=== design 1 ===
design_1/cell_classes.png
The bar under the picture is 50 um long.
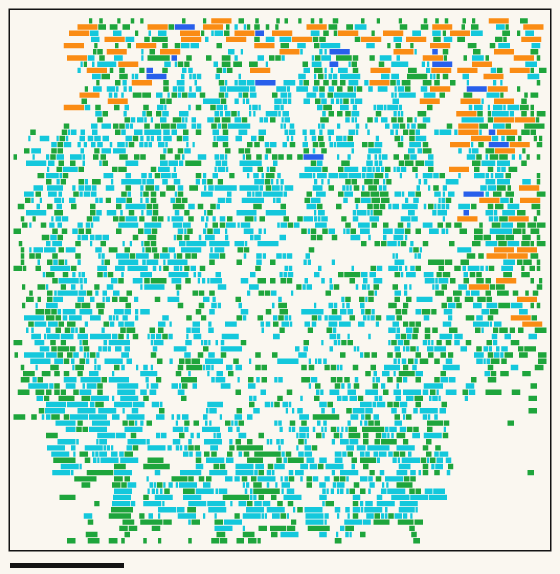

## src/rtl/rv_decode_execute_if.sv

```systemverilog
// Bundle between the issue logic and the RV32I decode/execute stage:
// decode inputs and the registered control/ALU outputs.
interface rv_decode_execute_if #(
   parameter int XLEN = 32
);
   logic            en;
   logic [31:0]     instruction;
   logic [XLEN-1:0] alu_a;
   logic [XLEN-1:0] alu_b;
   logic [11:0]     control;
   logic [6:0]      opcode;
   logic [2:0]      funct3;
   logic            funct7_5;
   logic [4:0]      rs1;
   logic [4:0]      rs2;
   logic [4:0]      rd;
   logic [3:0]      alu_op;
   logic [XLEN-1:0] alu_result;
   logic [3:0]      alu_status;
   logic            illegal;

   modport master (
      output en, instruction, alu_a, alu_b,
      input  control, opcode, funct3, funct7_5,
      input  rs1, rs2, rd, alu_op,
      input  alu_result, alu_status, illegal
   );

   modport slave (
      input  en, instruction, alu_a, alu_b,
      output control, opcode, funct3, funct7_5,
      output rs1, rs2, rd, alu_op,
      output alu_result, alu_status, illegal
   );
endinterface

```

## src/rtl/rv_decode_execute.sv

```systemverilog
// Single-cycle RV32I decode/execute stage: decodes the instruction,
// runs the ALU on pre-muxed operands and registers everything.
module rv_decode_execute #(
   parameter int XLEN = 32
) (
   input logic clk,
   input logic rst_n,
   rv_decode_execute_if.slave bus
);

   logic [6:0]      opc;
   logic [2:0]      f3;
   logic            f75;
   logic [11:0]     ctrl;
   logic            ill;
   logic [1:0]      alu_ctrl;
   logic [3:0]      op;
   logic [XLEN-1:0] a;
   logic [XLEN-1:0] b;
   logic [XLEN:0]   add_w;
   logic [XLEN:0]   sub_w;
   logic            v_add;
   logic            v_sub;
   logic [XLEN-1:0] res;
   logic            c_f;
   logic            v_f;

   logic [11:0]     control_d, control_q;
   logic [6:0]      opcode_d, opcode_q;
   logic [2:0]      funct3_d, funct3_q;
   logic            funct7_5_d, funct7_5_q;
   logic [4:0]      rs1_d, rs1_q;
   logic [4:0]      rs2_d, rs2_q;
   logic [4:0]      rd_d, rd_q;
   logic [3:0]      alu_op_d, alu_op_q;
   logic [XLEN-1:0] alu_result_d, alu_result_q;
   logic [3:0]      alu_status_d, alu_status_q;
   logic            illegal_d, illegal_q;

   assign opc      = bus.instruction[6:0];
   assign f3       = bus.instruction[14:12];
   assign f75      = bus.instruction[30];
   assign a        = bus.alu_a;
   assign b        = bus.alu_b;
   assign alu_ctrl = ctrl[2:1];

   always_comb begin
      ctrl = 12'h000;
      ill  = 1'b0;
      unique case (opc)
         7'b0110011: ctrl = 12'h045;
         7'b0010011: ctrl = 12'h147;
         7'b0000011: ctrl = 12'h149;
         7'b0100011: ctrl = 12'h181;
         7'b1100011: ctrl = 12'h403;
         7'b1101111: ctrl = 12'h851;
         7'b1100111: ctrl = 12'h971;
         7'b0110111: ctrl = 12'h059;
         7'b0010111: ctrl = 12'h241;
         default:    ill  = 1'b1;
      endcase
   end

   // Only shifts-right take funct7_5 from an I-type, so ADDI stays ADD.
   always_comb begin
      op = 4'b0000;
      unique case (alu_ctrl)
         2'b00: op = 4'b0000;
         2'b01: op = 4'b1000;
         2'b10: op = {f75, f3};
         2'b11: op = {(f3 == 3'b101) & f75, f3};
      endcase
   end

   assign add_w = {1'b0, a} + {1'b0, b};
   assign sub_w = {1'b0, a} + {1'b0, ~b} + {{XLEN{1'b0}}, 1'b1};
   assign v_add = (a[XLEN-1] == b[XLEN-1])
                & (add_w[XLEN-1] != a[XLEN-1]);
   assign v_sub = (a[XLEN-1] != b[XLEN-1])
                & (sub_w[XLEN-1] != a[XLEN-1]);

   always_comb begin
      res = add_w[XLEN-1:0];
      c_f = add_w[XLEN];
      v_f = v_add;
      unique case (op)
         4'b1000: begin
            res = sub_w[XLEN-1:0];
            c_f = sub_w[XLEN];
            v_f = v_sub;
         end
         4'b0010: begin
            res = {{(XLEN-1){1'b0}}, sub_w[XLEN-1] ^ v_sub};
            c_f = sub_w[XLEN];
            v_f = v_sub;
         end
         4'b0011: begin
            res = {{(XLEN-1){1'b0}}, ~sub_w[XLEN]};
            c_f = sub_w[XLEN];
            v_f = v_sub;
         end
         4'b0001: begin
            res = a << b[4:0];
            c_f = 1'b0;
            v_f = 1'b0;
         end
         4'b0100: begin
            res = a ^ b;
            c_f = 1'b0;
            v_f = 1'b0;
         end
         4'b0101: begin
            res = a >> b[4:0];
            c_f = 1'b0;
            v_f = 1'b0;
         end
         4'b1101: begin
            res = $unsigned($signed(a) >>> b[4:0]);
            c_f = 1'b0;
            v_f = 1'b0;
         end
         4'b0110: begin
            res = a | b;
            c_f = 1'b0;
            v_f = 1'b0;
         end
         4'b0111: begin
            res = a & b;
            c_f = 1'b0;
            v_f = 1'b0;
         end
         default: begin
            res = add_w[XLEN-1:0];
            c_f = add_w[XLEN];
            v_f = v_add;
         end
      endcase
   end

   always_comb begin
      control_d    = control_q;
      opcode_d     = opcode_q;
      funct3_d     = funct3_q;
      funct7_5_d   = funct7_5_q;
      rs1_d        = rs1_q;
      rs2_d        = rs2_q;
      rd_d         = rd_q;
      alu_op_d     = alu_op_q;
      alu_result_d = alu_result_q;
      alu_status_d = alu_status_q;
      illegal_d    = illegal_q;
      if (bus.en) begin
         control_d    = ctrl;
         opcode_d     = opc;
         funct3_d     = f3;
         funct7_5_d   = f75;
         rs1_d        = bus.instruction[19:15];
         rs2_d        = bus.instruction[24:20];
         rd_d         = bus.instruction[11:7];
         alu_op_d     = op;
         alu_result_d = res;
         alu_status_d = {res[XLEN-1], res == '0, c_f, v_f};
         illegal_d    = ill;
      end
   end

   always_ff @(posedge clk or negedge rst_n) begin
      if (!rst_n) begin
         control_q    <= '0;
         opcode_q     <= '0;
         funct3_q     <= '0;
         funct7_5_q   <= 1'b0;
         rs1_q        <= '0;
         rs2_q        <= '0;
         rd_q         <= '0;
         alu_op_q     <= '0;
         alu_result_q <= '0;
         alu_status_q <= '0;
         illegal_q    <= 1'b0;
      end else begin
         control_q    <= control_d;
         opcode_q     <= opcode_d;
         funct3_q     <= funct3_d;
         funct7_5_q   <= funct7_5_d;
         rs1_q        <= rs1_d;
         rs2_q        <= rs2_d;
         rd_q         <= rd_d;
         alu_op_q     <= alu_op_d;
         alu_result_q <= alu_result_d;
         alu_status_q <= alu_status_d;
         illegal_q    <= illegal_d;
      end
   end

   assign bus.control    = control_q;
   assign bus.opcode     = opcode_q;
   assign bus.funct3     = funct3_q;
   assign bus.funct7_5   = funct7_5_q;
   assign bus.rs1        = rs1_q;
   assign bus.rs2        = rs2_q;
   assign bus.rd         = rd_q;
   assign bus.alu_op     = alu_op_q;
   assign bus.alu_result = alu_result_q;
   assign bus.alu_status = alu_status_q;
   assign bus.illegal    = illegal_q;

endmodule

```

## src/flat_wrapper.sv

```systemverilog
// flat-port wrapper written by rule: the top's interface ports become plain ports
module rv_decode_execute_flat 
#(
   parameter int XLEN = 32
)
  (clk, rst_n, bus_en, bus_instruction, bus_alu_a, bus_alu_b, bus_control, bus_opcode, bus_funct3, bus_funct7_5, bus_rs1, bus_rs2, bus_rd, bus_alu_op, bus_alu_result, bus_alu_status, bus_illegal);
  rv_decode_execute_if #(.XLEN(XLEN)) bus_i ();
  input logic clk;
  input logic rst_n;
  input wire logic [$bits(bus_i.en)-1:0] bus_en;
  input wire logic [$bits(bus_i.instruction)-1:0] bus_instruction;
  input wire logic [$bits(bus_i.alu_a)-1:0] bus_alu_a;
  input wire logic [$bits(bus_i.alu_b)-1:0] bus_alu_b;
  output wire logic [$bits(bus_i.control)-1:0] bus_control;
  output wire logic [$bits(bus_i.opcode)-1:0] bus_opcode;
  output wire logic [$bits(bus_i.funct3)-1:0] bus_funct3;
  output wire logic [$bits(bus_i.funct7_5)-1:0] bus_funct7_5;
  output wire logic [$bits(bus_i.rs1)-1:0] bus_rs1;
  output wire logic [$bits(bus_i.rs2)-1:0] bus_rs2;
  output wire logic [$bits(bus_i.rd)-1:0] bus_rd;
  output wire logic [$bits(bus_i.alu_op)-1:0] bus_alu_op;
  output wire logic [$bits(bus_i.alu_result)-1:0] bus_alu_result;
  output wire logic [$bits(bus_i.alu_status)-1:0] bus_alu_status;
  output wire logic [$bits(bus_i.illegal)-1:0] bus_illegal;
  assign bus_i.en = bus_en;
  assign bus_i.instruction = bus_instruction;
  assign bus_i.alu_a = bus_alu_a;
  assign bus_i.alu_b = bus_alu_b;
  assign bus_control = bus_i.control;
  assign bus_opcode = bus_i.opcode;
  assign bus_funct3 = bus_i.funct3;
  assign bus_funct7_5 = bus_i.funct7_5;
  assign bus_rs1 = bus_i.rs1;
  assign bus_rs2 = bus_i.rs2;
  assign bus_rd = bus_i.rd;
  assign bus_alu_op = bus_i.alu_op;
  assign bus_alu_result = bus_i.alu_result;
  assign bus_alu_status = bus_i.alu_status;
  assign bus_illegal = bus_i.illegal;
  rv_decode_execute #(.XLEN(XLEN)) u_core (.clk(clk), .rst_n(rst_n), .bus(bus_i));
endmodule
```

## config.mk

```make
export PLATFORM = sky130hd
export DESIGN_NAME = rv_decode_execute_flat
export DESIGN_NICKNAME = d
export VERILOG_FILES = /design/src/rtl/rv_decode_execute_if.sv /design/src/rtl/rv_decode_execute.sv /design/src/flat_wrapper.sv
export SDC_FILE = /design/constraint.sdc
export NUM_CORES = 1
export LEC_CHECK = 0
export CAP_MARGIN = 25
export CORE_UTILIZATION = 25
export DETAILED_ROUTE_END_ITERATION = 8
export PLACE_DENSITY_LB_ADDON = 0.1
export SETUP_SLACK_MARGIN = 0.2
export SLEW_MARGIN = 40
export SYNTH_ARGS = -nofsm -noshare
export SYNTH_HDL_FRONTEND = slang
export SYNTH_SLANG_ARGS = --single-unit
```

## constraint.sdc

```tcl
create_clock -name clk -period 0.8 [get_ports clk]
set_input_delay 0.12 -clock clk [delete_from_list [all_inputs] [get_ports clk]]
set_output_delay 0.12 -clock clk [all_outputs]
set_load 0.005 [all_outputs]
```

=== design 2 ===
File: src/rtl/branch_resolver.sv
// rtl/branch_resolver.sv - execute-side branch resolution, predictor update, redirect and flush
// Optional statistics counters are enabled by defining BRANCH_STATS_EN.
module branch_resolver #(
  parameter int DEPTH        = 4,
  parameter int FLUSH_CYCLES = 2,
  parameter int CNT_W        = 16
) (
  input  logic             clk,
  input  logic             reset,
  input  logic             fetch_valid,
  input  logic [31:0]      fetch_pc,
  input  logic             fetch_pred_taken,
  input  logic [31:0]      fetch_pred_addr,
  output logic             q_full,
  input  logic             ex_valid,
  input  logic             ex_taken,
  input  logic [31:0]      ex_target,
  output logic             BRANCHFLAG,
  output logic [31:0]      branch_addr,
  output logic             branch_taken,
  output logic [31:0]      branch_target,
  output logic             redirect_valid,
  output logic [31:0]      redirect_pc,
  output logic             flush,
  output logic             err_overflow,
  output logic             err_underflow,
  output logic [CNT_W-1:0] branch_count,
  output logic [CNT_W-1:0] mispredict_count
);

  localparam int AW = (DEPTH > 1) ? $clog2(DEPTH) : 1;
  localparam int FW = (FLUSH_CYCLES > 1) ? $clog2(FLUSH_CYCLES) : 1;

  typedef enum logic {
    ST_RUN,
    ST_FLUSH
  } state_t;

  state_t          state_q, state_d;
  logic [FW-1:0]   flush_cnt_q, flush_cnt_d;

  logic [31:0]     pc_mem_q   [DEPTH];
  logic [31:0]     pc_mem_d   [DEPTH];
  logic            pt_mem_q   [DEPTH];
  logic            pt_mem_d   [DEPTH];
  logic [31:0]     pa_mem_q   [DEPTH];
  logic [31:0]     pa_mem_d   [DEPTH];

  logic [AW-1:0]   wr_ptr_q, wr_ptr_d;
  logic [AW-1:0]   rd_ptr_q, rd_ptr_d;
  logic [AW:0]     count_q, count_d;

  logic            branchflag_q, branchflag_d;
  logic [31:0]     branch_addr_q, branch_addr_d;
  logic            branch_taken_q, branch_taken_d;
  logic [31:0]     branch_target_q, branch_target_d;
  logic            redirect_valid_q, redirect_valid_d;
  logic [31:0]     redirect_pc_q, redirect_pc_d;
  logic            flush_q, flush_d;
  logic            err_overflow_q, err_overflow_d;
  logic            err_underflow_q, err_underflow_d;

  logic [31:0]     head_pc;
  logic            head_pred_taken;
  logic [31:0]     head_pred_addr;
  logic            q_empty;
  logic            full;
  logic            do_push;
  logic            do_pop;
  logic            mispredict;

  assign head_pc         = pc_mem_q[rd_ptr_q];
  assign head_pred_taken = pt_mem_q[rd_ptr_q];
  assign head_pred_addr  = pa_mem_q[rd_ptr_q];
  assign q_empty         = (count_q == '0);
  assign full            = (count_q == (AW+1)'(DEPTH));

  // Queue bookkeeping, resolution compare, error flags and the RUN/FLUSH FSM.
  always_comb begin
    state_d          = state_q;
    flush_cnt_d      = flush_cnt_q;
    pc_mem_d         = pc_mem_q;
    pt_mem_d         = pt_mem_q;
    pa_mem_d         = pa_mem_q;
    wr_ptr_d         = wr_ptr_q;
    rd_ptr_d         = rd_ptr_q;
    count_d          = count_q;
    branchflag_d     = 1'b0;
    branch_addr_d    = branch_addr_q;
    branch_taken_d   = branch_taken_q;
    branch_target_d  = branch_target_q;
    redirect_valid_d = 1'b0;
    redirect_pc_d    = redirect_pc_q;
    flush_d          = flush_q;
    err_overflow_d   = err_overflow_q;
    err_underflow_d  = err_underflow_q;
    do_push          = 1'b0;
    do_pop           = 1'b0;
    mispredict       = 1'b0;

    case (state_q)
      ST_RUN: begin
        do_pop     = ex_valid && !q_empty;
        mispredict = do_pop && ((head_pred_taken != ex_taken) ||
                                (ex_taken && (head_pred_addr != ex_target)));
        // A pop frees the slot the push needs, so push+pop is fine when full.
        do_push    = fetch_valid && (!full || do_pop) && !mispredict;

        if (ex_valid && q_empty) begin
          err_underflow_d = 1'b1;
        end
        if (fetch_valid && full && !do_pop) begin
          err_overflow_d = 1'b1;
        end

        if (do_pop) begin
          branchflag_d    = 1'b1;
          branch_addr_d   = head_pc;
          branch_taken_d  = ex_taken;
          branch_target_d = ex_target;
        end

        if (mispredict) begin
          // Everything younger than the head is wrong-path: drop the whole queue.
          redirect_valid_d = 1'b1;
          redirect_pc_d    = ex_taken ? ex_target : (head_pc + 32'd4);
          flush_d          = 1'b1;
          flush_cnt_d      = FW'(FLUSH_CYCLES - 1);
          state_d          = ST_FLUSH;
          wr_ptr_d         = '0;
          rd_ptr_d         = '0;
          count_d          = '0;
        end else begin
          if (do_push) begin
            pc_mem_d[wr_ptr_q] = fetch_pc;
            pt_mem_d[wr_ptr_q] = fetch_pred_taken;
            pa_mem_d[wr_ptr_q] = fetch_pred_addr;
            wr_ptr_d           = wr_ptr_q + AW'(1);
          end
          if (do_pop) begin
            rd_ptr_d = rd_ptr_q + AW'(1);
          end
          if (do_push && !do_pop) begin
            count_d = count_q + (AW+1)'(1);
          end else if (!do_push && do_pop) begin
            count_d = count_q - (AW+1)'(1);
          end
        end
      end

      ST_FLUSH: begin
        // Inputs are ignored here; flush stays high until the counter expires.
        if (flush_cnt_q == '0) begin
          flush_d = 1'b0;
          state_d = ST_RUN;
        end else begin
          flush_cnt_d = flush_cnt_q - FW'(1);
        end
      end

      default: begin
        state_d = ST_RUN;
        flush_d = 1'b0;
      end
    endcase
  end

  // State, queue storage and registered outputs.
  always_ff @(posedge clk or negedge reset) begin
    if (!reset) begin
      state_q          <= ST_RUN;
      flush_cnt_q      <= '0;
      for (int i = 0; i < DEPTH; i++) begin
        pc_mem_q[i] <= '0;
        pt_mem_q[i] <= 1'b0;
        pa_mem_q[i] <= '0;
      end
      wr_ptr_q         <= '0;
      rd_ptr_q         <= '0;
      count_q          <= '0;
      branchflag_q     <= 1'b0;
      branch_addr_q    <= '0;
      branch_taken_q   <= 1'b0;
      branch_target_q  <= '0;
      redirect_valid_q <= 1'b0;
      redirect_pc_q    <= '0;
      flush_q          <= 1'b0;
      err_overflow_q   <= 1'b0;
      err_underflow_q  <= 1'b0;
    end else begin
      state_q          <= state_d;
      flush_cnt_q      <= flush_cnt_d;
      pc_mem_q         <= pc_mem_d;
      pt_mem_q         <= pt_mem_d;
      pa_mem_q         <= pa_mem_d;
      wr_ptr_q         <= wr_ptr_d;
      rd_ptr_q         <= rd_ptr_d;
      count_q          <= count_d;
      branchflag_q     <= branchflag_d;
      branch_addr_q    <= branch_addr_d;
      branch_taken_q   <= branch_taken_d;
      branch_target_q  <= branch_target_d;
      redirect_valid_q <= redirect_valid_d;
      redirect_pc_q    <= redirect_pc_d;
      flush_q          <= flush_d;
      err_overflow_q   <= err_overflow_d;
      err_underflow_q  <= err_underflow_d;
    end
  end

  assign q_full         = full;
  assign BRANCHFLAG     = branchflag_q;
  assign branch_addr    = branch_addr_q;
  assign branch_taken   = branch_taken_q;
  assign branch_target  = branch_target_q;
  assign redirect_valid = redirect_valid_q;
  assign redirect_pc    = redirect_pc_q;
  assign flush          = flush_q;
  assign err_overflow   = err_overflow_q;
  assign err_underflow  = err_underflow_q;

`ifdef BRANCH_STATS_EN
  logic [CNT_W-1:0] branch_count_q, branch_count_d;
  logic [CNT_W-1:0] mispredict_count_q, mispredict_count_d;

  // Saturating resolution and mispredict counters.
  always_comb begin
    branch_count_d     = branch_count_q;
    mispredict_count_d = mispredict_count_q;
    if (do_pop && (branch_count_q != '1)) begin
      branch_count_d = branch_count_q + CNT_W'(1);
    end
    if (mispredict && (mispredict_count_q != '1)) begin
      mispredict_count_d = mispredict_count_q + CNT_W'(1);
    end
  end

  // Counter registers.
  always_ff @(posedge clk or negedge reset) begin
    if (!reset) begin
      branch_count_q     <= '0;
      mispredict_count_q <= '0;
    end else begin
      branch_count_q     <= branch_count_d;
      mispredict_count_q <= mispredict_count_d;
    end
  end

  assign branch_count     = branch_count_q;
  assign mispredict_count = mispredict_count_q;
`else
  assign branch_count     = '0;
  assign mispredict_count = '0;
`endif

endmodule

File: config.mk
export PLATFORM = sky130hd
export DESIGN_NAME = branch_resolver
export DESIGN_NICKNAME = d
export VERILOG_FILES = /design/src/rtl/branch_resolver.sv
export SDC_FILE = /design/constraint.sdc
export NUM_CORES = 1
export LEC_CHECK = 0
export ABC_AREA = 1
export CORE_MARGIN = 4
export CORE_UTILIZATION = 55
export CTS_BUF_LIST = sky130_fd_sc_hd__clkbuf_16
export CTS_CLUSTER_SIZE = 40
export DETAILED_ROUTE_END_ITERATION = 8
export DONT_BUFFER_PORTS = 1
export PLACE_DENSITY = 0.72
export SLEW_MARGIN = 40
export SYNTH_ARGS = -nofsm -noshare
export SYNTH_HDL_FRONTEND = slang
export SYNTH_SLANG_ARGS = --single-unit
File: constraint.sdc
create_clock -name clk -period 5.8 [get_ports clk]
set_input_delay 0.58 -clock clk [delete_from_list [all_inputs] [get_ports clk]]
set_output_delay 0.58 -clock clk [all_outputs]
set_load 0.01 [all_outputs]
=== design 3 ===
--- src/rtl/frame_writer.sv ---
// Writer side of the LED-matrix frame RAM: packs a raster pixel stream into
// half-panel RAM words and flags the display once a full frame is stored.
module frame_writer #(
    parameter int COLS   = 64,
    parameter int ROWS   = 32,
    parameter int ADDR_W = 10,
    parameter int PIX_W  = 24
) (
    input  logic                 clk,
    input  logic                 rst,
    input  logic                 wr_ena,
    input  logic                 pix_valid,
    output logic                 pix_ready,
    input  logic                 pix_sof,
    input  logic [PIX_W-1:0]     pix_data,
    output logic                 ram_we,
    output logic [1:0]           ram_be,
    output logic [ADDR_W-1:0]    ram_addr,
    output logic [2*PIX_W-1:0]   ram_data,
    output logic                 display_ena,
    output logic                 frame_done,
    output logic                 err_sync,
    output logic [7:0]           frame_cnt
);
    localparam int XW = $clog2(COLS);
    localparam int YW = $clog2(ROWS);

    typedef enum logic {HUNT, WRITE} state_t;

    state_t        state;
    logic [XW-1:0] x;
    logic [YW-1:0] y;
    logic          accept, do_write, last;
    logic [XW-1:0] wx;
    logic [YW-1:0] wy;

    assign pix_ready = (state == WRITE) | wr_ena;
    assign accept    = pix_valid & pix_ready;
    // In HUNT only a sof pixel is stored; everything else is dropped.
    assign do_write  = accept & (pix_sof | (state == WRITE));
    // A sof always lands at (0,0), wherever the counters were.
    assign wx        = pix_sof ? '0 : x;
    assign wy        = pix_sof ? '0 : y;
    assign last      = (state == WRITE) && !pix_sof &&
                       (x == XW'(COLS - 1)) && (y == YW'(ROWS - 1));

    always_ff @(posedge clk or negedge rst) begin
        if (!rst) begin
            state       <= HUNT;
            x           <= '0;
            y           <= '0;
            ram_we      <= 1'b0;
            ram_be      <= 2'b00;
            ram_addr    <= '0;
            ram_data    <= '0;
            display_ena <= 1'b0;
            frame_done  <= 1'b0;
            err_sync    <= 1'b0;
            frame_cnt   <= '0;
        end else begin
            ram_we     <= do_write;
            ram_be     <= do_write ? (wy[YW-1] ? 2'b10 : 2'b01) : 2'b00;
            frame_done <= 1'b0;
            err_sync   <= 1'b0;
            if (do_write) begin
                ram_addr <= {wy[YW-2:0], wx};
                ram_data <= {pix_data, pix_data};
                if (last) begin
                    state       <= HUNT;
                    x           <= '0;
                    y           <= '0;
                    frame_done  <= 1'b1;
                    frame_cnt   <= frame_cnt + 8'd1;
                    display_ena <= 1'b1;
                end else begin
                    state    <= WRITE;
                    err_sync <= pix_sof && (state == WRITE);
                    x        <= wx + XW'(1);
                    y        <= (&wx) ? wy + YW'(1) : wy;
                end
            end
        end
    end
endmodule

--- config.mk ---
export PLATFORM = sky130hd
export DESIGN_NAME = frame_writer
export DESIGN_NICKNAME = d
export VERILOG_FILES = /design/src/rtl/frame_writer.sv
export SDC_FILE = /design/constraint.sdc
export NUM_CORES = 1
export LEC_CHECK = 0
export ABC_CLOCK_PERIOD_IN_PS = 3000
export CORE_MARGIN = 4
export CORE_UTILIZATION = 48
export CTS_CLUSTER_DIAMETER = 120
export CTS_CLUSTER_SIZE = 25
export DETAILED_ROUTE_END_ITERATION = 10
export PLACE_DENSITY = 0.86
export SLEW_MARGIN = 0
export SYNTH_ARGS = -nofsm -noshare
export SYNTH_HDL_FRONTEND = slang
export SYNTH_SLANG_ARGS = --single-unit
--- constraint.sdc ---
create_clock -name clk -period 3 [get_ports clk]
set_input_delay 0.9 -clock clk [delete_from_list [all_inputs] [get_ports clk]]
set_output_delay 0.9 -clock clk [all_outputs]
set_load 0.005 [all_outputs]
design_1/pdn.png
Pins as bars on the die edge.
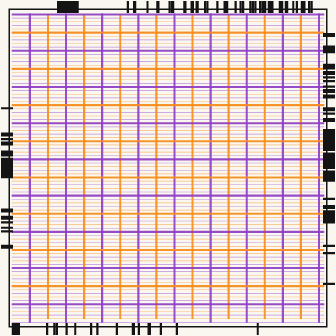
| net | colour |
|---|---|
| VSS | purple |
| VDD | orange |
met5 straps: 17
rows: 85
signal pins: 178
met4 straps: 17
met1 rails: 86

## Picture notes: design_1/cell_classes.png
| class | colour | cells | share of their area |
|---|---|---|---|
| other buffers and delay cells | green | 1,042 | 37% |
| all other logic | cyan | 1,526 | 54% |
| clock drivers and dummy loads | blue | 16 | 1.2% |
| flip-flops | orange | 78 | 8.0% |

==> results_tabular.tex, design 1 <==
% Implementation results table
\begin{tabular}{lr}
\hline
Metric & Value \\
\hline
\multicolumn{2}{l}{\textbf{Final layout}} \\
Post-route standard cell area excluding fillers & $\sim$25,000 um\^{}2 \\
Max FFs per register & 31 \\
Layout non-clock buf frac & between 30\% and 40\% \\
Flop count & slightly below 80 \\
\# clk buffers & 9 \\
Cell type taking the most area & logic gates \\
Area occupied by multi-input gates & between 10,000 and 15,000 um\^{}2 \\
\multicolumn{2}{l}{\textbf{Floorplanning}} \\
Area enclosed by the die boundary & 56,300 um\^{}2 \\
Core Density at Floorplan & 25.5\% \\
\# rows & approximately 85 \\
\multicolumn{2}{l}{\textbf{Drt}} \\
DRT met1 WL & between 30,000 and 40,000 um \\
Detail-routed net length per standard cell & between 20 and 30 um \\
DR WL met3 & $\sim$6000 um \\
Top layer in use & met5 \\
Vias per inst & 5.55 \\
Number of DRC violations after detailed routing & 0 \\
\multicolumn{2}{l}{\textbf{Timing}} \\
Final-report setup violation count & around 140 \\
Transition time at the pin with the least slew margin & 632 ps \\
Post-layout worst setup margin & -2610 ps \\
Smallest hold slack & -238 ps \\
Worst-case headroom to the max-slew limit & 57.2\% \\
Peak clock frequency supported by timing & 293 MHz \\
Number of hold-slack violations in the final timing report & 78 \\
Max Slew Vio Count & 0 \\
Worst clock skew on the final layout & 0 ps \\
\multicolumn{2}{l}{\textbf{Power and ir drop}} \\
Switching power summed over all nets & $\sim$10,000 uW \\
Power in the clock group & 4130 uW \\
Max rail drop VDD & around 0.9 mV \\
\multicolumn{2}{l}{\textbf{Logic synthesis}} \\
XOR Share, Synth & less than 1\% \\
Complex Gates by Area & a little over a quarter \\
Total of flip-flops plus latches after synthesis & 78 \\
Cell type contributing the most total cell area after synthesis & dfrtp\_1 \\
Count of warnings emitted by yosys & 0 \\
Dominant cell area share & approximately 14\% \\
Share of synthesized area occupied by flip-flops and latches & 14.1\% \\
\multicolumn{2}{l}{\textbf{Global route}} \\
Grt met3 use & about 4\% \\
Met2 Usage GRT & 50.5\% \\
\multicolumn{2}{l}{\textbf{Worst setup path}} \\
Critical path capture point type & flop \\
Data required time at the worst endpoint & about 1100 ps \\
\multicolumn{2}{l}{\textbf{Outcome}} \\
Result of the run & finished with violations \\
Failing checks & negative hold slack, negative setup slack \\
\multicolumn{2}{l}{\textbf{Run}} \\
Max-cap violation count & 0 \\
\multicolumn{2}{l}{\textbf{Place}} \\
PortBufs & about 170 \\
\multicolumn{2}{l}{\textbf{Clocking}} \\
Buffers inserted during post-CTS setup optimization & roughly 130 \\
Clock tree from TritonCTS & done \\
Root Buffer Master & clkbuf\_16 \\
\hline
\end{tabular}
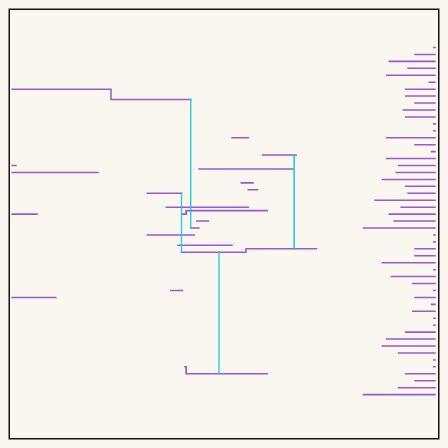
design_3/metal_stack.png
Two of the layers only.
| layer | colour | wire length |
|---|---|---|
| met4 | cyan | 78.9 um |
| met3 | purple | 482 um |
detail-routed net length per standard cell: 14.6 um
vias: 2,281

==> results_tabular.tex, design 3 <==
% Implementation results table
\begin{tabular}{lr}
\hline
Metric & Value \\
\hline
\multicolumn{2}{l}{\textbf{Power and ir drop}} \\
Top power group & sequential cells \\
Portion of total power attributed to combinational logic & between 10\% and 20\% \\
Max rail drop VDD & roughly 0.30 mV \\
\multicolumn{2}{l}{\textbf{Worst setup path}} \\
Critical path capture point type & primary output \\
Worst Setup Path Type & in2out \\
Library cell contributing the largest single delay on the critical path & clkdlybuf4s50\_1 \\
Data arrival time of the worst path & between 1500 and 2000 ps \\
\multicolumn{2}{l}{\textbf{Outcome}} \\
Result of the run & complete, no violations \\
\multicolumn{2}{l}{\textbf{Hold path}} \\
Cells on Worst Hold Path & 1 \\
Startpoint of the tightest hold check path & frame\_cnt[7] \\
\multicolumn{2}{l}{\textbf{Logic synthesis}} \\
Nets in the synthesized netlist & roughly 310 \\
Primary FF master, synth & dfrtp\_1 \\
Top area cell types & dfrtp\_1 (54\%), nand2\_1 (13\%), buf\_4 (7.1\%) \\
Count of warnings emitted by yosys & 0 \\
Dominant cell area share & 54.4\% \\
Cell type contributing the most total cell area after synthesis & dfrtp\_1 \\
Total of flip-flops plus latches after synthesis & around 60 \\
Most common cell in the netlist & nand2\_1 \\
\multicolumn{2}{l}{\textbf{Global route}} \\
Maximum number of pins on one net before global-route repair & between 60 and 70 \\
Met2 Usage GRT & a little under a third \\
Global Route Usage Sum & between 10\% and 20\% \\
Grt met3 use & about 6.2\% \\
Aggregate global routing overflow & 0 \\
GRT met1 Usage & between 20\% and 30\% \\
Via count of the first global-routing pass & 2,207 \\
\multicolumn{2}{l}{\textbf{Timing}} \\
Worst clock skew on the final layout & between 7 and 8 ps \\
Worst-case headroom to the max-slew limit & just over 50\% \\
\multicolumn{2}{l}{\textbf{Final layout}} \\
Leading cell types in the layout, fill and taps excluded & clkdlybuf4s50\_1 (99), nand2\_1 (92), dfrtp\_1 (60) \\
Final \#Nets & 399 \\
Area growth from synthesis to final layout & 41.0\% \\
Non-clock inverter instance count of the final layout & 6 \\
Area taken by flip-flops and latches & $\sim$1500 um\^{}2 \\
Proportion of cell area spent on the clock network & 5.21\% \\
Register containing the most flip-flops in the final layout & ram\_data \\
\multicolumn{2}{l}{\textbf{Clocking}} \\
Clock tree from TritonCTS & done \\
Num Clock Sinks & 60 \\
Number of CTS-inserted buffers & 9 \\
\multicolumn{2}{l}{\textbf{Floorplanning}} \\
Area enclosed by the die boundary & around 7000 um\^{}2 \\
Number of tapcells & between 70 and 80 \\
Width of the die & between 80 and 90 um \\
\multicolumn{2}{l}{\textbf{Drt}} \\
First-pass iteration count of the detailed router & 4 \\
Number of DRC violations after detailed routing & 0 \\
\multicolumn{2}{l}{\textbf{Place}} \\
Post-Place Cell Area & $\sim$3700 um\^{}2 \\
\multicolumn{2}{l}{\textbf{Run}} \\
Max-cap violation count & 0 \\
\hline
\end{tabular}
design_2/pdn.png
Pins as bars on the die edge.
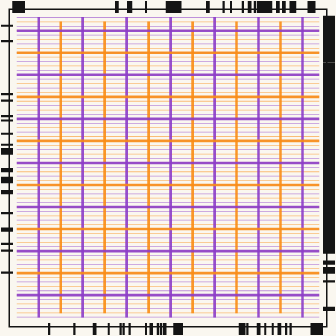
| net | colour |
|---|---|
| VSS | purple |
| VDD | orange |
met1 rails: 69
signal pins: 237
met4 straps: 13
met5 straps: 13
width of the die: 195 um
Core Region: 34,500 um^2
Max rail drop VDD: 0.413 mV

design_2/clock_map.png
The bar under the picture is 50 um long.
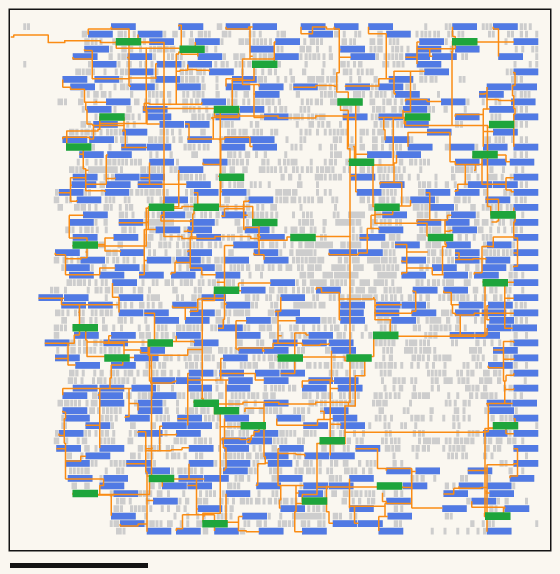
[flip-flops] blue | count: 371
[cells driving clock nets] green | count: 40
[clock wires] orange | length: 4,600 um
flops lie: all over the die
routed clock nets: 41

==> results_tabular.tex, design 2 <==
% Implementation results table
\begin{tabular}{lr}
\hline
Metric & Value \\
\hline
\multicolumn{2}{l}{\textbf{Worst setup path}} \\
Critical path capture point type & flop \\
CP dominant cell by count & nand2\_1 \\
Cell family with the largest share of critical-path delay & buffers and inverters \\
Worst r2r src & rd\_ptr\_q[0] \\
Reg-to-reg endpoint & pc\_mem\_q[70] \\
Library cell contributing the largest single delay on the critical path & clkbuf\_8 \\
Data required time at the worst endpoint & $\sim$6300 ps \\
Count of buffer and inverter cells on the critical path & 4 \\
\multicolumn{2}{l}{\textbf{Final layout}} \\
Final \#Nets & $\sim$2,500 \\
Flop count & around 370 \\
Post-route standard cell area excluding fillers & slightly above 20,000 um\^{}2 \\
Proportion of cell area spent on the clock network & under 10\% \\
Multi-input gate count & 1,912 \\
\# clk buffers & slightly above 40 \\
\multicolumn{2}{l}{\textbf{Run}} \\
Max-cap violation count & 0 \\
Number of warnings the tools reported & 37 \\
\multicolumn{2}{l}{\textbf{Clocking}} \\
H-tree depth & 2 \\
Root Buffer Master & clkbuf\_16 \\
Clock latency reported for the late side of the worst-skew pair & 550 ps \\
Clk pin slew, worst setup/hold paths & $\sim$60 ps \\
\multicolumn{2}{l}{\textbf{Hold path}} \\
Worst hold path class & in2async \\
\multicolumn{2}{l}{\textbf{Drt}} \\
Vias per inst & between 6 and 7 \\
Detail-routed net length per standard cell & roughly 21 um \\
Number of DRC markers in iteration 0 & 1,975 \\
Top layer in use & met4 \\
Number of DRC violations after detailed routing & 0 \\
\multicolumn{2}{l}{\textbf{Outcome}} \\
Failing checks & negative hold slack \\
Result of the run & finished with violations \\
\multicolumn{2}{l}{\textbf{Floorplanning}} \\
Number of tapcells & $\sim$460 \\
Core Density at Floorplan & 55.7\% \\
\multicolumn{2}{l}{\textbf{Place}} \\
Number of cells in the design after placement & 2,824 \\
\multicolumn{2}{l}{\textbf{Logic synthesis}} \\
\# Cells Yosys & about 2,500 \\
Number of enable flip-flop cells & 0 \\
Complex Gates by Area & under 10\% \\
Mux area share & less than 1\% \\
Chip Area, Yosys & between 15,000 and 20,000 um\^{}2 \\
Synth cell count leaders & nand2\_1 (1,150), dfrtp\_1 (371), nand4\_1 (285), nand3\_1 (188), nor2\_1 (88) \\
Fraction of synthesis flops using an asynchronous set or reset pin & 100\% \\
Post-Synthesis Cell Area & 19,200 um\^{}2 \\
\multicolumn{2}{l}{\textbf{Power and ir drop}} \\
Power, Total & around 12,000 uW \\
\multicolumn{2}{l}{\textbf{Timing}} \\
Number of hold-slack violations in the final timing report & around 370 \\
Smallest hold slack & -275 ps \\
\hline
\end{tabular}

=== design 4 ===
design_4/cell_classes.png
The bar under the picture is 20 um long.
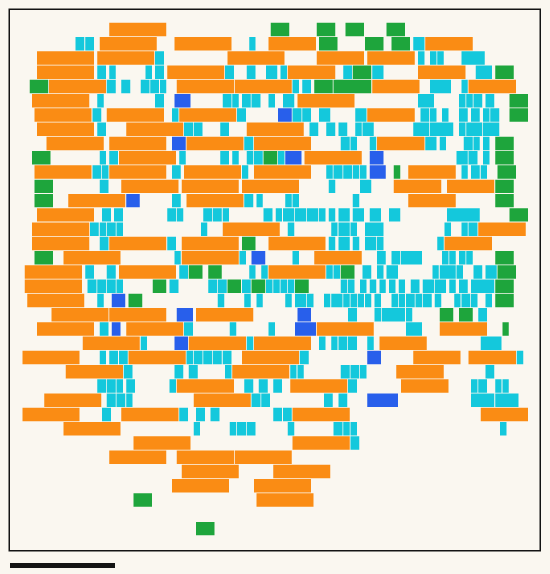

### config.mk
export PLATFORM = sky130hd
export DESIGN_NAME = fir_decim_buffer_flat
export DESIGN_NICKNAME = d
export VERILOG_FILES = /design/src/rtl/fir_pkg.sv /design/src/rtl/fir_decim_buffer_if.sv /design/src/rtl/sync_fifo.sv /design/src/rtl/fir_decim_buffer.sv /design/src/flat_wrapper.sv
export SDC_FILE = /design/constraint.sdc
export NUM_CORES = 1
export LEC_CHECK = 0
export ABC_AREA = 1
export CAP_MARGIN = 20
export CORE_AREA = 2 2 99 101
export CTS_BUF_LIST = sky130_fd_sc_hd__clkbuf_4
export CTS_CLUSTER_SIZE = 16
export DETAILED_ROUTE_END_ITERATION = 16
export DIE_AREA = 0 0 101 103
export PLACE_DENSITY = 0.67
export RECOVER_POWER = 50
export SLEW_MARGIN = 25
export SYNTH_ARGS = -nofsm -noshare
export SYNTH_HDL_FRONTEND = slang
export SYNTH_SLANG_ARGS = --single-unit
### constraint.sdc
create_clock -name clk -period 4.2 [get_ports clk]
set_input_delay 0.84 -clock clk [delete_from_list [all_inputs] [get_ports clk]]
set_output_delay 0.84 -clock clk [all_outputs]
set_load 0.1 [all_outputs]
### src/rtl/fir_pkg.sv
// Constants shared by the 4-tap FIR filter and the decimating output buffer.
package fir_pkg;

  localparam int unsigned FIR_DW   = 10;
  localparam int unsigned FIR_TAPS = 4;
  localparam int unsigned FIR_CW   = 8;

  // Symmetric low-pass taps; the filter's output is FIR_DW bits wide.
  localparam logic signed [FIR_CW-1:0] FIR_C0 = 8'sd16;
  localparam logic signed [FIR_CW-1:0] FIR_C1 = 8'sd48;
  localparam logic signed [FIR_CW-1:0] FIR_C2 = 8'sd48;
  localparam logic signed [FIR_CW-1:0] FIR_C3 = 8'sd16;

endpackage

### src/rtl/fir_decim_buffer_if.sv
// Sample-in / sample-out handshake bundle of the decimating output buffer.
interface fir_decim_buffer_if
  import fir_pkg::*;
#(
  parameter int unsigned DW    = FIR_DW,
  parameter int unsigned DEPTH = 8
);
  localparam int unsigned LW = $clog2(DEPTH) + 1;

  logic          in_valid;
  logic [DW-1:0] in_data;
  logic          out_ready;
  logic          clr_ovf;
  logic          out_valid;
  logic [DW-1:0] out_data;
  logic [LW-1:0] level;
  logic          overflow;

  modport master (
    output in_valid, in_data, out_ready, clr_ovf,
    input  out_valid, out_data, level, overflow
  );

  modport slave (
    input  in_valid, in_data, out_ready, clr_ovf,
    output out_valid, out_data, level, overflow
  );

endinterface

### src/rtl/sync_fifo.sv
// First-word-fall-through FIFO; exposes the next head so the owner can register it.
module sync_fifo #(
  parameter int unsigned DW    = 10,
  parameter int unsigned DEPTH = 8
) (
  input  logic                       clk,
  input  logic                       rst_n,
  input  logic                       push_i,
  input  logic [DW-1:0]              wdata_i,
  input  logic                       pop_i,
  output logic                       valid_o,
  output logic [$clog2(DEPTH):0]     level_o,
  output logic                       next_valid_c_o,
  output logic [DW-1:0]              next_head_c_o,
  output logic                       drop_c_o
);
  localparam int unsigned AW = $clog2(DEPTH);
  localparam int unsigned LW = AW + 1;

  logic [DW-1:0] mem_q [DEPTH];
  logic [AW-1:0] wr_ptr_q, wr_ptr_d;
  logic [AW-1:0] rd_ptr_q, rd_ptr_d;
  logic [LW-1:0] level_q, level_d;
  logic          valid_q;
  logic          full_c, pop_acc_c, push_acc_c;

  // A full FIFO still accepts a push when the head leaves on the same edge.
  always_comb begin
    full_c     = (level_q == LW'(DEPTH));
    pop_acc_c  = pop_i & valid_q;
    push_acc_c = push_i & (~full_c | pop_acc_c);
    drop_c_o   = push_i & full_c & ~pop_acc_c;

    wr_ptr_d = push_acc_c ? wr_ptr_q + AW'(1) : wr_ptr_q;
    rd_ptr_d = pop_acc_c  ? rd_ptr_q + AW'(1) : rd_ptr_q;

    level_d = level_q;
    if (push_acc_c && !pop_acc_c) begin
      level_d = level_q + LW'(1);
    end else if (!push_acc_c && pop_acc_c) begin
      level_d = level_q - LW'(1);
    end

    next_valid_c_o = (level_d != '0);
    // Bypass the write when the new head is the slot being written this edge.
    next_head_c_o  = (push_acc_c && (rd_ptr_d == wr_ptr_q)) ? wdata_i : mem_q[rd_ptr_d];
  end

  always_ff @(posedge clk or negedge rst_n) begin
    if (!rst_n) begin
      wr_ptr_q <= '0;
      rd_ptr_q <= '0;
      level_q  <= '0;
      valid_q  <= 1'b0;
    end else begin
      wr_ptr_q <= wr_ptr_d;
      rd_ptr_q <= rd_ptr_d;
      level_q  <= level_d;
      valid_q  <= next_valid_c_o;
    end
  end

  // Storage is never observed while empty, so it carries no reset.
  always_ff @(posedge clk) begin
    if (push_acc_c) begin
      mem_q[wr_ptr_q] <= wdata_i;
    end
  end

  assign valid_o = valid_q;
  assign level_o = level_q;

endmodule

### src/rtl/fir_decim_buffer.sv
// Keeps one FIR sample in every DECIM valid samples and buffers it for a
// valid/ready consumer, with occupancy and a sticky overflow flag.
module fir_decim_buffer
  import fir_pkg::*;
#(
  parameter int unsigned DW    = FIR_DW,
  parameter int unsigned DECIM = 4,
  parameter int unsigned DEPTH = 8
) (
  input logic                 clk,
  input logic                 rst,
  fir_decim_buffer_if.slave   bus
);
  localparam int unsigned PW = (DECIM > 1) ? $clog2(DECIM) : 1;
  localparam int unsigned LW = $clog2(DEPTH) + 1;

  logic [PW-1:0] phase_q, phase_d;
  logic          overflow_q, overflow_d;
  logic [DW-1:0] out_data_q, out_data_d;
  logic          keep_c;
  logic          fifo_valid;
  logic [LW-1:0] fifo_level;
  logic          next_valid_c;
  logic [DW-1:0] next_head_c;
  logic          drop_c;

  sync_fifo #(
    .DW    (DW),
    .DEPTH (DEPTH)
  ) u_fifo (
    .clk            (clk),
    .rst_n          (rst),
    .push_i         (keep_c),
    .wdata_i        (bus.in_data),
    .pop_i          (bus.out_ready),
    .valid_o        (fifo_valid),
    .level_o        (fifo_level),
    .next_valid_c_o (next_valid_c),
    .next_head_c_o  (next_head_c),
    .drop_c_o       (drop_c)
  );

  // Phase counts valid samples only; it advances even when the kept sample is dropped.
  always_comb begin
    keep_c  = bus.in_valid && (phase_q == '0);
    phase_d = phase_q;
    if (bus.in_valid) begin
      phase_d = (phase_q == PW'(DECIM - 1)) ? '0 : phase_q + PW'(1);
    end

    overflow_d = overflow_q;
    if (drop_c) begin
      overflow_d = 1'b1;
    end else if (bus.clr_ovf) begin
      overflow_d = 1'b0;
    end

    out_data_d = next_valid_c ? next_head_c : '0;
  end

  always_ff @(posedge clk or negedge rst) begin
    if (!rst) begin
      phase_q    <= '0;
      overflow_q <= 1'b0;
      out_data_q <= '0;
    end else begin
      phase_q    <= phase_d;
      overflow_q <= overflow_d;
      out_data_q <= out_data_d;
    end
  end

  assign bus.out_valid = fifo_valid;
  assign bus.out_data  = out_data_q;
  assign bus.level     = fifo_level;
  assign bus.overflow  = overflow_q;

endmodule
### src/flat_wrapper.sv
// flat-port wrapper written by rule: the top's interface ports become plain ports
module fir_decim_buffer_flat import fir_pkg::*;
#(
  parameter int unsigned DW    = FIR_DW,
  parameter int unsigned DECIM = 4,
  parameter int unsigned DEPTH = 8
)
  (clk, rst, bus_in_valid, bus_in_data, bus_out_ready, bus_clr_ovf, bus_out_valid, bus_out_data, bus_level, bus_overflow);
  fir_decim_buffer_if #(.DW(DW), .DEPTH(DEPTH)) bus_i ();
  input logic clk;
  input logic rst;
  input wire logic [$bits(bus_i.in_valid)-1:0] bus_in_valid;
  input wire logic [$bits(bus_i.in_data)-1:0] bus_in_data;
  input wire logic [$bits(bus_i.out_ready)-1:0] bus_out_ready;
  input wire logic [$bits(bus_i.clr_ovf)-1:0] bus_clr_ovf;
  output wire logic [$bits(bus_i.out_valid)-1:0] bus_out_valid;
  output wire logic [$bits(bus_i.out_data)-1:0] bus_out_data;
  output wire logic [$bits(bus_i.level)-1:0] bus_level;
  output wire logic [$bits(bus_i.overflow)-1:0] bus_overflow;
  assign bus_i.in_valid = bus_in_valid;
  assign bus_i.in_data = bus_in_data;
  assign bus_i.out_ready = bus_out_ready;
  assign bus_i.clr_ovf = bus_clr_ovf;
  assign bus_out_valid = bus_i.out_valid;
  assign bus_out_data = bus_i.out_data;
  assign bus_level = bus_i.level;
  assign bus_overflow = bus_i.overflow;
  fir_decim_buffer #(.DW(DW), .DECIM(DECIM), .DEPTH(DEPTH)) u_core (.clk(clk), .rst(rst), .bus(bus_i));
endmodule
=== design 5 ===
===== src/rtl/poly_coeff_accumulator.sv =====
// poly_coeff_accumulator: accumulates tagged partial-product terms into an N-entry
// coefficient bank with negacyclic reduction (x^N = -1, coefficients mod 2^W), then
// streams the N result coefficients out over a valid/ready interface.
module poly_coeff_accumulator #(
    parameter int unsigned N  = 4,
    parameter int unsigned W  = 8,
    parameter int unsigned IW = 3,
    parameter int unsigned CW = 2
) (
    input  logic          clk,
    input  logic          reset,
    input  logic          start,
    input  logic          prod_valid,
    input  logic [IW-1:0] prod_idx,
    input  logic [W-1:0]  prod_data,
    input  logic          prod_last,
    output logic          out_valid,
    input  logic          out_ready,
    output logic [W-1:0]  out_data,
    output logic [CW-1:0] out_idx,
    output logic          busy,
    output logic          done,
    output logic          idx_err
);

    localparam logic [1:0] ST_IDLE  = 2'd0;
    localparam logic [1:0] ST_ACCUM = 2'd1;
    localparam logic [1:0] ST_DRAIN = 2'd2;

    localparam int unsigned MAX_IDX = 2 * N - 2;

    logic [1:0]    state;
    logic [1:0]    state_nxt;
    logic [W-1:0]  bank     [N];
    logic [W-1:0]  bank_nxt [N];
    logic [CW-1:0] rd_ptr;
    logic [CW-1:0] rd_ptr_inc;
    logic [CW-1:0] wr_idx;
    logic          wr_sub;
    logic          term_en;
    logic          term_err;
    logic          hs;
    logic          last_hs;
    logic          enter_drain;

    // Next-state and per-cycle control decode; start outranks everything else.
    always_comb begin
        state_nxt   = state;
        term_en     = 1'b0;
        term_err    = 1'b0;
        wr_idx      = '0;
        wr_sub      = 1'b0;
        hs          = 1'b0;
        last_hs     = 1'b0;
        enter_drain = 1'b0;
        rd_ptr_inc  = rd_ptr + CW'(1);
        case (state)
            ST_IDLE: begin
                state_nxt = ST_IDLE;
            end
            ST_ACCUM: begin
                if (prod_valid && !start) begin
                    if (prod_idx < IW'(N)) begin
                        term_en = 1'b1;
                        wr_idx  = CW'(prod_idx);
                    end else if (prod_idx <= IW'(MAX_IDX)) begin
                        term_en = 1'b1;
                        wr_sub  = 1'b1;
                        wr_idx  = CW'(prod_idx - IW'(N));
                    end else begin
                        term_err = 1'b1;
                    end
                    if (prod_last) begin
                        state_nxt   = ST_DRAIN;
                        enter_drain = 1'b1;
                    end
                end
            end
            ST_DRAIN: begin
                hs      = out_valid && out_ready && !start;
                last_hs = hs && (rd_ptr == CW'(N - 1));
                if (last_hs) begin
                    state_nxt = ST_IDLE;
                end
            end
            default: begin
                state_nxt = ST_IDLE;
            end
        endcase
        if (start) begin
            state_nxt = ACCUM_STATE();
        end
    end

    function automatic logic [1:0] ACCUM_STATE();
        return ST_ACCUM;
    endfunction

    // Bank after this cycle's term; x^N wraps to -1 so upper exponents subtract.
    always_comb begin
        for (int i = 0; i < int'(N); i++) begin
            bank_nxt[i] = bank[i];
        end
        if (term_en) begin
            if (wr_sub) begin
                bank_nxt[wr_idx] = bank[wr_idx] - prod_data;
            end else begin
                bank_nxt[wr_idx] = bank[wr_idx] + prod_data;
            end
        end
    end

    // State register.
    always_ff @(posedge clk or posedge reset) begin
        if (reset) begin
            state <= ST_IDLE;
        end else begin
            state <= state_nxt;
        end
    end

    // Coefficient bank: cleared by start, otherwise takes the accumulated value.
    always_ff @(posedge clk or posedge reset) begin
        if (reset) begin
            for (int i = 0; i < int'(N); i++) begin
                bank[i] <= '0;
            end
        end else if (start) begin
            for (int i = 0; i < int'(N); i++) begin
                bank[i] <= '0;
            end
        end else begin
            for (int i = 0; i < int'(N); i++) begin
                bank[i] <= bank_nxt[i];
            end
        end
    end

    // Output stream, read pointer and status flags.
    always_ff @(posedge clk or posedge reset) begin
        if (reset) begin
            rd_ptr    <= '0;
            out_valid <= 1'b0;
            out_data  <= '0;
            out_idx   <= '0;
            done      <= 1'b0;
            idx_err   <= 1'b0;
        end else begin
            done <= last_hs;
            if (start) begin
                rd_ptr    <= '0;
                out_valid <= 1'b0;
                out_idx   <= '0;
                idx_err   <= 1'b0;
            end else begin
                if (term_err) begin
                    idx_err <= 1'b1;
                end
                if (enter_drain) begin
                    // Forward the final term so coefficient 0 is correct on the first beat.
                    out_valid <= 1'b1;
                    out_data  <= bank_nxt[0];
                    out_idx   <= '0;
                    rd_ptr    <= '0;
                end else if (last_hs) begin
                    out_valid <= 1'b0;
                    out_idx   <= '0;
                    rd_ptr    <= '0;
                end else if (hs) begin
                    rd_ptr   <= rd_ptr_inc;
                    out_idx  <= rd_ptr_inc;
                    out_data <= bank[rd_ptr_inc];
                end
            end
        end
    end

    assign busy = (state != ST_IDLE);

endmodule


===== config.mk =====
export PLATFORM = sky130hd
export DESIGN_NAME = poly_coeff_accumulator
export DESIGN_NICKNAME = d
export VERILOG_FILES = /design/src/rtl/poly_coeff_accumulator.sv
export SDC_FILE = /design/constraint.sdc
export NUM_CORES = 1
export LEC_CHECK = 0
export ABC_AREA = 1
export CORE_MARGIN = 4
export CORE_UTILIZATION = 50
export CTS_BUF_LIST = sky130_fd_sc_hd__clkbuf_2
export DETAILED_ROUTE_END_ITERATION = 6
export PLACE_DENSITY = 0.7
export REMOVE_ABC_BUFFERS = 1
export SYNTH_ARGS = -nofsm -noshare
export SYNTH_HDL_FRONTEND = slang
export SYNTH_SLANG_ARGS = --single-unit

===== constraint.sdc =====
create_clock -name clk -period 3.8 [get_ports clk]
set_clock_uncertainty 0.1 [all_clocks]
set_input_delay 0.95 -clock clk [delete_from_list [all_inputs] [get_ports clk]]
set_output_delay 0.95 -clock clk [all_outputs]
set_load 0.02 [all_outputs]

=== design 6 ===
`config.mk`:
```
export PLATFORM = sky130hd
export DESIGN_NAME = motion_integrator
export DESIGN_NICKNAME = d
export VERILOG_FILES = /design/src/rtl/motion_integrator.sv
export SDC_FILE = /design/constraint.sdc
export NUM_CORES = 1
export LEC_CHECK = 0
export CAP_MARGIN = 20
export CELL_PAD_IN_SITES_DETAIL_PLACEMENT = 1
export CELL_PAD_IN_SITES_GLOBAL_PLACEMENT = 1
export CORE_MARGIN = 4
export CORE_UTILIZATION = 35
export DETAILED_ROUTE_END_ITERATION = 8
export PLACE_DENSITY_LB_ADDON = 0.1
export SYNTH_ARGS = -nofsm -noshare
export SYNTH_HDL_FRONTEND = slang
export SYNTH_SLANG_ARGS = --single-unit
```
`constraint.sdc`:
```
create_clock -name clk -period 3.95 [get_ports clk]
set_input_delay 0.5925 -clock clk [delete_from_list [all_inputs] [get_ports clk]]
set_output_delay 0.5925 -clock clk [all_outputs]
set_load 0.02 [all_outputs]
```
`src/rtl/motion_integrator.sv`:
```
// Frame-locked 2-D position integrator with edge reflection.
// Q10.4 positions advance once per vsync rise, X then Y.
module motion_integrator #(
  parameter int X_MAX  = 608,
  parameter int Y_MAX  = 448,
  parameter int X_INIT = 304,
  parameter int Y_INIT = 224
) (
  input  logic        clk,
  input  logic        rst_n,
  input  logic        vsync,
  input  logic        paused,
  input  logic [11:0] step_size,
  output logic [9:0]  pos_x,
  output logic [9:0]  pos_y,
  output logic        dir_x,
  output logic        dir_y,
  output logic        bounce_x,
  output logic        bounce_y,
  output logic        busy,
  output logic        update_done
);

  localparam logic [13:0] LIM_X = 14'(X_MAX * 16);
  localparam logic [13:0] LIM_Y = 14'(Y_MAX * 16);
  localparam logic [13:0] RST_X = 14'(X_INIT * 16);
  localparam logic [13:0] RST_Y = 14'(Y_INIT * 16);

  typedef enum logic [1:0] {
    IDLE,
    UPD_X,
    UPD_Y
  } state_t;

  typedef struct packed {
    logic [13:0] p;
    logic        dir;
    logic        hit;
  } axis_t;

  state_t      state;
  state_t      state_n;
  logic        vsync_q;
  logic        armed;
  logic        rise;
  logic        go;
  logic [7:0]  step_q;
  logic [7:0]  step_clamp;
  logic [13:0] px;
  logic [13:0] py;
  axis_t       adv_x;
  axis_t       adv_y;

  // Overshoot past either end folds back; results are clamped into
  // [0, lim] so tiny limits with large steps cannot wrap.
  function automatic axis_t advance(
    input logic [13:0] p,
    input logic        dir,
    input logic [7:0]  step,
    input logic [13:0] lim
  );
    logic [14:0] s;
    logic [14:0] two_l;
    logic [14:0] d;
    axis_t       r;
    r.p   = p;
    r.dir = dir;
    r.hit = 1'b0;
    s     = {1'b0, p} + {7'd0, step};
    two_l = {lim, 1'b0};
    d     = {7'd0, step} - {1'b0, p};
    if (dir) begin
      if (s > {1'b0, lim}) begin
        r.dir = 1'b0;
        r.hit = 1'b1;
        r.p   = (s > two_l) ? 14'd0 : 14'(two_l - s);
      end else begin
        r.p = 14'(s);
      end
    end else begin
      if ({6'd0, step} > p) begin
        r.dir = 1'b1;
        r.hit = 1'b1;
        r.p   = (d > {1'b0, lim}) ? lim : 14'(d);
      end else begin
        r.p = p - {6'd0, step};
      end
    end
    return r;
  endfunction

  // armed blocks a vsync that was already high when reset released
  assign rise = vsync & ~vsync_q & armed;
  assign go   = rise & ~paused;

  assign step_clamp = (step_size > 12'd255) ? 8'd255 : step_size[7:0];

  always_comb begin
    adv_x = advance(px, dir_x, step_q, LIM_X);
    adv_y = advance(py, dir_y, step_q, LIM_Y);
  end

  always_ff @(posedge clk or negedge rst_n) begin
    if (!rst_n) begin
      state <= IDLE;
    end else begin
      state <= state_n;
    end
  end

  always_comb begin
    state_n = state;
    unique case (state)
      IDLE:    if (go) state_n = UPD_X;
      UPD_X:   state_n = UPD_Y;
      UPD_Y:   state_n = IDLE;
      default: state_n = IDLE;
    endcase
  end

  always_ff @(posedge clk or negedge rst_n) begin
    if (!rst_n) begin
      vsync_q     <= 1'b0;
      armed       <= 1'b0;
      step_q      <= 8'd0;
      px          <= RST_X;
      py          <= RST_Y;
      dir_x       <= 1'b1;
      dir_y       <= 1'b1;
      bounce_x    <= 1'b0;
      bounce_y    <= 1'b0;
      update_done <= 1'b0;
    end else begin
      vsync_q     <= vsync;
      bounce_x    <= 1'b0;
      bounce_y    <= 1'b0;
      update_done <= 1'b0;
      if (!vsync) armed <= 1'b1;
      unique case (state)
        IDLE: begin
          if (go) step_q <= step_clamp;
        end
        UPD_X: begin
          px       <= adv_x.p;
          dir_x    <= adv_x.dir;
          bounce_x <= adv_x.hit;
        end
        UPD_Y: begin
          py          <= adv_y.p;
          dir_y       <= adv_y.dir;
          bounce_y    <= adv_y.hit;
          update_done <= 1'b1;
        end
        default: ;
      endcase
    end
  end

  assign pos_x = px[13:4];
  assign pos_y = py[13:4];
  assign busy  = (state != IDLE);

endmodule

```
design_6/pdn.png
Pins as bars on the die edge.
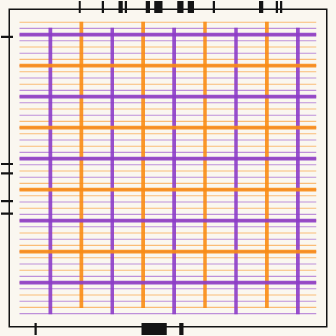
| net | colour |
|---|---|
| VDD | orange |
| VSS | purple |
met5 straps: 9
rows: 47
met4 straps: 9
signal pins: 42

==> results_tabular.tex, design 6 <==
% Implementation results table
\begin{tabular}{lr}
\hline
Metric & Value \\
\hline
\multicolumn{2}{l}{\textbf{Worst setup path}} \\
Cell family with the largest share of critical-path delay & AND-OR/OR-AND gates \\
Highest cell delay on the worst timing path & 550 ps \\
Nature of the critical path startpoint & flop \\
Data arrival time of the worst path & 3900 ps \\
Maximum net fanout on the critical path & 8 \\
Worst r2r src & py[3] \\
\multicolumn{2}{l}{\textbf{Logic synthesis}} \\
Number of different library cells in the post-synthesis netlist & about 96 \\
Number of instances in the synthesized netlist & about 750 \\
Mapped Avg Cell Area & 8.01 um\^{}2 \\
Main logic family after synthesis & AND-OR/OR-AND gates \\
\# Cells Yosys & roughly 750 \\
Count of warnings emitted by yosys & 0 \\
Fraction of the mapped netlist area in adder cells & roughly 12\% \\
\multicolumn{2}{l}{\textbf{Final layout}} \\
Area occupied by multi-input gates & 4240 um\^{}2 \\
Multi-input gate count & 591 \\
Most common cell after layout, fill and taps aside & a21oi\_1 \\
Layout Utilization & about two fifths \\
Filler instances & $\sim$2,000 \\
\multicolumn{2}{l}{\textbf{Power and ir drop}} \\
Part of the total power dissipated in the clock network & under 10\% \\
Power, Total & about 5800 uW \\
Portion of total power attributed to combinational logic & about three quarters \\
\multicolumn{2}{l}{\textbf{Timing}} \\
Shortest clock period the worst path allows after layout & 3690 ps \\
Setup repair after global routing missed its margin & no \\
Final-report setup violation count & 0 \\
\multicolumn{2}{l}{\textbf{Clocking}} \\
Longest Clk Path Bufs & 2 \\
Buffers inserted during post-CTS setup optimization & 0 \\
Clk pin slew, worst setup/hold paths & 70 ps \\
\multicolumn{2}{l}{\textbf{Global route}} \\
Maximum number of pins on one net before global-route repair & 35 \\
Global Route Usage Sum & between 20\% and 30\% \\
Met2 Usage GRT & roughly 41\% \\
\multicolumn{2}{l}{\textbf{Floorplanning}} \\
Number of tapcells & approximately 220 \\
Count of pins on the block boundary & 42 \\
\multicolumn{2}{l}{\textbf{Drt}} \\
First-pass iteration count of the detailed router & 4 \\
Top layer in use & met4 \\
Met2 routed WL & $\sim$11,000 um \\
Vias & slightly below 6,000 \\
\multicolumn{2}{l}{\textbf{Place}} \\
Half-perimeter wire length after placement & between 15,000 and 20,000 um \\
Placement-stage worst setup slack & around 20 ps \\
\multicolumn{2}{l}{\textbf{Outcome}} \\
Result of the run & complete, no violations \\
\hline
\end{tabular}
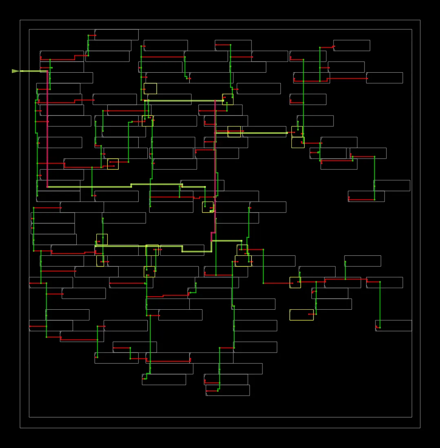
design_4/final_clocks.png
worst clock skew on the final layout: 31.9 ps
power in the clock group: 490 uW
flop count: 104
number of CTS-inserted buffers: 9
clock latency reported for the late side of the worst-skew pair: 460 ps

## Picture notes: design_4/cell_classes.png
| class | colour | cells | share of their area |
|---|---|---|---|
| flip-flops | orange | 104 | 60% |
| other buffers and delay cells | green | 44 | 8.1% |
| all other logic | cyan | 301 | 29% |
| clock drivers and dummy loads | blue | 16 | 2.7% |
Core Region: 9460 um^2
# rows: 36

==> results_tabular.tex, design 4 <==
% Implementation results table
\begin{tabular}{lr}
\hline
Metric & Value \\
\hline
\multicolumn{2}{l}{\textbf{Final layout}} \\
Area occupied by multi-input gates & about 1400 um\^{}2 \\
Ratio of cells with drive above 1 in the final layout & roughly 11\% \\
Sequential share of cell area & 58.1\% \\
Final \#Nets & 481 \\
Leading cell types in the layout, fill and taps excluded & nand3\_1 (114), nand2\_1 (92), edfxtp\_1 (80) \\
\multicolumn{2}{l}{\textbf{Clocking}} \\
Longest Clk Path Bufs & 2 \\
\multicolumn{2}{l}{\textbf{Global route}} \\
Grt met3 use & 4.27\% \\
GRT met1 Usage & 29.0\% \\
\multicolumn{2}{l}{\textbf{Hold path}} \\
Worst hold path class & reg2reg \\
\multicolumn{2}{l}{\textbf{Worst setup path}} \\
Maximum net fanout on the critical path & 16 \\
Worst Setup Path Type & in2reg \\
Number of cells on the critical path & 7 \\
Cell-by-cell listing of the critical path & dlygate4sd3\_1 -> nand2\_1 -> inv\_1 -> nor2\_1 -> nor2\_4 -> nand2\_1 -> nor2\_1 \\
\multicolumn{2}{l}{\textbf{Logic synthesis}} \\
Total of flip-flops plus latches after synthesis & approximately 100 \\
Primary FF master, synth & edfxtp\_1 \\
Share of synthesized area occupied by flip-flops and latches & between 60\% and 70\% \\
XOR Share, Synth & under 10\% \\
Basic Gates by Area & between 20 and 30\% \\
\multicolumn{2}{l}{\textbf{Power and ir drop}} \\
Switching part of the total power & a little over 50\% \\
Leakage power of the design & 0.00206 uW \\
Seq pwr share & between 30\% and 40\% \\
Max rail drop VDD & between 0.3 and 0.4 mV \\
\multicolumn{2}{l}{\textbf{Place}} \\
Final weighted congestion in routability-driven placement & $\sim$0.89 \\
\multicolumn{2}{l}{\textbf{Drt}} \\
Number of DRC markers in iteration 0 & 289 \\
Vias & 3,246 \\
Met2 routed WL & approximately 4900 um \\
\multicolumn{2}{l}{\textbf{Floorplanning}} \\
Count of pins on the block boundary & 31 \\
\multicolumn{2}{l}{\textbf{Outcome}} \\
Result of the run & complete, no violations \\
\multicolumn{2}{l}{\textbf{Timing}} \\
Max Slew Vio Count & 0 \\
Worst-case headroom to the max-slew limit & about 11\% \\
\hline
\end{tabular}
design_5/metal_stack.png
Two of the layers only.
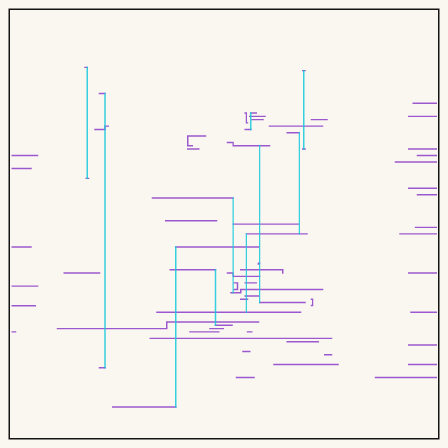
| layer | colour | wire length |
|---|---|---|
| met4 | cyan | 235 um |
| met3 | purple | 470 um |
detail-routed net length per standard cell: 15.8 um
vias: 3,151

==> results_tabular.tex, design 5 <==
% Implementation results table
\begin{tabular}{lr}
\hline
Metric & Value \\
\hline
\multicolumn{2}{l}{\textbf{Logic synthesis}} \\
Post-Synthesis Cell Area & 3290 um\^{}2 \\
Mux area share & 0\% \\
Total of flip-flops plus latches after synthesis & $\sim$47 \\
Fraction of synthesis flops using an asynchronous set or reset pin & 100\% \\
Count of warnings emitted by yosys & 0 \\
Number of different library cells in the post-synthesis netlist & $\sim$43 \\
\multicolumn{2}{l}{\textbf{Final layout}} \\
Sequential share of cell area & $\sim$28\% \\
Cell type taking the most area & logic gates \\
Multi-input gate count & between 200 and 300 \\
Leading cell types in the layout, fill and taps excluded & nand2\_1 (72), inv\_1 (53), buf\_4 (53) \\
\# clk buffers & 6 \\
Area occupied by multi-input gates & approximately 1900 um\^{}2 \\
Final \#Nets & between 500 and 600 \\
Area taken by flip-flops and latches & between 1000 and 1500 um\^{}2 \\
Proportion of cell area spent on the clock network & between 2 and 2.5\% \\
\multicolumn{2}{l}{\textbf{Power and ir drop}} \\
Power consumed by sequential cells & around 580 uW \\
Portion of total power attributed to combinational logic & a little under two fifths \\
Top power group & sequential cells \\
Power, Total & 1460 uW \\
\multicolumn{2}{l}{\textbf{Worst setup path}} \\
Reg-to-reg endpoint & out\_data[7] \\
Depth of the worst register-to-register path & 22 \\
Highest cell delay on the worst timing path & approximately 400 ps \\
CP dominant cell by count & nand2\_1 \\
\multicolumn{2}{l}{\textbf{Hold path}} \\
Worst hold path class & reg2reg \\
Endpoint of the worst hold path & out\_data[5] \\
\multicolumn{2}{l}{\textbf{Timing}} \\
Peak clock frequency supported by timing & 270 MHz \\
Sum of negative setup slack & 0 ps \\
\multicolumn{2}{l}{\textbf{Place}} \\
Final weighted congestion in routability-driven placement & between 0.8 and 0.9 \\
\multicolumn{2}{l}{\textbf{Global route}} \\
Maximum number of pins on one net before global-route repair & approximately 48 \\
Global Route Usage Sum & approximately a quarter \\
\multicolumn{2}{l}{\textbf{Clocking}} \\
Longest Clk Path Bufs & 2 \\
Root Buffer Master & clkbuf\_2 \\
\multicolumn{2}{l}{\textbf{Drt}} \\
Total routed wirelength & a little over 9000 um \\
Vias per inst & 5.50 \\
DR WL met3 & 469 um \\
\multicolumn{2}{l}{\textbf{Outcome}} \\
Result of the run & complete, no violations \\
\hline
\end{tabular}

=== design 7 ===
design_7/cell_classes.png
The bar under the picture is 50 um long.
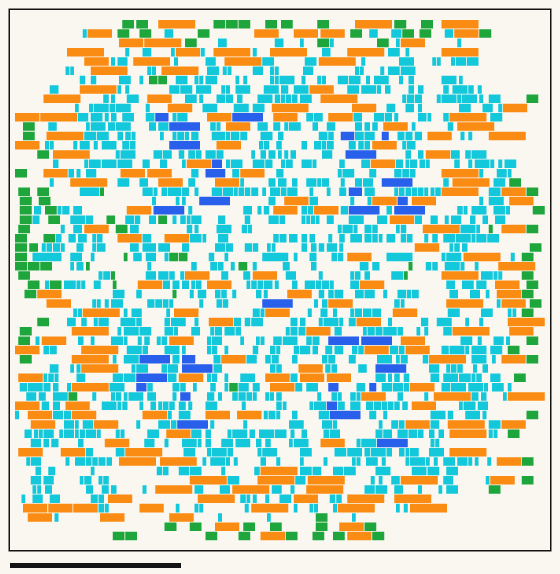

## config.mk

```make
export PLATFORM = sky130hd
export DESIGN_NAME = mtimer_clint
export DESIGN_NICKNAME = d
export VERILOG_FILES = /design/src/rtl/mtimer_clint.sv
export SDC_FILE = /design/constraint.sdc
export NUM_CORES = 1
export LEC_CHECK = 0
export CAP_MARGIN = 20
export CORE_UTILIZATION = 45
export DETAILED_ROUTE_END_ITERATION = 8
export RECOVER_POWER = 100
export SLEW_MARGIN = 20
export SYNTH_ARGS = -nofsm -noshare
export SYNTH_HDL_FRONTEND = slang
export SYNTH_SLANG_ARGS = --single-unit
export TNS_END_PERCENT = 20
```

## constraint.sdc

```tcl
create_clock -name clk -period 13.7 [get_ports clk]
set_clock_uncertainty 0.15 [all_clocks]
set_input_delay 2.74 -clock clk [delete_from_list [all_inputs] [get_ports clk]]
set_output_delay 2.74 -clock clk [all_outputs]
set_load 0.005 [all_outputs]
```

## src/rtl/mtimer_clint.sv

```systemverilog
// Machine timer / software interrupt block: shared mtime, N_CH compare channels.
// Optional MTIMER_SNAPSHOT_EN: tear-free 64-bit mtime read via a hi-half shadow.
module mtimer_clint #(
   parameter int unsigned N_CH         = 1,
   parameter int unsigned PRESCALE_DIV = 1,
   parameter logic [63:0] MTIMECMP_RST = '1
) (
   input  logic            clk,
   input  logic            rst_n,
   input  logic            bus_req_i,
   input  logic            bus_we_i,
   input  logic [15:0]     bus_addr_i,
   input  logic [31:0]     bus_wdata_i,
   output logic [31:0]     bus_rdata_o,
   output logic            bus_rvalid_o,
   output logic            bus_err_o,
   input  logic            halt_i,
   output logic [N_CH-1:0] mtip_o,
   output logic [N_CH-1:0] msip_o
);

   logic [63:0]     mtime;
   logic [15:0]     pre;
   logic [63:0]     cmp [N_CH];
   logic [N_CH-1:0] msip;

   logic [13:0] wa;
   logic        rd, wr, tick;
   logic        msip_hit, cmp_hit, time_hit, hit;
   logic [3:0]  msip_idx, cmp_idx;
   logic        cmp_hi, time_hi;
   logic [31:0] rd_val, time_hi_rd;
   logic        unused_addr;

   assign wa          = bus_addr_i[15:2];
   assign unused_addr = ^bus_addr_i[1:0];
   assign rd          = bus_req_i && !bus_we_i;
   assign wr          = bus_req_i && bus_we_i;

   assign msip_hit = wa < 14'(N_CH);
   assign msip_idx = wa[3:0];
   assign cmp_hit  = (wa >= 14'h1000) && (wa < 14'h1000 + 14'(2 * N_CH));
   assign cmp_idx  = wa[4:1];
   assign cmp_hi   = wa[0];
   assign time_hit = wa[13:1] == 13'h17FF;
   assign time_hi  = wa[0];
   assign hit      = msip_hit || cmp_hit || time_hit;

   assign tick   = !halt_i && (pre == 16'(PRESCALE_DIV - 1));
   assign msip_o = msip;

`ifdef MTIMER_SNAPSHOT_EN
   logic [31:0] shadow;

   // Lo read captures hi so a following hi read cannot tear across a carry
   always_ff @(posedge clk) begin
      if (!rst_n) begin
         shadow <= '0;
      end else if (rd && time_hit && !time_hi) begin
         shadow <= mtime[63:32];
      end else if (wr && time_hit && time_hi) begin
         shadow <= bus_wdata_i;
      end
   end

   assign time_hi_rd = shadow;
`else
   assign time_hi_rd = mtime[63:32];
`endif

   always_comb begin
      rd_val = '0;
      for (int i = 0; i < N_CH; i++) begin
         if (msip_hit && msip_idx == 4'(i)) rd_val = {31'b0, msip[i]};
         if (cmp_hit && cmp_idx == 4'(i))
            rd_val = cmp_hi ? cmp[i][63:32] : cmp[i][31:0];
      end
      if (time_hit) rd_val = time_hi ? time_hi_rd : mtime[31:0];
   end

   always_ff @(posedge clk) begin
      if (!rst_n) begin
         mtime        <= '0;
         pre          <= '0;
         msip         <= '0;
         mtip_o       <= '0;
         bus_rdata_o  <= '0;
         bus_rvalid_o <= 1'b0;
         bus_err_o    <= 1'b0;
         for (int i = 0; i < N_CH; i++) cmp[i] <= MTIMECMP_RST;
      end else begin
         if (!halt_i) pre <= tick ? '0 : pre + 16'd1;

         // A bus write to either half suppresses that cycle's increment
         if (wr && time_hit) begin
            if (time_hi) mtime[63:32] <= bus_wdata_i;
            else         mtime[31:0]  <= bus_wdata_i;
         end else if (tick) begin
            mtime <= mtime + 64'd1;
         end

         for (int i = 0; i < N_CH; i++) begin
            if (wr && cmp_hit && cmp_idx == 4'(i)) begin
               if (cmp_hi) cmp[i][63:32] <= bus_wdata_i;
               else        cmp[i][31:0]  <= bus_wdata_i;
            end
            if (wr && msip_hit && msip_idx == 4'(i)) msip[i] <= bus_wdata_i[0];
            mtip_o[i] <= mtime >= cmp[i];
         end

         bus_rvalid_o <= rd;
         bus_err_o    <= bus_req_i && !hit;
         bus_rdata_o  <= rd ? rd_val : '0;
      end
   end

endmodule

```

=== design 8 ===
<file path="src/rtl/adc_capture_pkg.sv">
// Shared definitions for the ADC capture controller.
//   cap_state_t : capture FSM state encoding
//   DATA_W_DEF  : default ADC sample width
//   CNT_W_DEF   : default width of offset and sample counters
//   DS_W        : width of the optional downsample ratio input
package adc_capture_pkg;

  typedef enum logic [1:0] {
    ST_IDLE    = 2'd0,
    ST_DELAY   = 2'd1,
    ST_CAPTURE = 2'd2,
    ST_DONE    = 2'd3
  } cap_state_t;

  localparam int DATA_W_DEF = 10;
  localparam int CNT_W_DEF  = 32;
  localparam int DS_W       = 16;

endpackage

</file>
<file path="src/rtl/capture_delay_counter.sv">
// Loadable down-counter for the trigger offset.
//   adc_clk, reset : clock, asynchronous active-high reset
//   load, load_val : load the counter with load_val (has priority over dec)
//   dec            : decrement by one; holds at zero instead of wrapping
//   count, zero    : current value and (count == 0) flag
module capture_delay_counter #(
  parameter int CNT_W = 32
) (
  input  logic             adc_clk,
  input  logic             reset,
  input  logic             load,
  input  logic             dec,
  input  logic [CNT_W-1:0] load_val,
  output logic [CNT_W-1:0] count,
  output logic             zero
);

  always_ff @(posedge adc_clk or posedge reset) begin
    if (reset) begin
      count <= '0;
    end else if (load) begin
      count <= load_val;
    end else if (dec && (count != '0)) begin
      count <= count - CNT_W'(1);
    end
  end

  assign zero = (count == '0);

endmodule

</file>
<file path="src/rtl/adc_capture_ctrl.sv">
// ADC capture controller: on a capture request waits trigger_offset_i cycles,
// then streams max_samples_i registered ADC samples into a FIFO, stopping
// early on FIFO full (sticky overflow) or when the request is withdrawn.
// Ports:
//   adc_clk, reset            : clock, asynchronous active-high reset
//   adc_data_i                : ADC sample, new every cycle
//   capture_go_i              : capture request, held until capture_done_o
//   capture_done_o            : capture complete, held until go drops
//   trigger_offset_i          : cycles from go to first stored sample
//   max_samples_i             : samples to store per capture (0 = none)
//   fifo_full_i               : FIFO cannot accept a write
//   fifo_wr_en_o/_data_o      : FIFO write strobe and registered sample
//   busy_o                    : delaying or capturing
//   overflow_o                : capture ended by FIFO full (sticky)
//   sample_count_o            : samples written in current/last capture
// Build option: define ADC_CAPTURE_DOWNSAMPLE_EN to add downsample_i, which
// writes only every downsample_i+1 CAPTURE cycles (first on CAPTURE entry).
module adc_capture_ctrl
  import adc_capture_pkg::*;
#(
  parameter int DATA_W = DATA_W_DEF,
  parameter int CNT_W  = CNT_W_DEF
) (
  input  logic              adc_clk,
  input  logic              reset,
`ifdef ADC_CAPTURE_DOWNSAMPLE_EN
  input  logic [DS_W-1:0]   downsample_i,
`endif
  input  logic [DATA_W-1:0] adc_data_i,
  input  logic              capture_go_i,
  output logic              capture_done_o,
  input  logic [CNT_W-1:0]  trigger_offset_i,
  input  logic [CNT_W-1:0]  max_samples_i,
  input  logic              fifo_full_i,
  output logic              fifo_wr_en_o,
  output logic [DATA_W-1:0] fifo_wr_data_o,
  output logic              busy_o,
  output logic              overflow_o,
  output logic [CNT_W-1:0]  sample_count_o
);

  cap_state_t       state, next_state;
  logic [CNT_W-1:0] max_lat;
  logic [CNT_W-1:0] dly_count;
  logic [CNT_W-1:0] count_inc;
  logic             dly_zero;
  logic             dly_load, dly_dec;
  logic             load_cfg, do_write, set_ovf;
  logic             write_slot;

  function automatic logic [CNT_W-1:0] sat_inc(input logic [CNT_W-1:0] v);
    return (v == '1) ? v : v + CNT_W'(1);
  endfunction

  assign count_inc = sat_inc(sample_count_o);

  // The offset is latched by loading it straight into the delay counter.
  capture_delay_counter #(.CNT_W(CNT_W)) u_delay (
    .adc_clk  (adc_clk),
    .reset    (reset),
    .load     (dly_load),
    .dec      (dly_dec),
    .load_val (trigger_offset_i),
    .count    (dly_count),
    .zero     (dly_zero)
  );

`ifdef ADC_CAPTURE_DOWNSAMPLE_EN
  logic [DS_W-1:0] ds_lat, ds_cnt;

  // ds_cnt is zero on CAPTURE entry so the first CAPTURE cycle writes.
  assign write_slot = (ds_cnt == '0);

  always_ff @(posedge adc_clk or posedge reset) begin
    if (reset) begin
      ds_lat <= '0;
      ds_cnt <= '0;
    end else begin
      if (load_cfg) ds_lat <= downsample_i;
      if (state != ST_CAPTURE) ds_cnt <= '0;
      else if (do_write)       ds_cnt <= ds_lat;
      else if (ds_cnt != '0)   ds_cnt <= ds_cnt - DS_W'(1);
    end
  end
`else
  assign write_slot = 1'b1;
`endif

  always_ff @(posedge adc_clk or posedge reset) begin
    if (reset) state <= ST_IDLE;
    else       state <= next_state;
  end

  always_comb begin
    next_state = state;
    load_cfg   = 1'b0;
    dly_load   = 1'b0;
    dly_dec    = 1'b0;
    do_write   = 1'b0;
    set_ovf    = 1'b0;
    case (state)
      ST_IDLE: begin
        if (capture_go_i) begin
          load_cfg = 1'b1;
          dly_load = 1'b1;
          if (max_samples_i == '0)          next_state = ST_DONE;
          else if (trigger_offset_i != '0)  next_state = ST_DELAY;
          else                              next_state = ST_CAPTURE;
        end
      end
      ST_DELAY: begin
        // Leaving at count 1 puts the first write offset+1 cycles after go.
        if (!capture_go_i)                             next_state = ST_IDLE;
        else if (dly_zero || dly_count == CNT_W'(1))   next_state = ST_CAPTURE;
        else                                           dly_dec    = 1'b1;
      end
      ST_CAPTURE: begin
        if (!capture_go_i) begin
          next_state = ST_IDLE;
        end else if (fifo_full_i) begin
          set_ovf    = 1'b1;
          next_state = ST_DONE;
        end else if (write_slot) begin
          do_write = 1'b1;
          if (count_inc >= max_lat) next_state = ST_DONE;
        end
      end
      ST_DONE: begin
        if (!capture_go_i) next_state = ST_IDLE;
      end
      default: next_state = ST_IDLE;
    endcase
  end

  // Output register stage: status outputs reflect the state one cycle later.
  always_ff @(posedge adc_clk or posedge reset) begin
    if (reset) begin
      max_lat        <= '0;
      fifo_wr_en_o   <= 1'b0;
      fifo_wr_data_o <= '0;
      sample_count_o <= '0;
      overflow_o     <= 1'b0;
      busy_o         <= 1'b0;
      capture_done_o <= 1'b0;
    end else begin
      fifo_wr_en_o   <= do_write;
      busy_o         <= (state == ST_DELAY) || (state == ST_CAPTURE);
      capture_done_o <= (state == ST_DONE);
      if (load_cfg) begin
        max_lat        <= max_samples_i;
        sample_count_o <= '0;
        overflow_o     <= 1'b0;
      end
      if (do_write) begin
        fifo_wr_data_o <= adc_data_i;
        sample_count_o <= count_inc;
      end
      if (set_ovf) overflow_o <= 1'b1;
    end
  end

endmodule

</file>
<file path="config.mk">
export PLATFORM = sky130hd
export DESIGN_NAME = adc_capture_ctrl
export DESIGN_NICKNAME = d
export VERILOG_FILES = /design/src/rtl/adc_capture_pkg.sv /design/src/rtl/capture_delay_counter.sv /design/src/rtl/adc_capture_ctrl.sv
export SDC_FILE = /design/constraint.sdc
export NUM_CORES = 1
export LEC_CHECK = 0
export CAP_MARGIN = 20
export CORE_MARGIN = 3
export CORE_UTILIZATION = 58
export CTS_CLUSTER_DIAMETER = 120
export DETAILED_ROUTE_END_ITERATION = 6
export DONT_BUFFER_PORTS = 1
export PLACE_DENSITY_LB_ADDON = 0.3
export SETUP_SLACK_MARGIN = 0.3
export SLEW_MARGIN = 25
export SYNTH_ARGS = -nofsm -noshare
export SYNTH_HDL_FRONTEND = slang
export SYNTH_SLANG_ARGS = --single-unit
</file>
<file path="constraint.sdc">
create_clock -name adc_clk -period 4.1 [get_ports adc_clk]
set_input_delay 0.615 -clock adc_clk [delete_from_list [all_inputs] [get_ports adc_clk]]
set_output_delay 0.615 -clock adc_clk [all_outputs]
set_load 0.02 [all_outputs]
</file>
=== design 9 ===
### src/rtl/mul_seq_arb_pkg.sv
// Shared types and constants for the sequential shift-add multiplier.
package mul_seq_pkg;

    localparam int DEF_W = 4;
    localparam int N_REQ = 2;
    localparam int CNT_W = $clog2(DEF_W + 1);

    typedef enum logic [1:0] {
        IDLE = 2'd0,
        RUN  = 2'd1,
        DONE = 2'd2
    } state_t;

    function automatic int step_cnt_w(input int w);
        return $clog2(w + 1);
    endfunction

endpackage

### src/rtl/mul_seq_arb_if.sv
// Request/operand/result bundle between the two requesters and the multiplier.
interface mul_seq_arb_if
    import mul_seq_pkg::*;
#(
    parameter int W = DEF_W
);
    logic [N_REQ-1:0] req;
    logic [W-1:0]     a0;
    logic [W-1:0]     b0;
    logic [W-1:0]     a1;
    logic [W-1:0]     b1;
    logic [N_REQ-1:0] gnt;
    logic             busy;
    logic             done;
    logic             done_id;
    logic [2*W-1:0]   product;

    modport master (
        output req, a0, b0, a1, b1,
        input  gnt, busy, done, done_id, product
    );

    modport slave (
        input  req, a0, b0, a1, b1,
        output gnt, busy, done, done_id, product
    );
endinterface

### src/rtl/mul_seq_add.sv
// W-bit ripple-carry adder; the only adder in the multiplier datapath.
module mul_seq_add #(
    parameter int W = 4
) (
    input  logic [W-1:0] i_a,
    input  logic [W-1:0] i_b,
    output logic [W-1:0] o_sum,
    output logic         o_cout
);
    logic [W:0] w_c;

    assign w_c[0] = 1'b0;

    generate
        for (genvar gi = 0; gi < W; gi++) begin : g_bit
            assign o_sum[gi]  = i_a[gi] ^ i_b[gi] ^ w_c[gi];
            assign w_c[gi+1]  = (i_a[gi] & i_b[gi]) | (i_a[gi] & w_c[gi]) | (i_b[gi] & w_c[gi]);
        end
    endgenerate

    assign o_cout = w_c[W];
endmodule

### src/rtl/mul_seq_arb.sv
// Round-robin shared shift-add multiplier for two requesters.
// Optional MUL_SEQ_ZERO_SKIP_EN: finish early once remaining multiplier bits are zero.
module mul_seq_arb
    import mul_seq_pkg::*;
#(
    parameter int W = DEF_W
) (
    input  logic          i_clk,
    input  logic          i_rst_n,
    mul_seq_arb_if.slave  bus
);
    localparam int             CW   = step_cnt_w(W);
    localparam logic [CW-1:0]  LAST = CW'(W - 1);

    state_t          r_state;
    state_t          w_state_next;
    logic            r_ptr;
    logic            r_winner;
    logic [1:0]      r_gnt;
    logic [W-1:0]    r_mcand;
    logic [W-1:0]    r_mplier;
    logic [W-1:0]    r_acc_hi;
    logic [CW-1:0]   r_cnt;
    logic [2*W-1:0]  r_product;
    logic            r_done_id;

    logic            w_accept;
    logic            w_win;
    logic            w_last;
    logic [W-1:0]    w_addend;
    logic [W-1:0]    w_sum;
    logic            w_cout;
    logic [2*W-1:0]  w_shifted;

    assign w_accept = (r_state == IDLE) && (|bus.req);
    // Contention is settled by the pointer; a lone request wins outright.
    assign w_win    = (bus.req == 2'b11) ? r_ptr : bus.req[1];
    assign w_addend = r_mplier[0] ? r_mcand : '0;

    mul_seq_add #(.W(W)) u_add (
        .i_a    (r_acc_hi),
        .i_b    (w_addend),
        .o_sum  (w_sum),
        .o_cout (w_cout)
    );

`ifdef MUL_SEQ_ZERO_SKIP_EN
    // r_live marks which r_mplier bits are still unconsumed multiplier bits.
    logic [W-1:0] r_live;

    always_comb begin
        w_shifted = (2*W)'({w_cout, w_sum, r_mplier} >> 1);
        w_last    = (r_cnt == LAST) || ((r_mplier[W-1:1] & r_live[W-1:1]) == '0);
        if (w_last) begin
            for (int j = 1; j < W; j++) begin
                if (r_live[j]) begin
                    w_shifted = w_shifted >> 1;
                end
            end
        end
    end
`else
    always_comb begin
        w_shifted = (2*W)'({w_cout, w_sum, r_mplier} >> 1);
        w_last    = (r_cnt == LAST);
    end
`endif

    always_comb begin
        w_state_next = r_state;
        case (r_state)
            IDLE:    if (w_accept) w_state_next = RUN;
            RUN:     if (w_last)   w_state_next = DONE;
            DONE:    w_state_next = IDLE;
            default: w_state_next = IDLE;
        endcase
    end

    always_ff @(posedge i_clk or negedge i_rst_n) begin
        if (!i_rst_n) begin
            r_state   <= IDLE;
            r_ptr     <= 1'b0;
            r_winner  <= 1'b0;
            r_gnt     <= '0;
            r_mcand   <= '0;
            r_mplier  <= '0;
            r_acc_hi  <= '0;
            r_cnt     <= '0;
            r_product <= '0;
            r_done_id <= 1'b0;
`ifdef MUL_SEQ_ZERO_SKIP_EN
            r_live    <= '0;
`endif
        end else begin
            r_state <= w_state_next;
            r_gnt   <= '0;
            case (r_state)
                IDLE: begin
                    if (w_accept) begin
                        r_gnt    <= w_win ? 2'b10 : 2'b01;
                        r_winner <= w_win;
                        r_ptr    <= ~w_win;
                        r_mcand  <= w_win ? bus.a1 : bus.a0;
                        r_mplier <= w_win ? bus.b1 : bus.b0;
                        r_acc_hi <= '0;
                        r_cnt    <= '0;
`ifdef MUL_SEQ_ZERO_SKIP_EN
                        r_live   <= '1;
`endif
                    end
                end
                RUN: begin
                    r_acc_hi <= w_shifted[2*W-1:W];
                    r_mplier <= w_shifted[W-1:0];
                    r_cnt    <= r_cnt + 1'b1;
`ifdef MUL_SEQ_ZERO_SKIP_EN
                    r_live   <= r_live >> 1;
`endif
                    if (w_last) begin
                        r_product <= w_shifted;
                        r_done_id <= r_winner;
                    end
                end
                default: ;
            endcase
        end
    end

    assign bus.gnt     = r_gnt;
    assign bus.busy    = (r_state != IDLE);
    assign bus.done    = (r_state == DONE);
    assign bus.done_id = r_done_id;
    assign bus.product = r_product;
endmodule
### src/flat_wrapper.sv
// flat-port wrapper written by rule: the top's interface ports become plain ports
module mul_seq_arb_flat import mul_seq_pkg::*;
#(
    parameter int W = DEF_W
)
  (i_clk, i_rst_n, bus_req, bus_a0, bus_b0, bus_a1, bus_b1, bus_gnt, bus_busy, bus_done, bus_done_id, bus_product);
  mul_seq_arb_if #(.W(W)) bus_i ();
  input  logic i_clk;
  input  logic i_rst_n;
  input wire logic [$bits(bus_i.req)-1:0] bus_req;
  input wire logic [$bits(bus_i.a0)-1:0] bus_a0;
  input wire logic [$bits(bus_i.b0)-1:0] bus_b0;
  input wire logic [$bits(bus_i.a1)-1:0] bus_a1;
  input wire logic [$bits(bus_i.b1)-1:0] bus_b1;
  output wire logic [$bits(bus_i.gnt)-1:0] bus_gnt;
  output wire logic [$bits(bus_i.busy)-1:0] bus_busy;
  output wire logic [$bits(bus_i.done)-1:0] bus_done;
  output wire logic [$bits(bus_i.done_id)-1:0] bus_done_id;
  output wire logic [$bits(bus_i.product)-1:0] bus_product;
  assign bus_i.req = bus_req;
  assign bus_i.a0 = bus_a0;
  assign bus_i.b0 = bus_b0;
  assign bus_i.a1 = bus_a1;
  assign bus_i.b1 = bus_b1;
  assign bus_gnt = bus_i.gnt;
  assign bus_busy = bus_i.busy;
  assign bus_done = bus_i.done;
  assign bus_done_id = bus_i.done_id;
  assign bus_product = bus_i.product;
  mul_seq_arb #(.W(W)) u_core (.i_clk(i_clk), .i_rst_n(i_rst_n), .bus(bus_i));
endmodule
### config.mk
export PLATFORM = sky130hd
export DESIGN_NAME = mul_seq_arb_flat
export DESIGN_NICKNAME = d
export VERILOG_FILES = /design/src/rtl/mul_seq_arb_pkg.sv /design/src/rtl/mul_seq_arb_if.sv /design/src/rtl/mul_seq_add.sv /design/src/rtl/mul_seq_arb.sv /design/src/flat_wrapper.sv
export SDC_FILE = /design/constraint.sdc
export NUM_CORES = 1
export LEC_CHECK = 0
export CAP_MARGIN = 0
export CORE_UTILIZATION = 30
export DETAILED_ROUTE_END_ITERATION = 16
export PLACE_DENSITY = 0.62
export SETUP_SLACK_MARGIN = 0.2
export SLEW_MARGIN = 20
export SYNTH_ARGS = -nofsm -noshare
export SYNTH_HDL_FRONTEND = slang
export SYNTH_SLANG_ARGS = --single-unit
### constraint.sdc
create_clock -name i_clk -period 4.9 [get_ports i_clk]
set_clock_uncertainty 0.05 [all_clocks]
set_input_delay 0.735 -clock i_clk [delete_from_list [all_inputs] [get_ports i_clk]]
set_output_delay 0.735 -clock i_clk [all_outputs]
set_load 0.005 [all_outputs]

==> layout pictures side by side <==
The clock network.
shot_01.png
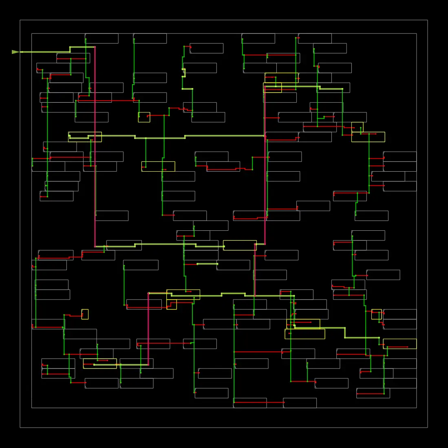
shot_02.png
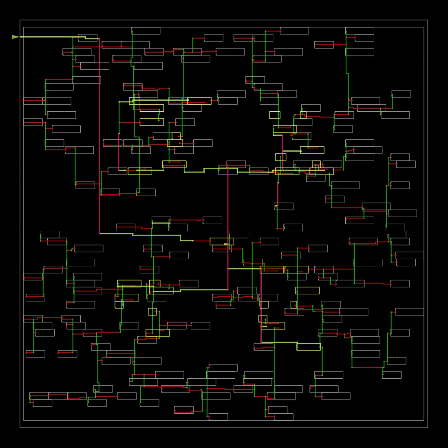
shot_03.png
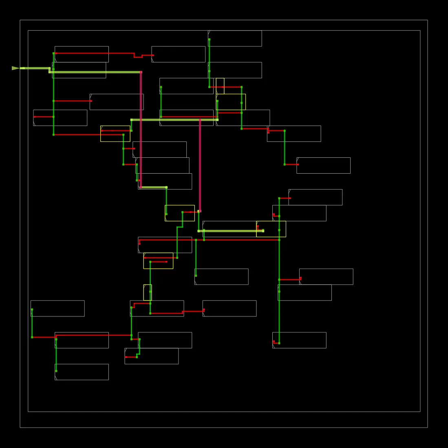
The one with the fewest sequential cells is shot_03.png.
The one with the most clock buffers is shot_02.png.
| from | picture |
|---|---|
| design 7 | shot_02.png |
| design 8 | shot_01.png |
| design 9 | shot_03.png |

design_9/pdn.png
Pins as bars on the die edge.
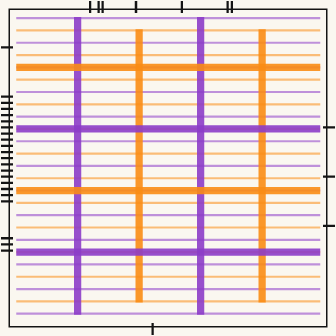
| net | colour |
|---|---|
| VSS | purple |
| VDD | orange |
signal pins: 33
met4 straps: 4
rows: 24

==> results_tabular.tex, design 9 <==
% Implementation results table
\begin{tabular}{lr}
\hline
Metric & Value \\
\hline
\multicolumn{2}{l}{\textbf{Outcome}} \\
Result of the run & complete, no violations \\
\multicolumn{2}{l}{\textbf{Timing}} \\
Number of hold-slack violations in the final timing report & 0 \\
\multicolumn{2}{l}{\textbf{Worst setup path}} \\
CP startpoint & u\_core.r\_state[1] \\
Reg-to-reg endpoint & u\_core.r\_acc\_hi[2] \\
Destination of the critical timing path & bus\_busy \\
Nature of the critical path startpoint & flop \\
Highest cell delay on the worst timing path & approximately 450 ps \\
Depth of the worst register-to-register path & 9 \\
Worst Setup Path Type & reg2out \\
\multicolumn{2}{l}{\textbf{Global route}} \\
First-pass GRT wire length & roughly 4900 um \\
Aggregate global routing overflow & 0 \\
\multicolumn{2}{l}{\textbf{Place}} \\
Placement-stage worst setup slack & approximately 2800 ps \\
Number of cells in the design after placement & about 200 \\
\multicolumn{2}{l}{\textbf{Floorplanning}} \\
\# rows & 24 \\
Core Density at Floorplan & around a third \\
Core Region & roughly 4400 um\^{}2 \\
Count of pins on the block boundary & 33 \\
\multicolumn{2}{l}{\textbf{Logic synthesis}} \\
Dominant cell area share & 54.4\% \\
Number of enable flip-flop cells & 0 \\
Most common cell in the netlist & dfrtp\_1 \\
Complex Gates by Area & roughly 11\% \\
\multicolumn{2}{l}{\textbf{Final layout}} \\
Multi-input gate count & approximately 76 \\
Most common cell after layout, fill and taps aside & clkdlybuf4s50\_1 \\
Area occupied by multi-input gates & 563 um\^{}2 \\
Diode count & 0 \\
Flop count & 30 \\
Max FFs per register & 8 \\
\multicolumn{2}{l}{\textbf{Clocking}} \\
Buffers inserted during post-CTS setup optimization & 0 \\
\multicolumn{2}{l}{\textbf{Power and ir drop}} \\
Portion of total power attributed to combinational logic & approximately two fifths \\
\multicolumn{2}{l}{\textbf{Run}} \\
Max-cap violation count & 0 \\
\multicolumn{2}{l}{\textbf{Drt}} \\
Met2 routed WL & about 1200 um \\
Number of DRC violations after detailed routing & 0 \\
DR WL met3 & about 140 um \\
Vias per inst & around 4.7 \\
\hline
\end{tabular}
design_7/pdn.png
Pins as bars on the die edge.
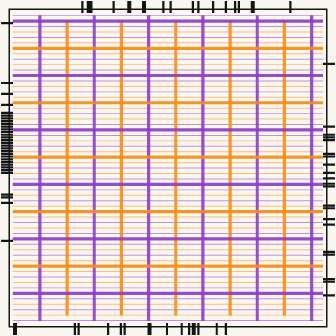
| net | colour |
|---|---|
| VSS | purple |
| VDD | orange |
met5 straps: 11
met4 straps: 11
signal pins: 89
rows: 56
met1 rails: 57
Max rail drop VDD: 0.0753 mV
width of the die: 158 um
floorplan die height: 158 um
Core Region: 23,600 um^2

design_7/metal_stack.png
Two of the layers only.
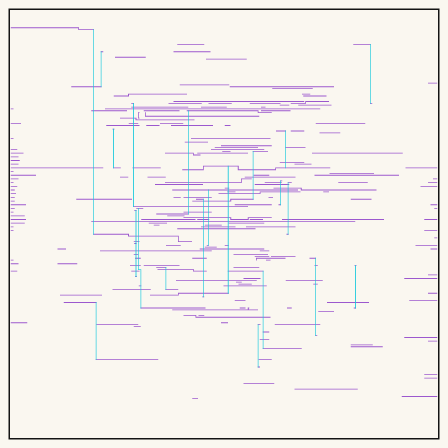
| layer | colour | wire length |
|---|---|---|
| met3 | purple | 2,490 um |
| met4 | cyan | 543 um |

## Picture notes: design_7/cell_classes.png
| class | colour | cells | share of their area |
|---|---|---|---|
| other buffers and delay cells | green | 104 | 7.8% |
| clock drivers and dummy loads | blue | 32 | 4.9% |
| flip-flops | orange | 180 | 35% |
| all other logic | cyan | 1,023 | 53% |

==> results_tabular.tex, design 7 <==
% Implementation results table
\begin{tabular}{lr}
\hline
Metric & Value \\
\hline
\multicolumn{2}{l}{\textbf{Hold path}} \\
Startpoint of the tightest hold check path & pre[14] \\
\multicolumn{2}{l}{\textbf{Worst setup path}} \\
Worst Setup Path Type & in2reg \\
Destination of the critical timing path & cmp[0][1] \\
Register-to-Register Setup Slack & between 10,000 and 15,000 ps \\
Reg-to-reg endpoint & mtime[63] \\
Library cell contributing the largest single delay on the critical path & clkbuf\_1 \\
\multicolumn{2}{l}{\textbf{Final layout}} \\
Layout Utilization & 53.6\% \\
Area growth from synthesis to final layout & 15.7\% \\
\# clk buffers & 19 \\
Flop count & roughly 180 \\
Proportion of cell area spent on the clock network & between 4 and 5\% \\
Non-clock inverter instance count of the final layout & between 80 and 90 \\
Ratio of cells with drive above 1 in the final layout & a little over 5\% \\
\multicolumn{2}{l}{\textbf{Run}} \\
Max-cap violation count & 9 \\
\multicolumn{2}{l}{\textbf{Timing}} \\
Smallest hold slack & 361 ps \\
Fin crit share & 62.0\% \\
Max Slew Vio Count & 316 \\
Final-report setup violation count & 0 \\
Setup repair after global routing missed its margin & no \\
\multicolumn{2}{l}{\textbf{Power and ir drop}} \\
Part of the total power dissipated in the clock network & a little over two fifths \\
Leakage power of the design & $\sim$0.0048 uW \\
Internal portion of total power & 865 uW \\
\multicolumn{2}{l}{\textbf{Logic synthesis}} \\
Post-Synthesis Cell Area & 10,900 um\^{}2 \\
Mapped Avg Cell Area & 8.61 um\^{}2 \\
Chip Area, Yosys & approximately 11,000 um\^{}2 \\
Cell type contributing the most total cell area after synthesis & dfxtp\_1 \\
Synth cell count leaders & nand2\_1 (157), dfxtp\_1 (116), nor2\_1 (103), inv\_1 (86), a21oi\_1 (75) \\
\multicolumn{2}{l}{\textbf{Clocking}} \\
H-tree depth & 4 \\
Num Clock Sinks & roughly 180 \\
Clock latency reported for the late side of the worst-skew pair & about 440 ps \\
Longest Clk Path Bufs & 2 \\
\multicolumn{2}{l}{\textbf{Drt}} \\
Vias & 10,000 \\
\multicolumn{2}{l}{\textbf{Outcome}} \\
Result of the run & finished with violations \\
Failing checks & max-capacitance violations, max-slew violations \\
\multicolumn{2}{l}{\textbf{Global route}} \\
Maximum number of pins on one net before global-route repair & 64 \\
Most used routing layer & met2 \\
Via count of the first global-routing pass & 9,083 \\
\multicolumn{2}{l}{\textbf{Floorplanning}} \\
Area enclosed by the die boundary & $\sim$25,000 um\^{}2 \\
Count of pins on the block boundary & around 89 \\
\hline
\end{tabular}
design_8/cell_classes.png
The bar under the picture is 20 um long.
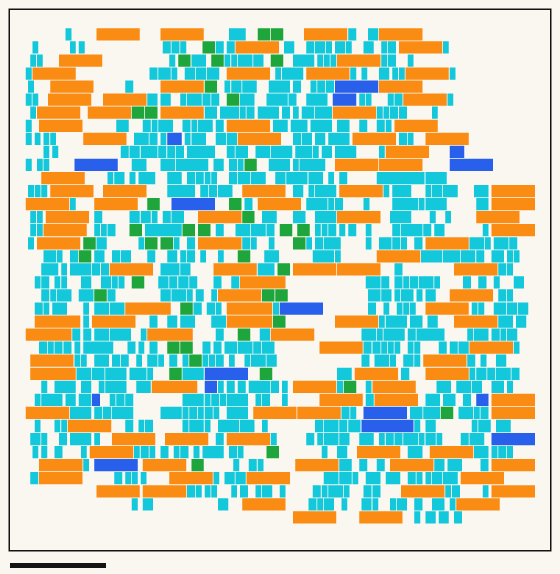
| class | colour | cells | share of their area |
|---|---|---|---|
| all other logic | cyan | 628 | 52% |
| other buffers and delay cells | green | 42 | 4.4% |
| clock drivers and dummy loads | blue | 16 | 4.3% |
| flip-flops | orange | 112 | 39% |
sequential share of cell area: 38.1%
Layout Utilization: 67.2%
post-route standard cell area excluding fillers: 7380 um^2
# rows: 38
Core Region: 11,000 um^2

==> results_tabular.tex, design 8 <==
% Implementation results table
\begin{tabular}{lr}
\hline
Metric & Value \\
\hline
\multicolumn{2}{l}{\textbf{Logic synthesis}} \\
Mux area share & less than 1\% \\
Primary FF master, synth & dfrtp\_1 \\
Fraction of synthesis flops using an asynchronous set or reset pin & 100\% \\
Most common cell in the netlist & nand2\_1 \\
Mapped Avg Cell Area & about 8.5 um\^{}2 \\
\multicolumn{2}{l}{\textbf{Hold path}} \\
Worst hold path class & in2async \\
\multicolumn{2}{l}{\textbf{Clocking}} \\
Num Clock Sinks & $\sim$110 \\
\multicolumn{2}{l}{\textbf{Final layout}} \\
Area growth from synthesis to final layout & 12.1\% \\
Non-clock inverter instance count of the final layout & slightly above 40 \\
\multicolumn{2}{l}{\textbf{Worst setup path}} \\
Nature of the critical path startpoint & flop \\
Library cell contributing the largest single delay on the critical path & or4\_4 \\
Number of cells on the critical path & 15 \\
Destination of the critical timing path & state[0] \\
\multicolumn{2}{l}{\textbf{Timing}} \\
Number of hold-slack violations in the final timing report & 0 \\
Worst-case headroom to the max-slew limit & around 50\% \\
Sum of negative setup slack & 0 ps \\
Max Slew Vio Count & 0 \\
Post-layout worst setup margin & approximately 230 ps \\
Setup repair after global routing missed its margin & yes \\
\multicolumn{2}{l}{\textbf{Drt}} \\
Total routed wirelength & roughly 17,000 um \\
Vias & 5,715 \\
Vias per inst & $\sim$6.1 \\
\multicolumn{2}{l}{\textbf{Power and ir drop}} \\
Comb pwr & between 1000 and 1500 uW \\
\multicolumn{2}{l}{\textbf{Global route}} \\
First-pass GRT wire length & about 27,000 um \\
\multicolumn{2}{l}{\textbf{Outcome}} \\
Result of the run & complete, no violations \\
\multicolumn{2}{l}{\textbf{Floorplanning}} \\
Width of the die & between 100 and 150 um \\
\hline
\end{tabular}

=== design 10 ===
design_10/metal_stack.png
Two of the layers only.
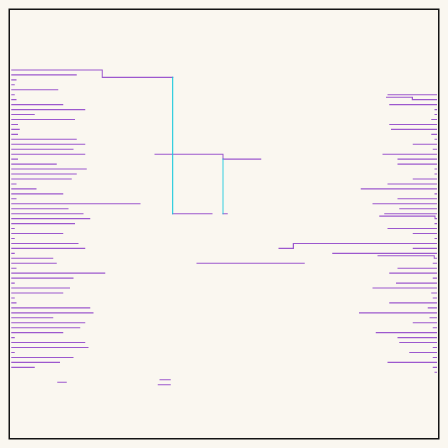

--- src/rtl/apb_pkg.sv ---
// Shared APB requester types: the transfer-phase enum, default bus widths
// and the packed response record used by APB requesters.
package apb_pkg;

  localparam int APB_ADDR_W = 32;
  localparam int APB_DATA_W = 32;

  typedef enum logic [1:0] {
    IDLE   = 2'd0,
    SETUP  = 2'd1,
    ACCESS = 2'd2,
    RESP   = 2'd3
  } apb_state_e;

  typedef struct packed {
    logic                  err;
    logic [APB_DATA_W-1:0] rdata;
  } apb_rsp_t;

endpackage

--- src/rtl/apb_timeout_cnt.sv ---
// Stall counter for the APB ACCESS phase. Counts cycles spent waiting on
// PREADY and flags the cycle that would be the TIMEOUT_CYCLES-th stall.
module apb_timeout_cnt #(
  parameter int TIMEOUT_CYCLES = 16
) (
  input  logic PCLK,
  input  logic PRESET,
  input  logic clear,
  input  logic count,
  output logic expired
);

  localparam int CNT_W = $clog2(TIMEOUT_CYCLES + 1);
  localparam logic [CNT_W-1:0] LAST = CNT_W'(TIMEOUT_CYCLES - 1);

  // cnt_q holds the number of stalled ACCESS cycles already elapsed
  logic [CNT_W-1:0] cnt_q;

  // clear ahead of ACCESS, then step once per stalled cycle (saturating)
  always_ff @(posedge PCLK) begin
    if (PRESET || clear) begin
      cnt_q <= '0;
    end else if (count && (cnt_q != LAST)) begin
      cnt_q <= cnt_q + 1'b1;
    end
  end

  // current stalled cycle is the last one allowed
  assign expired = count && (cnt_q == LAST);

endmodule

--- src/rtl/apb_master.sv ---
// APB3 requester: one valid/ready command in, one APB transfer, one
// response out. Optional stall watchdog enabled by APB_MASTER_TIMEOUT_EN.
//
// state  | meaning
// IDLE   | cmd_ready high, waiting for a command
// SETUP  | PSEL high, PENABLE low, exactly one cycle
// ACCESS | PSEL and PENABLE high, waiting for PREADY (or watchdog)
// RESP   | rsp_valid high, response held until rsp_ready
module apb_master
  import apb_pkg::*;
#(
  parameter int ADDR_W         = APB_ADDR_W,
  parameter int DATA_W         = APB_DATA_W,
  parameter int TIMEOUT_CYCLES = 16
) (
  input  logic              PCLK,
  input  logic              PRESET,
  input  logic              cmd_valid,
  output logic              cmd_ready,
  input  logic              cmd_write,
  input  logic [ADDR_W-1:0] cmd_addr,
  input  logic [DATA_W-1:0] cmd_wdata,
  output logic              rsp_valid,
  input  logic              rsp_ready,
  output logic [DATA_W-1:0] rsp_rdata,
  output logic              rsp_err,
  output logic              PSEL,
  output logic              PENABLE,
  output logic              PWRITE,
  output logic [ADDR_W-1:0] PADDR,
  output logic [DATA_W-1:0] PWDATA,
  input  logic [DATA_W-1:0] PRDATA,
  input  logic              PREADY,
  input  logic              PSLVERR
);

  if (TIMEOUT_CYCLES < 1) begin : g_bad_timeout
    $error("apb_master: TIMEOUT_CYCLES must be at least 1");
  end

  apb_state_e state_q, state_d;
  logic       accept, complete, abort, timeout_hit;

`ifdef APB_MASTER_TIMEOUT_EN
  apb_timeout_cnt #(
    .TIMEOUT_CYCLES(TIMEOUT_CYCLES)
  ) u_timeout (
    .PCLK    (PCLK),
    .PRESET  (PRESET),
    .clear   (state_q == SETUP),
    .count   ((state_q == ACCESS) && !PREADY),
    .expired (timeout_hit)
  );
`else
  assign timeout_hit = 1'b0;
`endif

  // state register
  always_ff @(posedge PCLK) begin
    if (PRESET) begin
      state_q <= IDLE;
    end else begin
      state_q <= state_d;
    end
  end

  // next state and phase-decoded outputs; PREADY beats the watchdog
  always_comb begin
    state_d   = state_q;
    cmd_ready = 1'b0;
    PSEL      = 1'b0;
    PENABLE   = 1'b0;
    rsp_valid = 1'b0;
    accept    = 1'b0;
    complete  = 1'b0;
    abort     = 1'b0;
    case (state_q)
      IDLE: begin
        cmd_ready = 1'b1;
        if (cmd_valid) begin
          accept  = 1'b1;
          state_d = SETUP;
        end
      end
      SETUP: begin
        PSEL    = 1'b1;
        state_d = ACCESS;
      end
      ACCESS: begin
        PSEL    = 1'b1;
        PENABLE = 1'b1;
        if (PREADY) begin
          complete = 1'b1;
          state_d  = RESP;
        end else if (timeout_hit) begin
          abort   = 1'b1;
          state_d = RESP;
        end
      end
      RESP: begin
        rsp_valid = 1'b1;
        if (rsp_ready) begin
          state_d = IDLE;
        end
      end
      default: state_d = IDLE;
    endcase
  end

  // APB request fields change only when a new command is taken
  always_ff @(posedge PCLK) begin
    if (PRESET) begin
      PWRITE <= 1'b0;
      PADDR  <= '0;
      PWDATA <= '0;
    end else if (accept) begin
      PWRITE <= cmd_write;
      PADDR  <= cmd_addr;
      PWDATA <= cmd_wdata;
    end
  end

  // response capture; read data is zeroed for writes and any error
  always_ff @(posedge PCLK) begin
    if (PRESET) begin
      rsp_err   <= 1'b0;
      rsp_rdata <= '0;
    end else if (complete) begin
      rsp_err   <= PSLVERR;
      rsp_rdata <= (PWRITE || PSLVERR) ? '0 : PRDATA;
    end else if (abort) begin
      rsp_err   <= 1'b1;
      rsp_rdata <= '0;
    end
  end

endmodule

--- config.mk ---
export PLATFORM = sky130hd
export DESIGN_NAME = apb_master
export DESIGN_NICKNAME = d
export VERILOG_FILES = /design/src/rtl/apb_pkg.sv /design/src/rtl/apb_timeout_cnt.sv /design/src/rtl/apb_master.sv
export SDC_FILE = /design/constraint.sdc
export NUM_CORES = 1
export LEC_CHECK = 0
export CAP_MARGIN = 20
export CORE_MARGIN = 10
export CORE_UTILIZATION = 40
export CTS_CLUSTER_DIAMETER = 150
export CTS_CLUSTER_SIZE = 40
export DETAILED_ROUTE_END_ITERATION = 6
export DONT_BUFFER_PORTS = 1
export SLEW_MARGIN = 10
export SYNTH_ARGS = -nofsm -noshare
export SYNTH_HDL_FRONTEND = slang
export SYNTH_HIERARCHICAL = 1
export SYNTH_SLANG_ARGS = --single-unit
--- constraint.sdc ---
create_clock -name PCLK -period 2.75 [get_ports PCLK]
set_input_delay 0.6875 -clock PCLK [delete_from_list [all_inputs] [get_ports PCLK]]
set_output_delay 0.6875 -clock PCLK [all_outputs]
set_load 0.01 [all_outputs]
=== design 11 ===
[src/rtl/web_fire_sequencer.sv]
// web_fire_sequencer: accepts web-shooter fire requests, checks fluid/energy/
// tracer resources, emits single shots or paced rapid-fire bursts, runs
// fluid-cartridge reloads and recharges energy on a free-running divider.
module web_fire_sequencer #(
  parameter int unsigned FLUID_MAX     = 15,
  parameter int unsigned ENERGY_INIT   = 64,
  parameter int unsigned TRACER_INIT   = 8,
  parameter int unsigned RECHARGE_DIV  = 16,
  parameter int unsigned COOLDOWN      = 3,
  parameter int unsigned BURST         = 4,
  parameter int unsigned SHOT_GAP      = 2,
  parameter int unsigned RELOAD_CYCLES = 8
) (
  input  logic       clk,
  input  logic       reset,
  input  logic       enable,
  input  logic       req,
  input  logic [2:0] select,
  output logic       ack,
  output logic       fire,
  output logic [7:0] web,
  output logic       deny,
  output logic       busy,
  output logic [3:0] fluid,
  output logic [7:0] energy,
  output logic [5:0] tracers,
  output logic       fluid_empty
);

  typedef enum logic [2:0] {
    S_IDLE,
    S_ACK,
    S_CHECK,
    S_FIRE,
    S_GAP,
    S_COOL,
    S_DENY,
    S_RELOAD
  } state_t;

  localparam logic [2:0] C_RAPID  = 3'd5;
  localparam logic [2:0] C_RELOAD = 3'd7;

  state_t      r_state;
  state_t      w_next;
  logic [2:0]  r_choice;
  logic [7:0]  r_shots;
  logic [7:0]  r_cnt;
  logic [15:0] r_div;
  logic [3:0]  r_fluid;
  logic [7:0]  r_energy;
  logic [5:0]  r_tracers;

  logic [3:0]  w_cost_fluid;
  logic [7:0]  w_cost_energy;
  logic [5:0]  w_cost_tracer;
  logic        w_ok;
  logic        w_debit;
  logic        w_recharge;
  logic [3:0]  w_fluid_after;
  logic [8:0]  w_energy_sum;

  // Per-choice resource cost table
  always_comb begin
    w_cost_fluid  = '0;
    w_cost_energy = '0;
    w_cost_tracer = '0;
    case (r_choice)
      3'd0, 3'd1, 3'd5: w_cost_fluid = 4'd1;
      3'd2:             w_cost_fluid = 4'd2;
      3'd3:             w_cost_fluid = 4'd4;
      3'd4: begin
        w_cost_fluid  = 4'd1;
        w_cost_energy = 8'd16;
      end
      3'd6: begin
        w_cost_energy = 8'd2;
        w_cost_tracer = 6'd1;
      end
      default: ;
    endcase
  end

  assign w_ok          = (r_fluid >= w_cost_fluid) && (r_energy >= w_cost_energy) &&
                         (r_tracers >= w_cost_tracer);
  assign w_debit       = (r_state == S_FIRE);
  assign w_recharge    = (r_div == 16'(RECHARGE_DIV - 1));
  assign w_fluid_after = r_fluid - w_cost_fluid;

  // Energy after this edge: debit and recharge may coincide, saturate at 255
  always_comb begin
    w_energy_sum = {1'b0, r_energy};
    if (w_debit) begin
      w_energy_sum = w_energy_sum - {1'b0, w_cost_energy};
    end
    if (w_recharge) begin
      w_energy_sum = w_energy_sum + 9'd1;
    end
  end

  // State register
  always_ff @(posedge clk or posedge reset) begin
    if (reset) begin
      r_state <= S_IDLE;
    end else begin
      r_state <= w_next;
    end
  end

  // Next-state logic; dropping enable aborts everything except a reload
  always_comb begin
    w_next = r_state;
    case (r_state)
      S_IDLE: begin
        if (enable && req) begin
          w_next = S_ACK;
        end
      end
      S_ACK: begin
        w_next = enable ? S_CHECK : S_IDLE;
      end
      S_CHECK: begin
        if (!enable) begin
          w_next = S_IDLE;
        end else if (r_choice == C_RELOAD) begin
          w_next = S_RELOAD;
        end else if (w_ok) begin
          w_next = S_FIRE;
        end else begin
          w_next = S_DENY;
        end
      end
      S_FIRE: begin
        if (!enable) begin
          w_next = S_IDLE;
        end else if ((r_choice == C_RAPID) && (r_shots > 8'd1) && (w_fluid_after >= 4'd1)) begin
          w_next = S_GAP;
        end else begin
          w_next = S_COOL;
        end
      end
      S_GAP: begin
        if (!enable) begin
          w_next = S_IDLE;
        end else if (r_cnt == 8'(SHOT_GAP - 1)) begin
          w_next = S_FIRE;
        end
      end
      S_COOL: begin
        if (!enable || (r_cnt == 8'(COOLDOWN - 1))) begin
          w_next = S_IDLE;
        end
      end
      S_DENY: begin
        w_next = S_IDLE;
      end
      S_RELOAD: begin
        if (r_cnt == 8'(RELOAD_CYCLES - 1)) begin
          w_next = S_IDLE;
        end
      end
      default: w_next = S_IDLE;
    endcase
  end

  // Per-state dwell counter, cleared on every state change
  always_ff @(posedge clk or posedge reset) begin
    if (reset) begin
      r_cnt <= '0;
    end else if (w_next != r_state) begin
      r_cnt <= '0;
    end else begin
      r_cnt <= r_cnt + 8'd1;
    end
  end

  // Latch the decoded choice on acceptance; track remaining burst shots
  always_ff @(posedge clk or posedge reset) begin
    if (reset) begin
      r_choice <= '0;
      r_shots  <= '0;
    end else begin
      if (r_state == S_IDLE && enable && req) begin
        r_choice <= {select[0], select[1], select[2]};
      end
      if (r_state == S_CHECK) begin
        r_shots <= 8'(BURST);
      end else if (r_state == S_FIRE) begin
        r_shots <= r_shots - 8'd1;
      end
    end
  end

  // Free-running energy recharge divider
  always_ff @(posedge clk or posedge reset) begin
    if (reset) begin
      r_div <= '0;
    end else if (w_recharge) begin
      r_div <= '0;
    end else begin
      r_div <= r_div + 16'd1;
    end
  end

  // Resource bookkeeping: debit on the FIRE edge, refill at reload completion
  always_ff @(posedge clk or posedge reset) begin
    if (reset) begin
      r_fluid   <= 4'(FLUID_MAX);
      r_energy  <= 8'(ENERGY_INIT);
      r_tracers <= 6'(TRACER_INIT);
    end else begin
      if (r_state == S_RELOAD && w_next == S_IDLE) begin
        r_fluid <= 4'(FLUID_MAX);
      end else if (w_debit) begin
        r_fluid <= w_fluid_after;
      end
      if (w_debit) begin
        r_tracers <= r_tracers - w_cost_tracer;
      end
      r_energy <= w_energy_sum[8] ? 8'hFF : w_energy_sum[7:0];
    end
  end

  assign ack         = (r_state == S_ACK);
  assign fire        = (r_state == S_FIRE);
  assign deny        = (r_state == S_DENY);
  assign busy        = (r_state != S_IDLE);
  assign web         = fire ? (8'h80 >> r_choice) : '0;
  assign fluid       = r_fluid;
  assign energy      = r_energy;
  assign tracers     = r_tracers;
  assign fluid_empty = (r_fluid == 4'd0);

endmodule

[config.mk]
export PLATFORM = sky130hd
export DESIGN_NAME = web_fire_sequencer
export DESIGN_NICKNAME = d
export VERILOG_FILES = /design/src/rtl/web_fire_sequencer.sv
export SDC_FILE = /design/constraint.sdc
export NUM_CORES = 1
export LEC_CHECK = 0
export CAP_MARGIN = 20
export CORE_MARGIN = 1
export CORE_UTILIZATION = 50
export CTS_CLUSTER_DIAMETER = 200
export DETAILED_ROUTE_END_ITERATION = 10
export HOLD_SLACK_MARGIN = 0.05
export PLACE_DENSITY = 0.72
export SLEW_MARGIN = 20
export SYNTH_ARGS = -nofsm -noshare
export SYNTH_HDL_FRONTEND = slang
export SYNTH_SLANG_ARGS = --single-unit
[constraint.sdc]
create_clock -name clk -period 5.8 [get_ports clk]
set_input_delay 1.74 -clock clk [delete_from_list [all_inputs] [get_ports clk]]
set_output_delay 1.74 -clock clk [all_outputs]
set_load 0.005 [all_outputs]
design_11/final_clocks.png
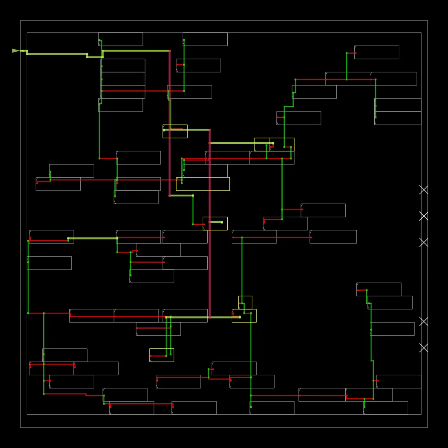
flop count: 56
number of CTS-inserted buffers: 5
clock latency reported for the late side of the worst-skew pair: 320 ps
worst clock skew on the final layout: 10.6 ps
Num Clock Sinks: 56

==> results_tabular.tex, design 11 <==
% Implementation results table
\begin{tabular}{lr}
\hline
Metric & Value \\
\hline
\multicolumn{2}{l}{\textbf{Outcome}} \\
Result of the run & finished with violations \\
Failing checks & design-rule violations \\
\multicolumn{2}{l}{\textbf{Drt}} \\
Met2 routed WL & 3240 um \\
First-pass iteration count of the detailed router & 7 \\
Number of DRC violations after detailed routing & 10 \\
Post-route antenna net violation count & 0 \\
\multicolumn{2}{l}{\textbf{Worst setup path}} \\
Library cell contributing the largest single delay on the critical path & dfrtp\_1 \\
Number of cells on the critical path & 4 \\
Data arrival time of the worst path & around 2300 ps \\
Data required time at the worst endpoint & about 4100 ps \\
Count of buffer and inverter cells on the critical path & 2 \\
\multicolumn{2}{l}{\textbf{Logic synthesis}} \\
Basic Gates by Area & roughly 27\% \\
Most common cell in the netlist & dfrtp\_1 \\
Fraction of the mapped netlist area in adder cells & around 6.2\% \\
Chip Area, Yosys & roughly 3400 um\^{}2 \\
XOR Share, Synth & 10.1\% \\
Number of instances in the synthesized netlist & 364 \\
Total of flip-flops plus latches after synthesis & between 50 and 60 \\
Number of different library cells in the post-synthesis netlist & 53 \\
Main logic family after synthesis & simple AND/OR/NAND/NOR gates \\
Dominant cell area share & a little under two fifths \\
Mapped Avg Cell Area & between 9 and 10 um\^{}2 \\
\multicolumn{2}{l}{\textbf{Global route}} \\
Grt met3 use & under 10\% \\
Met2 Usage GRT & around 34\% \\
Maximum number of pins on one net before global-route repair & $\sim$57 \\
\multicolumn{2}{l}{\textbf{Clocking}} \\
H-tree depth & 2 \\
Root Buffer Master & clkbuf\_8 \\
Clock tree from TritonCTS & done \\
\multicolumn{2}{l}{\textbf{Final layout}} \\
Proportion of cell area spent on the clock network & approximately 2.9\% \\
Multi-input combinational area share & 47.3\% \\
Tally of non-filler cells in the final layout & 478 \\
Register containing the most flip-flops in the final layout & r\_div \\
Post-route standard cell area excluding fillers & 3930 um\^{}2 \\
Max FFs per register & 16 \\
\# clk buffers & 5 \\
\multicolumn{2}{l}{\textbf{Place}} \\
Half-perimeter wire length after placement & 5100 um \\
\multicolumn{2}{l}{\textbf{Timing}} \\
Worst-case headroom to the max-slew limit & between 50\% and 60\% \\
Number of hold-slack violations in the final timing report & 0 \\
Peak clock frequency supported by timing & 248 MHz \\
Final-report setup violation count & 0 \\
\multicolumn{2}{l}{\textbf{Power and ir drop}} \\
Comb pwr & 750 uW \\
Power, Total & roughly 1700 uW \\
Max rail drop VDD & 0.135 mV \\
\multicolumn{2}{l}{\textbf{Hold path}} \\
Worst hold path class & reg2reg \\
\hline
\end{tabular}
design_10/clock_map.png
The bar under the picture is 20 um long.
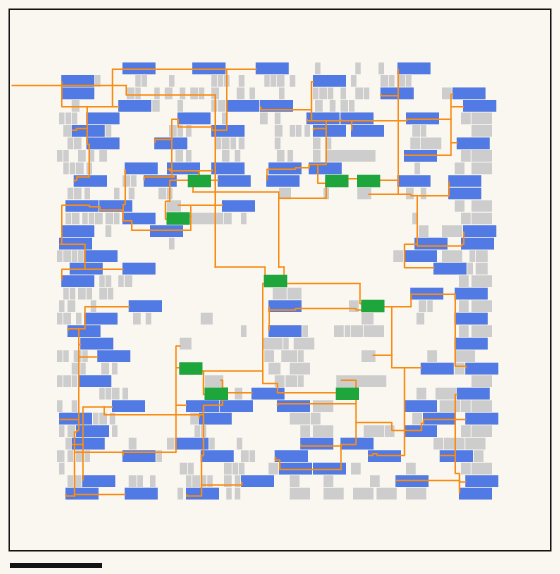
[clock wires] orange | length: 1,220 um
[flip-flops] blue | count: 100
[cells driving clock nets] green | count: 9
flops lie: all over the die

About design_10/metal_stack.png:
| layer | colour | wire length |
|---|---|---|
| met4 | cyan | 52.4 um |
| met3 | purple | 1,340 um |
vias: 2,683
total routed wirelength: 10,100 um

==> results_tabular.tex, design 10 <==
% Implementation results table
\begin{tabular}{lr}
\hline
Metric & Value \\
\hline
\multicolumn{2}{l}{\textbf{Outcome}} \\
Result of the run & complete, no violations \\
\multicolumn{2}{l}{\textbf{Drt}} \\
DRT met1 WL & approximately 4000 um \\
DR WL met3 & approximately 1300 um \\
Vias per inst & 5.06 \\
Top layer in use & met4 \\
\multicolumn{2}{l}{\textbf{Clocking}} \\
Number of CTS-inserted buffers & 9 \\
Buffers inserted during post-CTS setup optimization & 0 \\
Clk pin slew, worst setup/hold paths & 100 ps \\
Root Buffer Master & clkbuf\_8 \\
\multicolumn{2}{l}{\textbf{Hold path}} \\
Cells on Worst Hold Path & 1 \\
Endpoint of the worst hold path & PWDATA[8] \\
\multicolumn{2}{l}{\textbf{Worst setup path}} \\
Worst Setup Path Type & reg2reg \\
Critical path capture point type & flop \\
Data required time at the worst endpoint & just over 3000 ps \\
CP startpoint & state\_q[1] \\
Library cell contributing the largest single delay on the critical path & nand2\_2 \\
\multicolumn{2}{l}{\textbf{Place}} \\
Post-Place Cell Area & about 3800 um\^{}2 \\
Final weighted congestion in routability-driven placement & between 0.7 and 0.8 \\
Half-perimeter wire length after placement & approximately 7500 um \\
\multicolumn{2}{l}{\textbf{Logic synthesis}} \\
Mapped Avg Cell Area & a little over 9 um\^{}2 \\
Number of different library cells in the post-synthesis netlist & 23 \\
Fraction of synthesis flops using an asynchronous set or reset pin & 0\% \\
Top area cell types & dfxtp\_1 (53\%), nand2\_1 (13\%), a22oi\_2 (9.9\%) \\
\multicolumn{2}{l}{\textbf{Floorplanning}} \\
Width of the die & around 120 um \\
\multicolumn{2}{l}{\textbf{Power and ir drop}} \\
Power in the clock group & approximately 1100 uW \\
Power consumed by sequential cells & 1950 uW \\
\multicolumn{2}{l}{\textbf{Timing}} \\
Number of hold-slack violations in the final timing report & 0 \\
Worst clock skew on the final layout & about 14 ps \\
Post-layout worst setup margin & around 870 ps \\
Smallest hold slack & $\sim$390 ps \\
Worst-case headroom to the max-slew limit & 62.4\% \\
\multicolumn{2}{l}{\textbf{Final layout}} \\
Ratio of cells with drive above 1 in the final layout & between 20\% and 30\% \\
Area growth from synthesis to final layout & 5.14\% \\
Area taken by flip-flops and latches & roughly 2000 um\^{}2 \\
Post-route standard cell area excluding fillers & around 4000 um\^{}2 \\
Non-clock inverter instance count of the final layout & 3 \\
\# clk buffers & 9 \\
\multicolumn{2}{l}{\textbf{Global route}} \\
Global Route Usage Sum & 14.1\% \\
Via count of the first global-routing pass & approximately 2,700 \\
\hline
\end{tabular}

==> notes/layouts.md <==
Pictures saved along the way, in no particular order.

PDN straps and rails.
Pins as bars on the die edge.
panel A
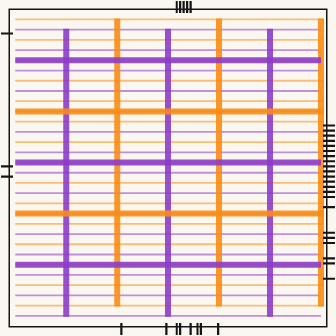
panel B
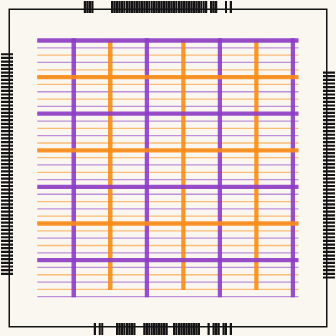
Panel A is design 11.
Panel B is design 10.
Of these, most pins: panel B

Key to panel A:
| net | colour |
|---|---|
| VDD | orange |
| VSS | purple |
signal pins: 38
met5 straps: 5



==> gallery <==
Cells coloured by class.
image #1
The bar under the picture is 50 um long.
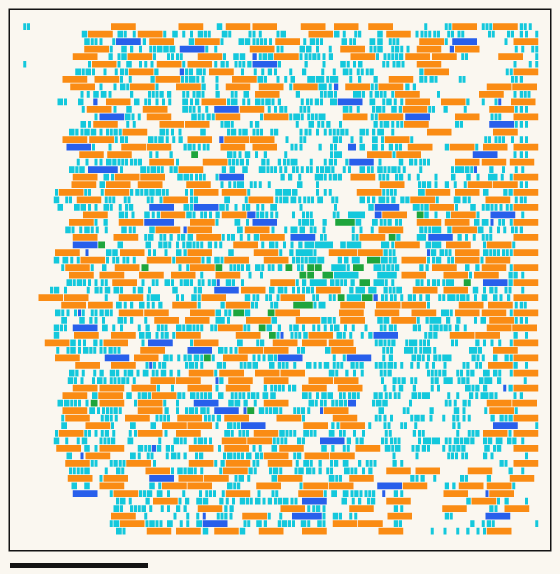
image #2
The bar under the picture is 20 um long.
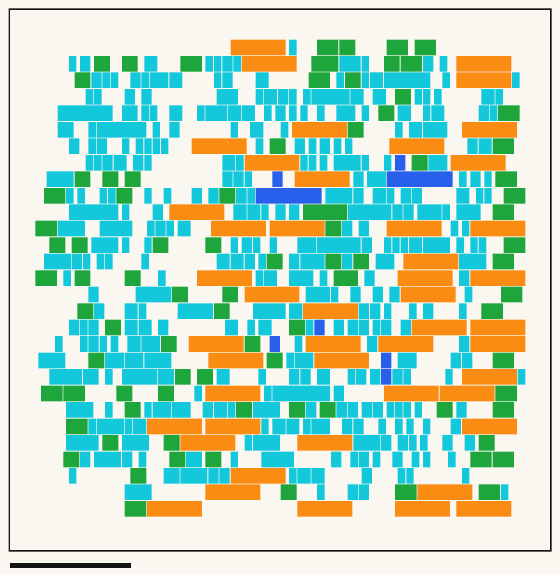
image #3
The bar under the picture is 20 um long.
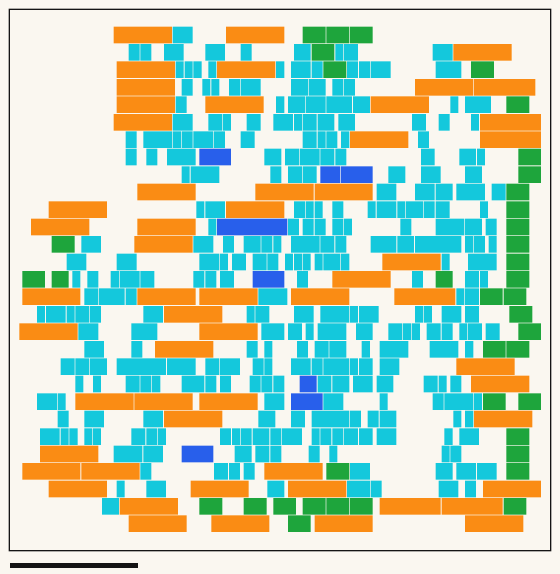
image #4
The bar under the picture is 20 um long.
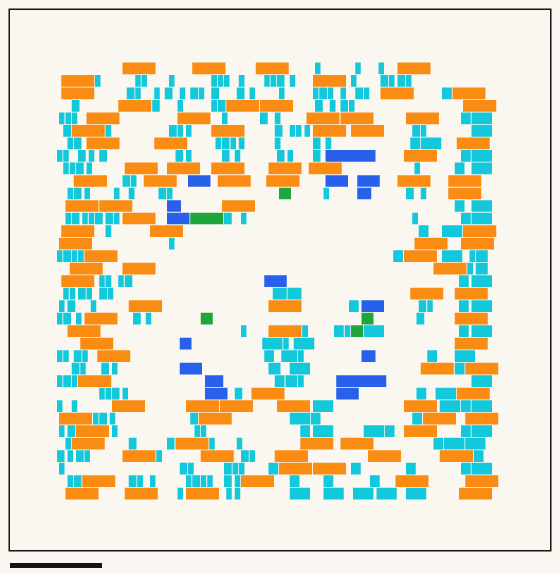
image #5
The bar under the picture is 50 um long.
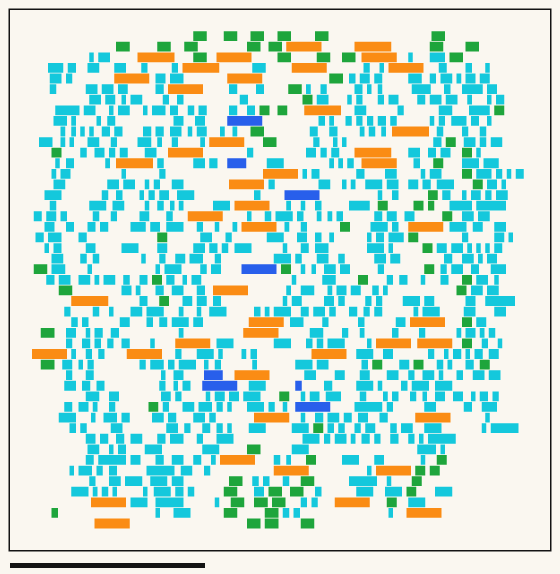
image #6
The bar under the picture is 20 um long.
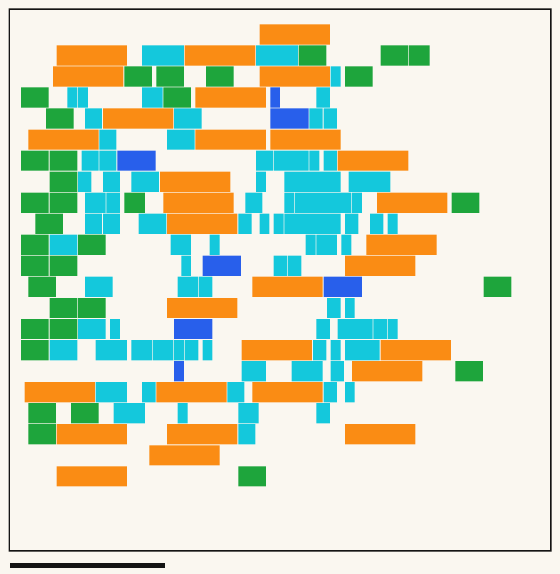
Design 6 is image #5.
Design 2 is image #1.
Design 10 is image #4.
Design 9 is image #6.
Design 5 is image #2.
Design 11 is image #3.
The one with the fewest cells is image #6.


==> screenshots <==
PDN straps and rails.
Pins as bars on the die edge.
(a)
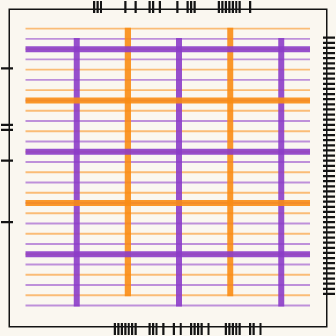
(b)
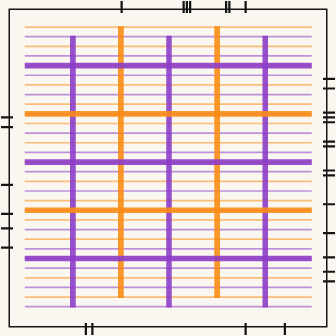
(c)
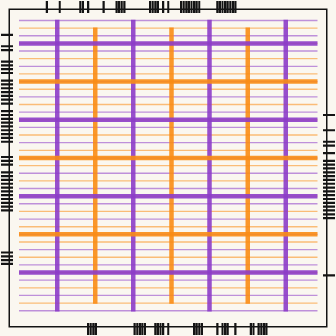
(d)
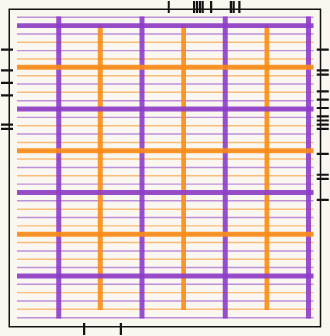
(b) is design 5.
(d) is design 4.
(a) is design 3.
(c) is design 8.
- most pins: (c)
- largest die: (c)

Key to (c):
| net | colour |
|---|---|
| VSS | purple |
| VDD | orange |
met5 straps: 7
met4 straps: 7

Power figures rest on the tool's default switching activity, not on a simulated workload.
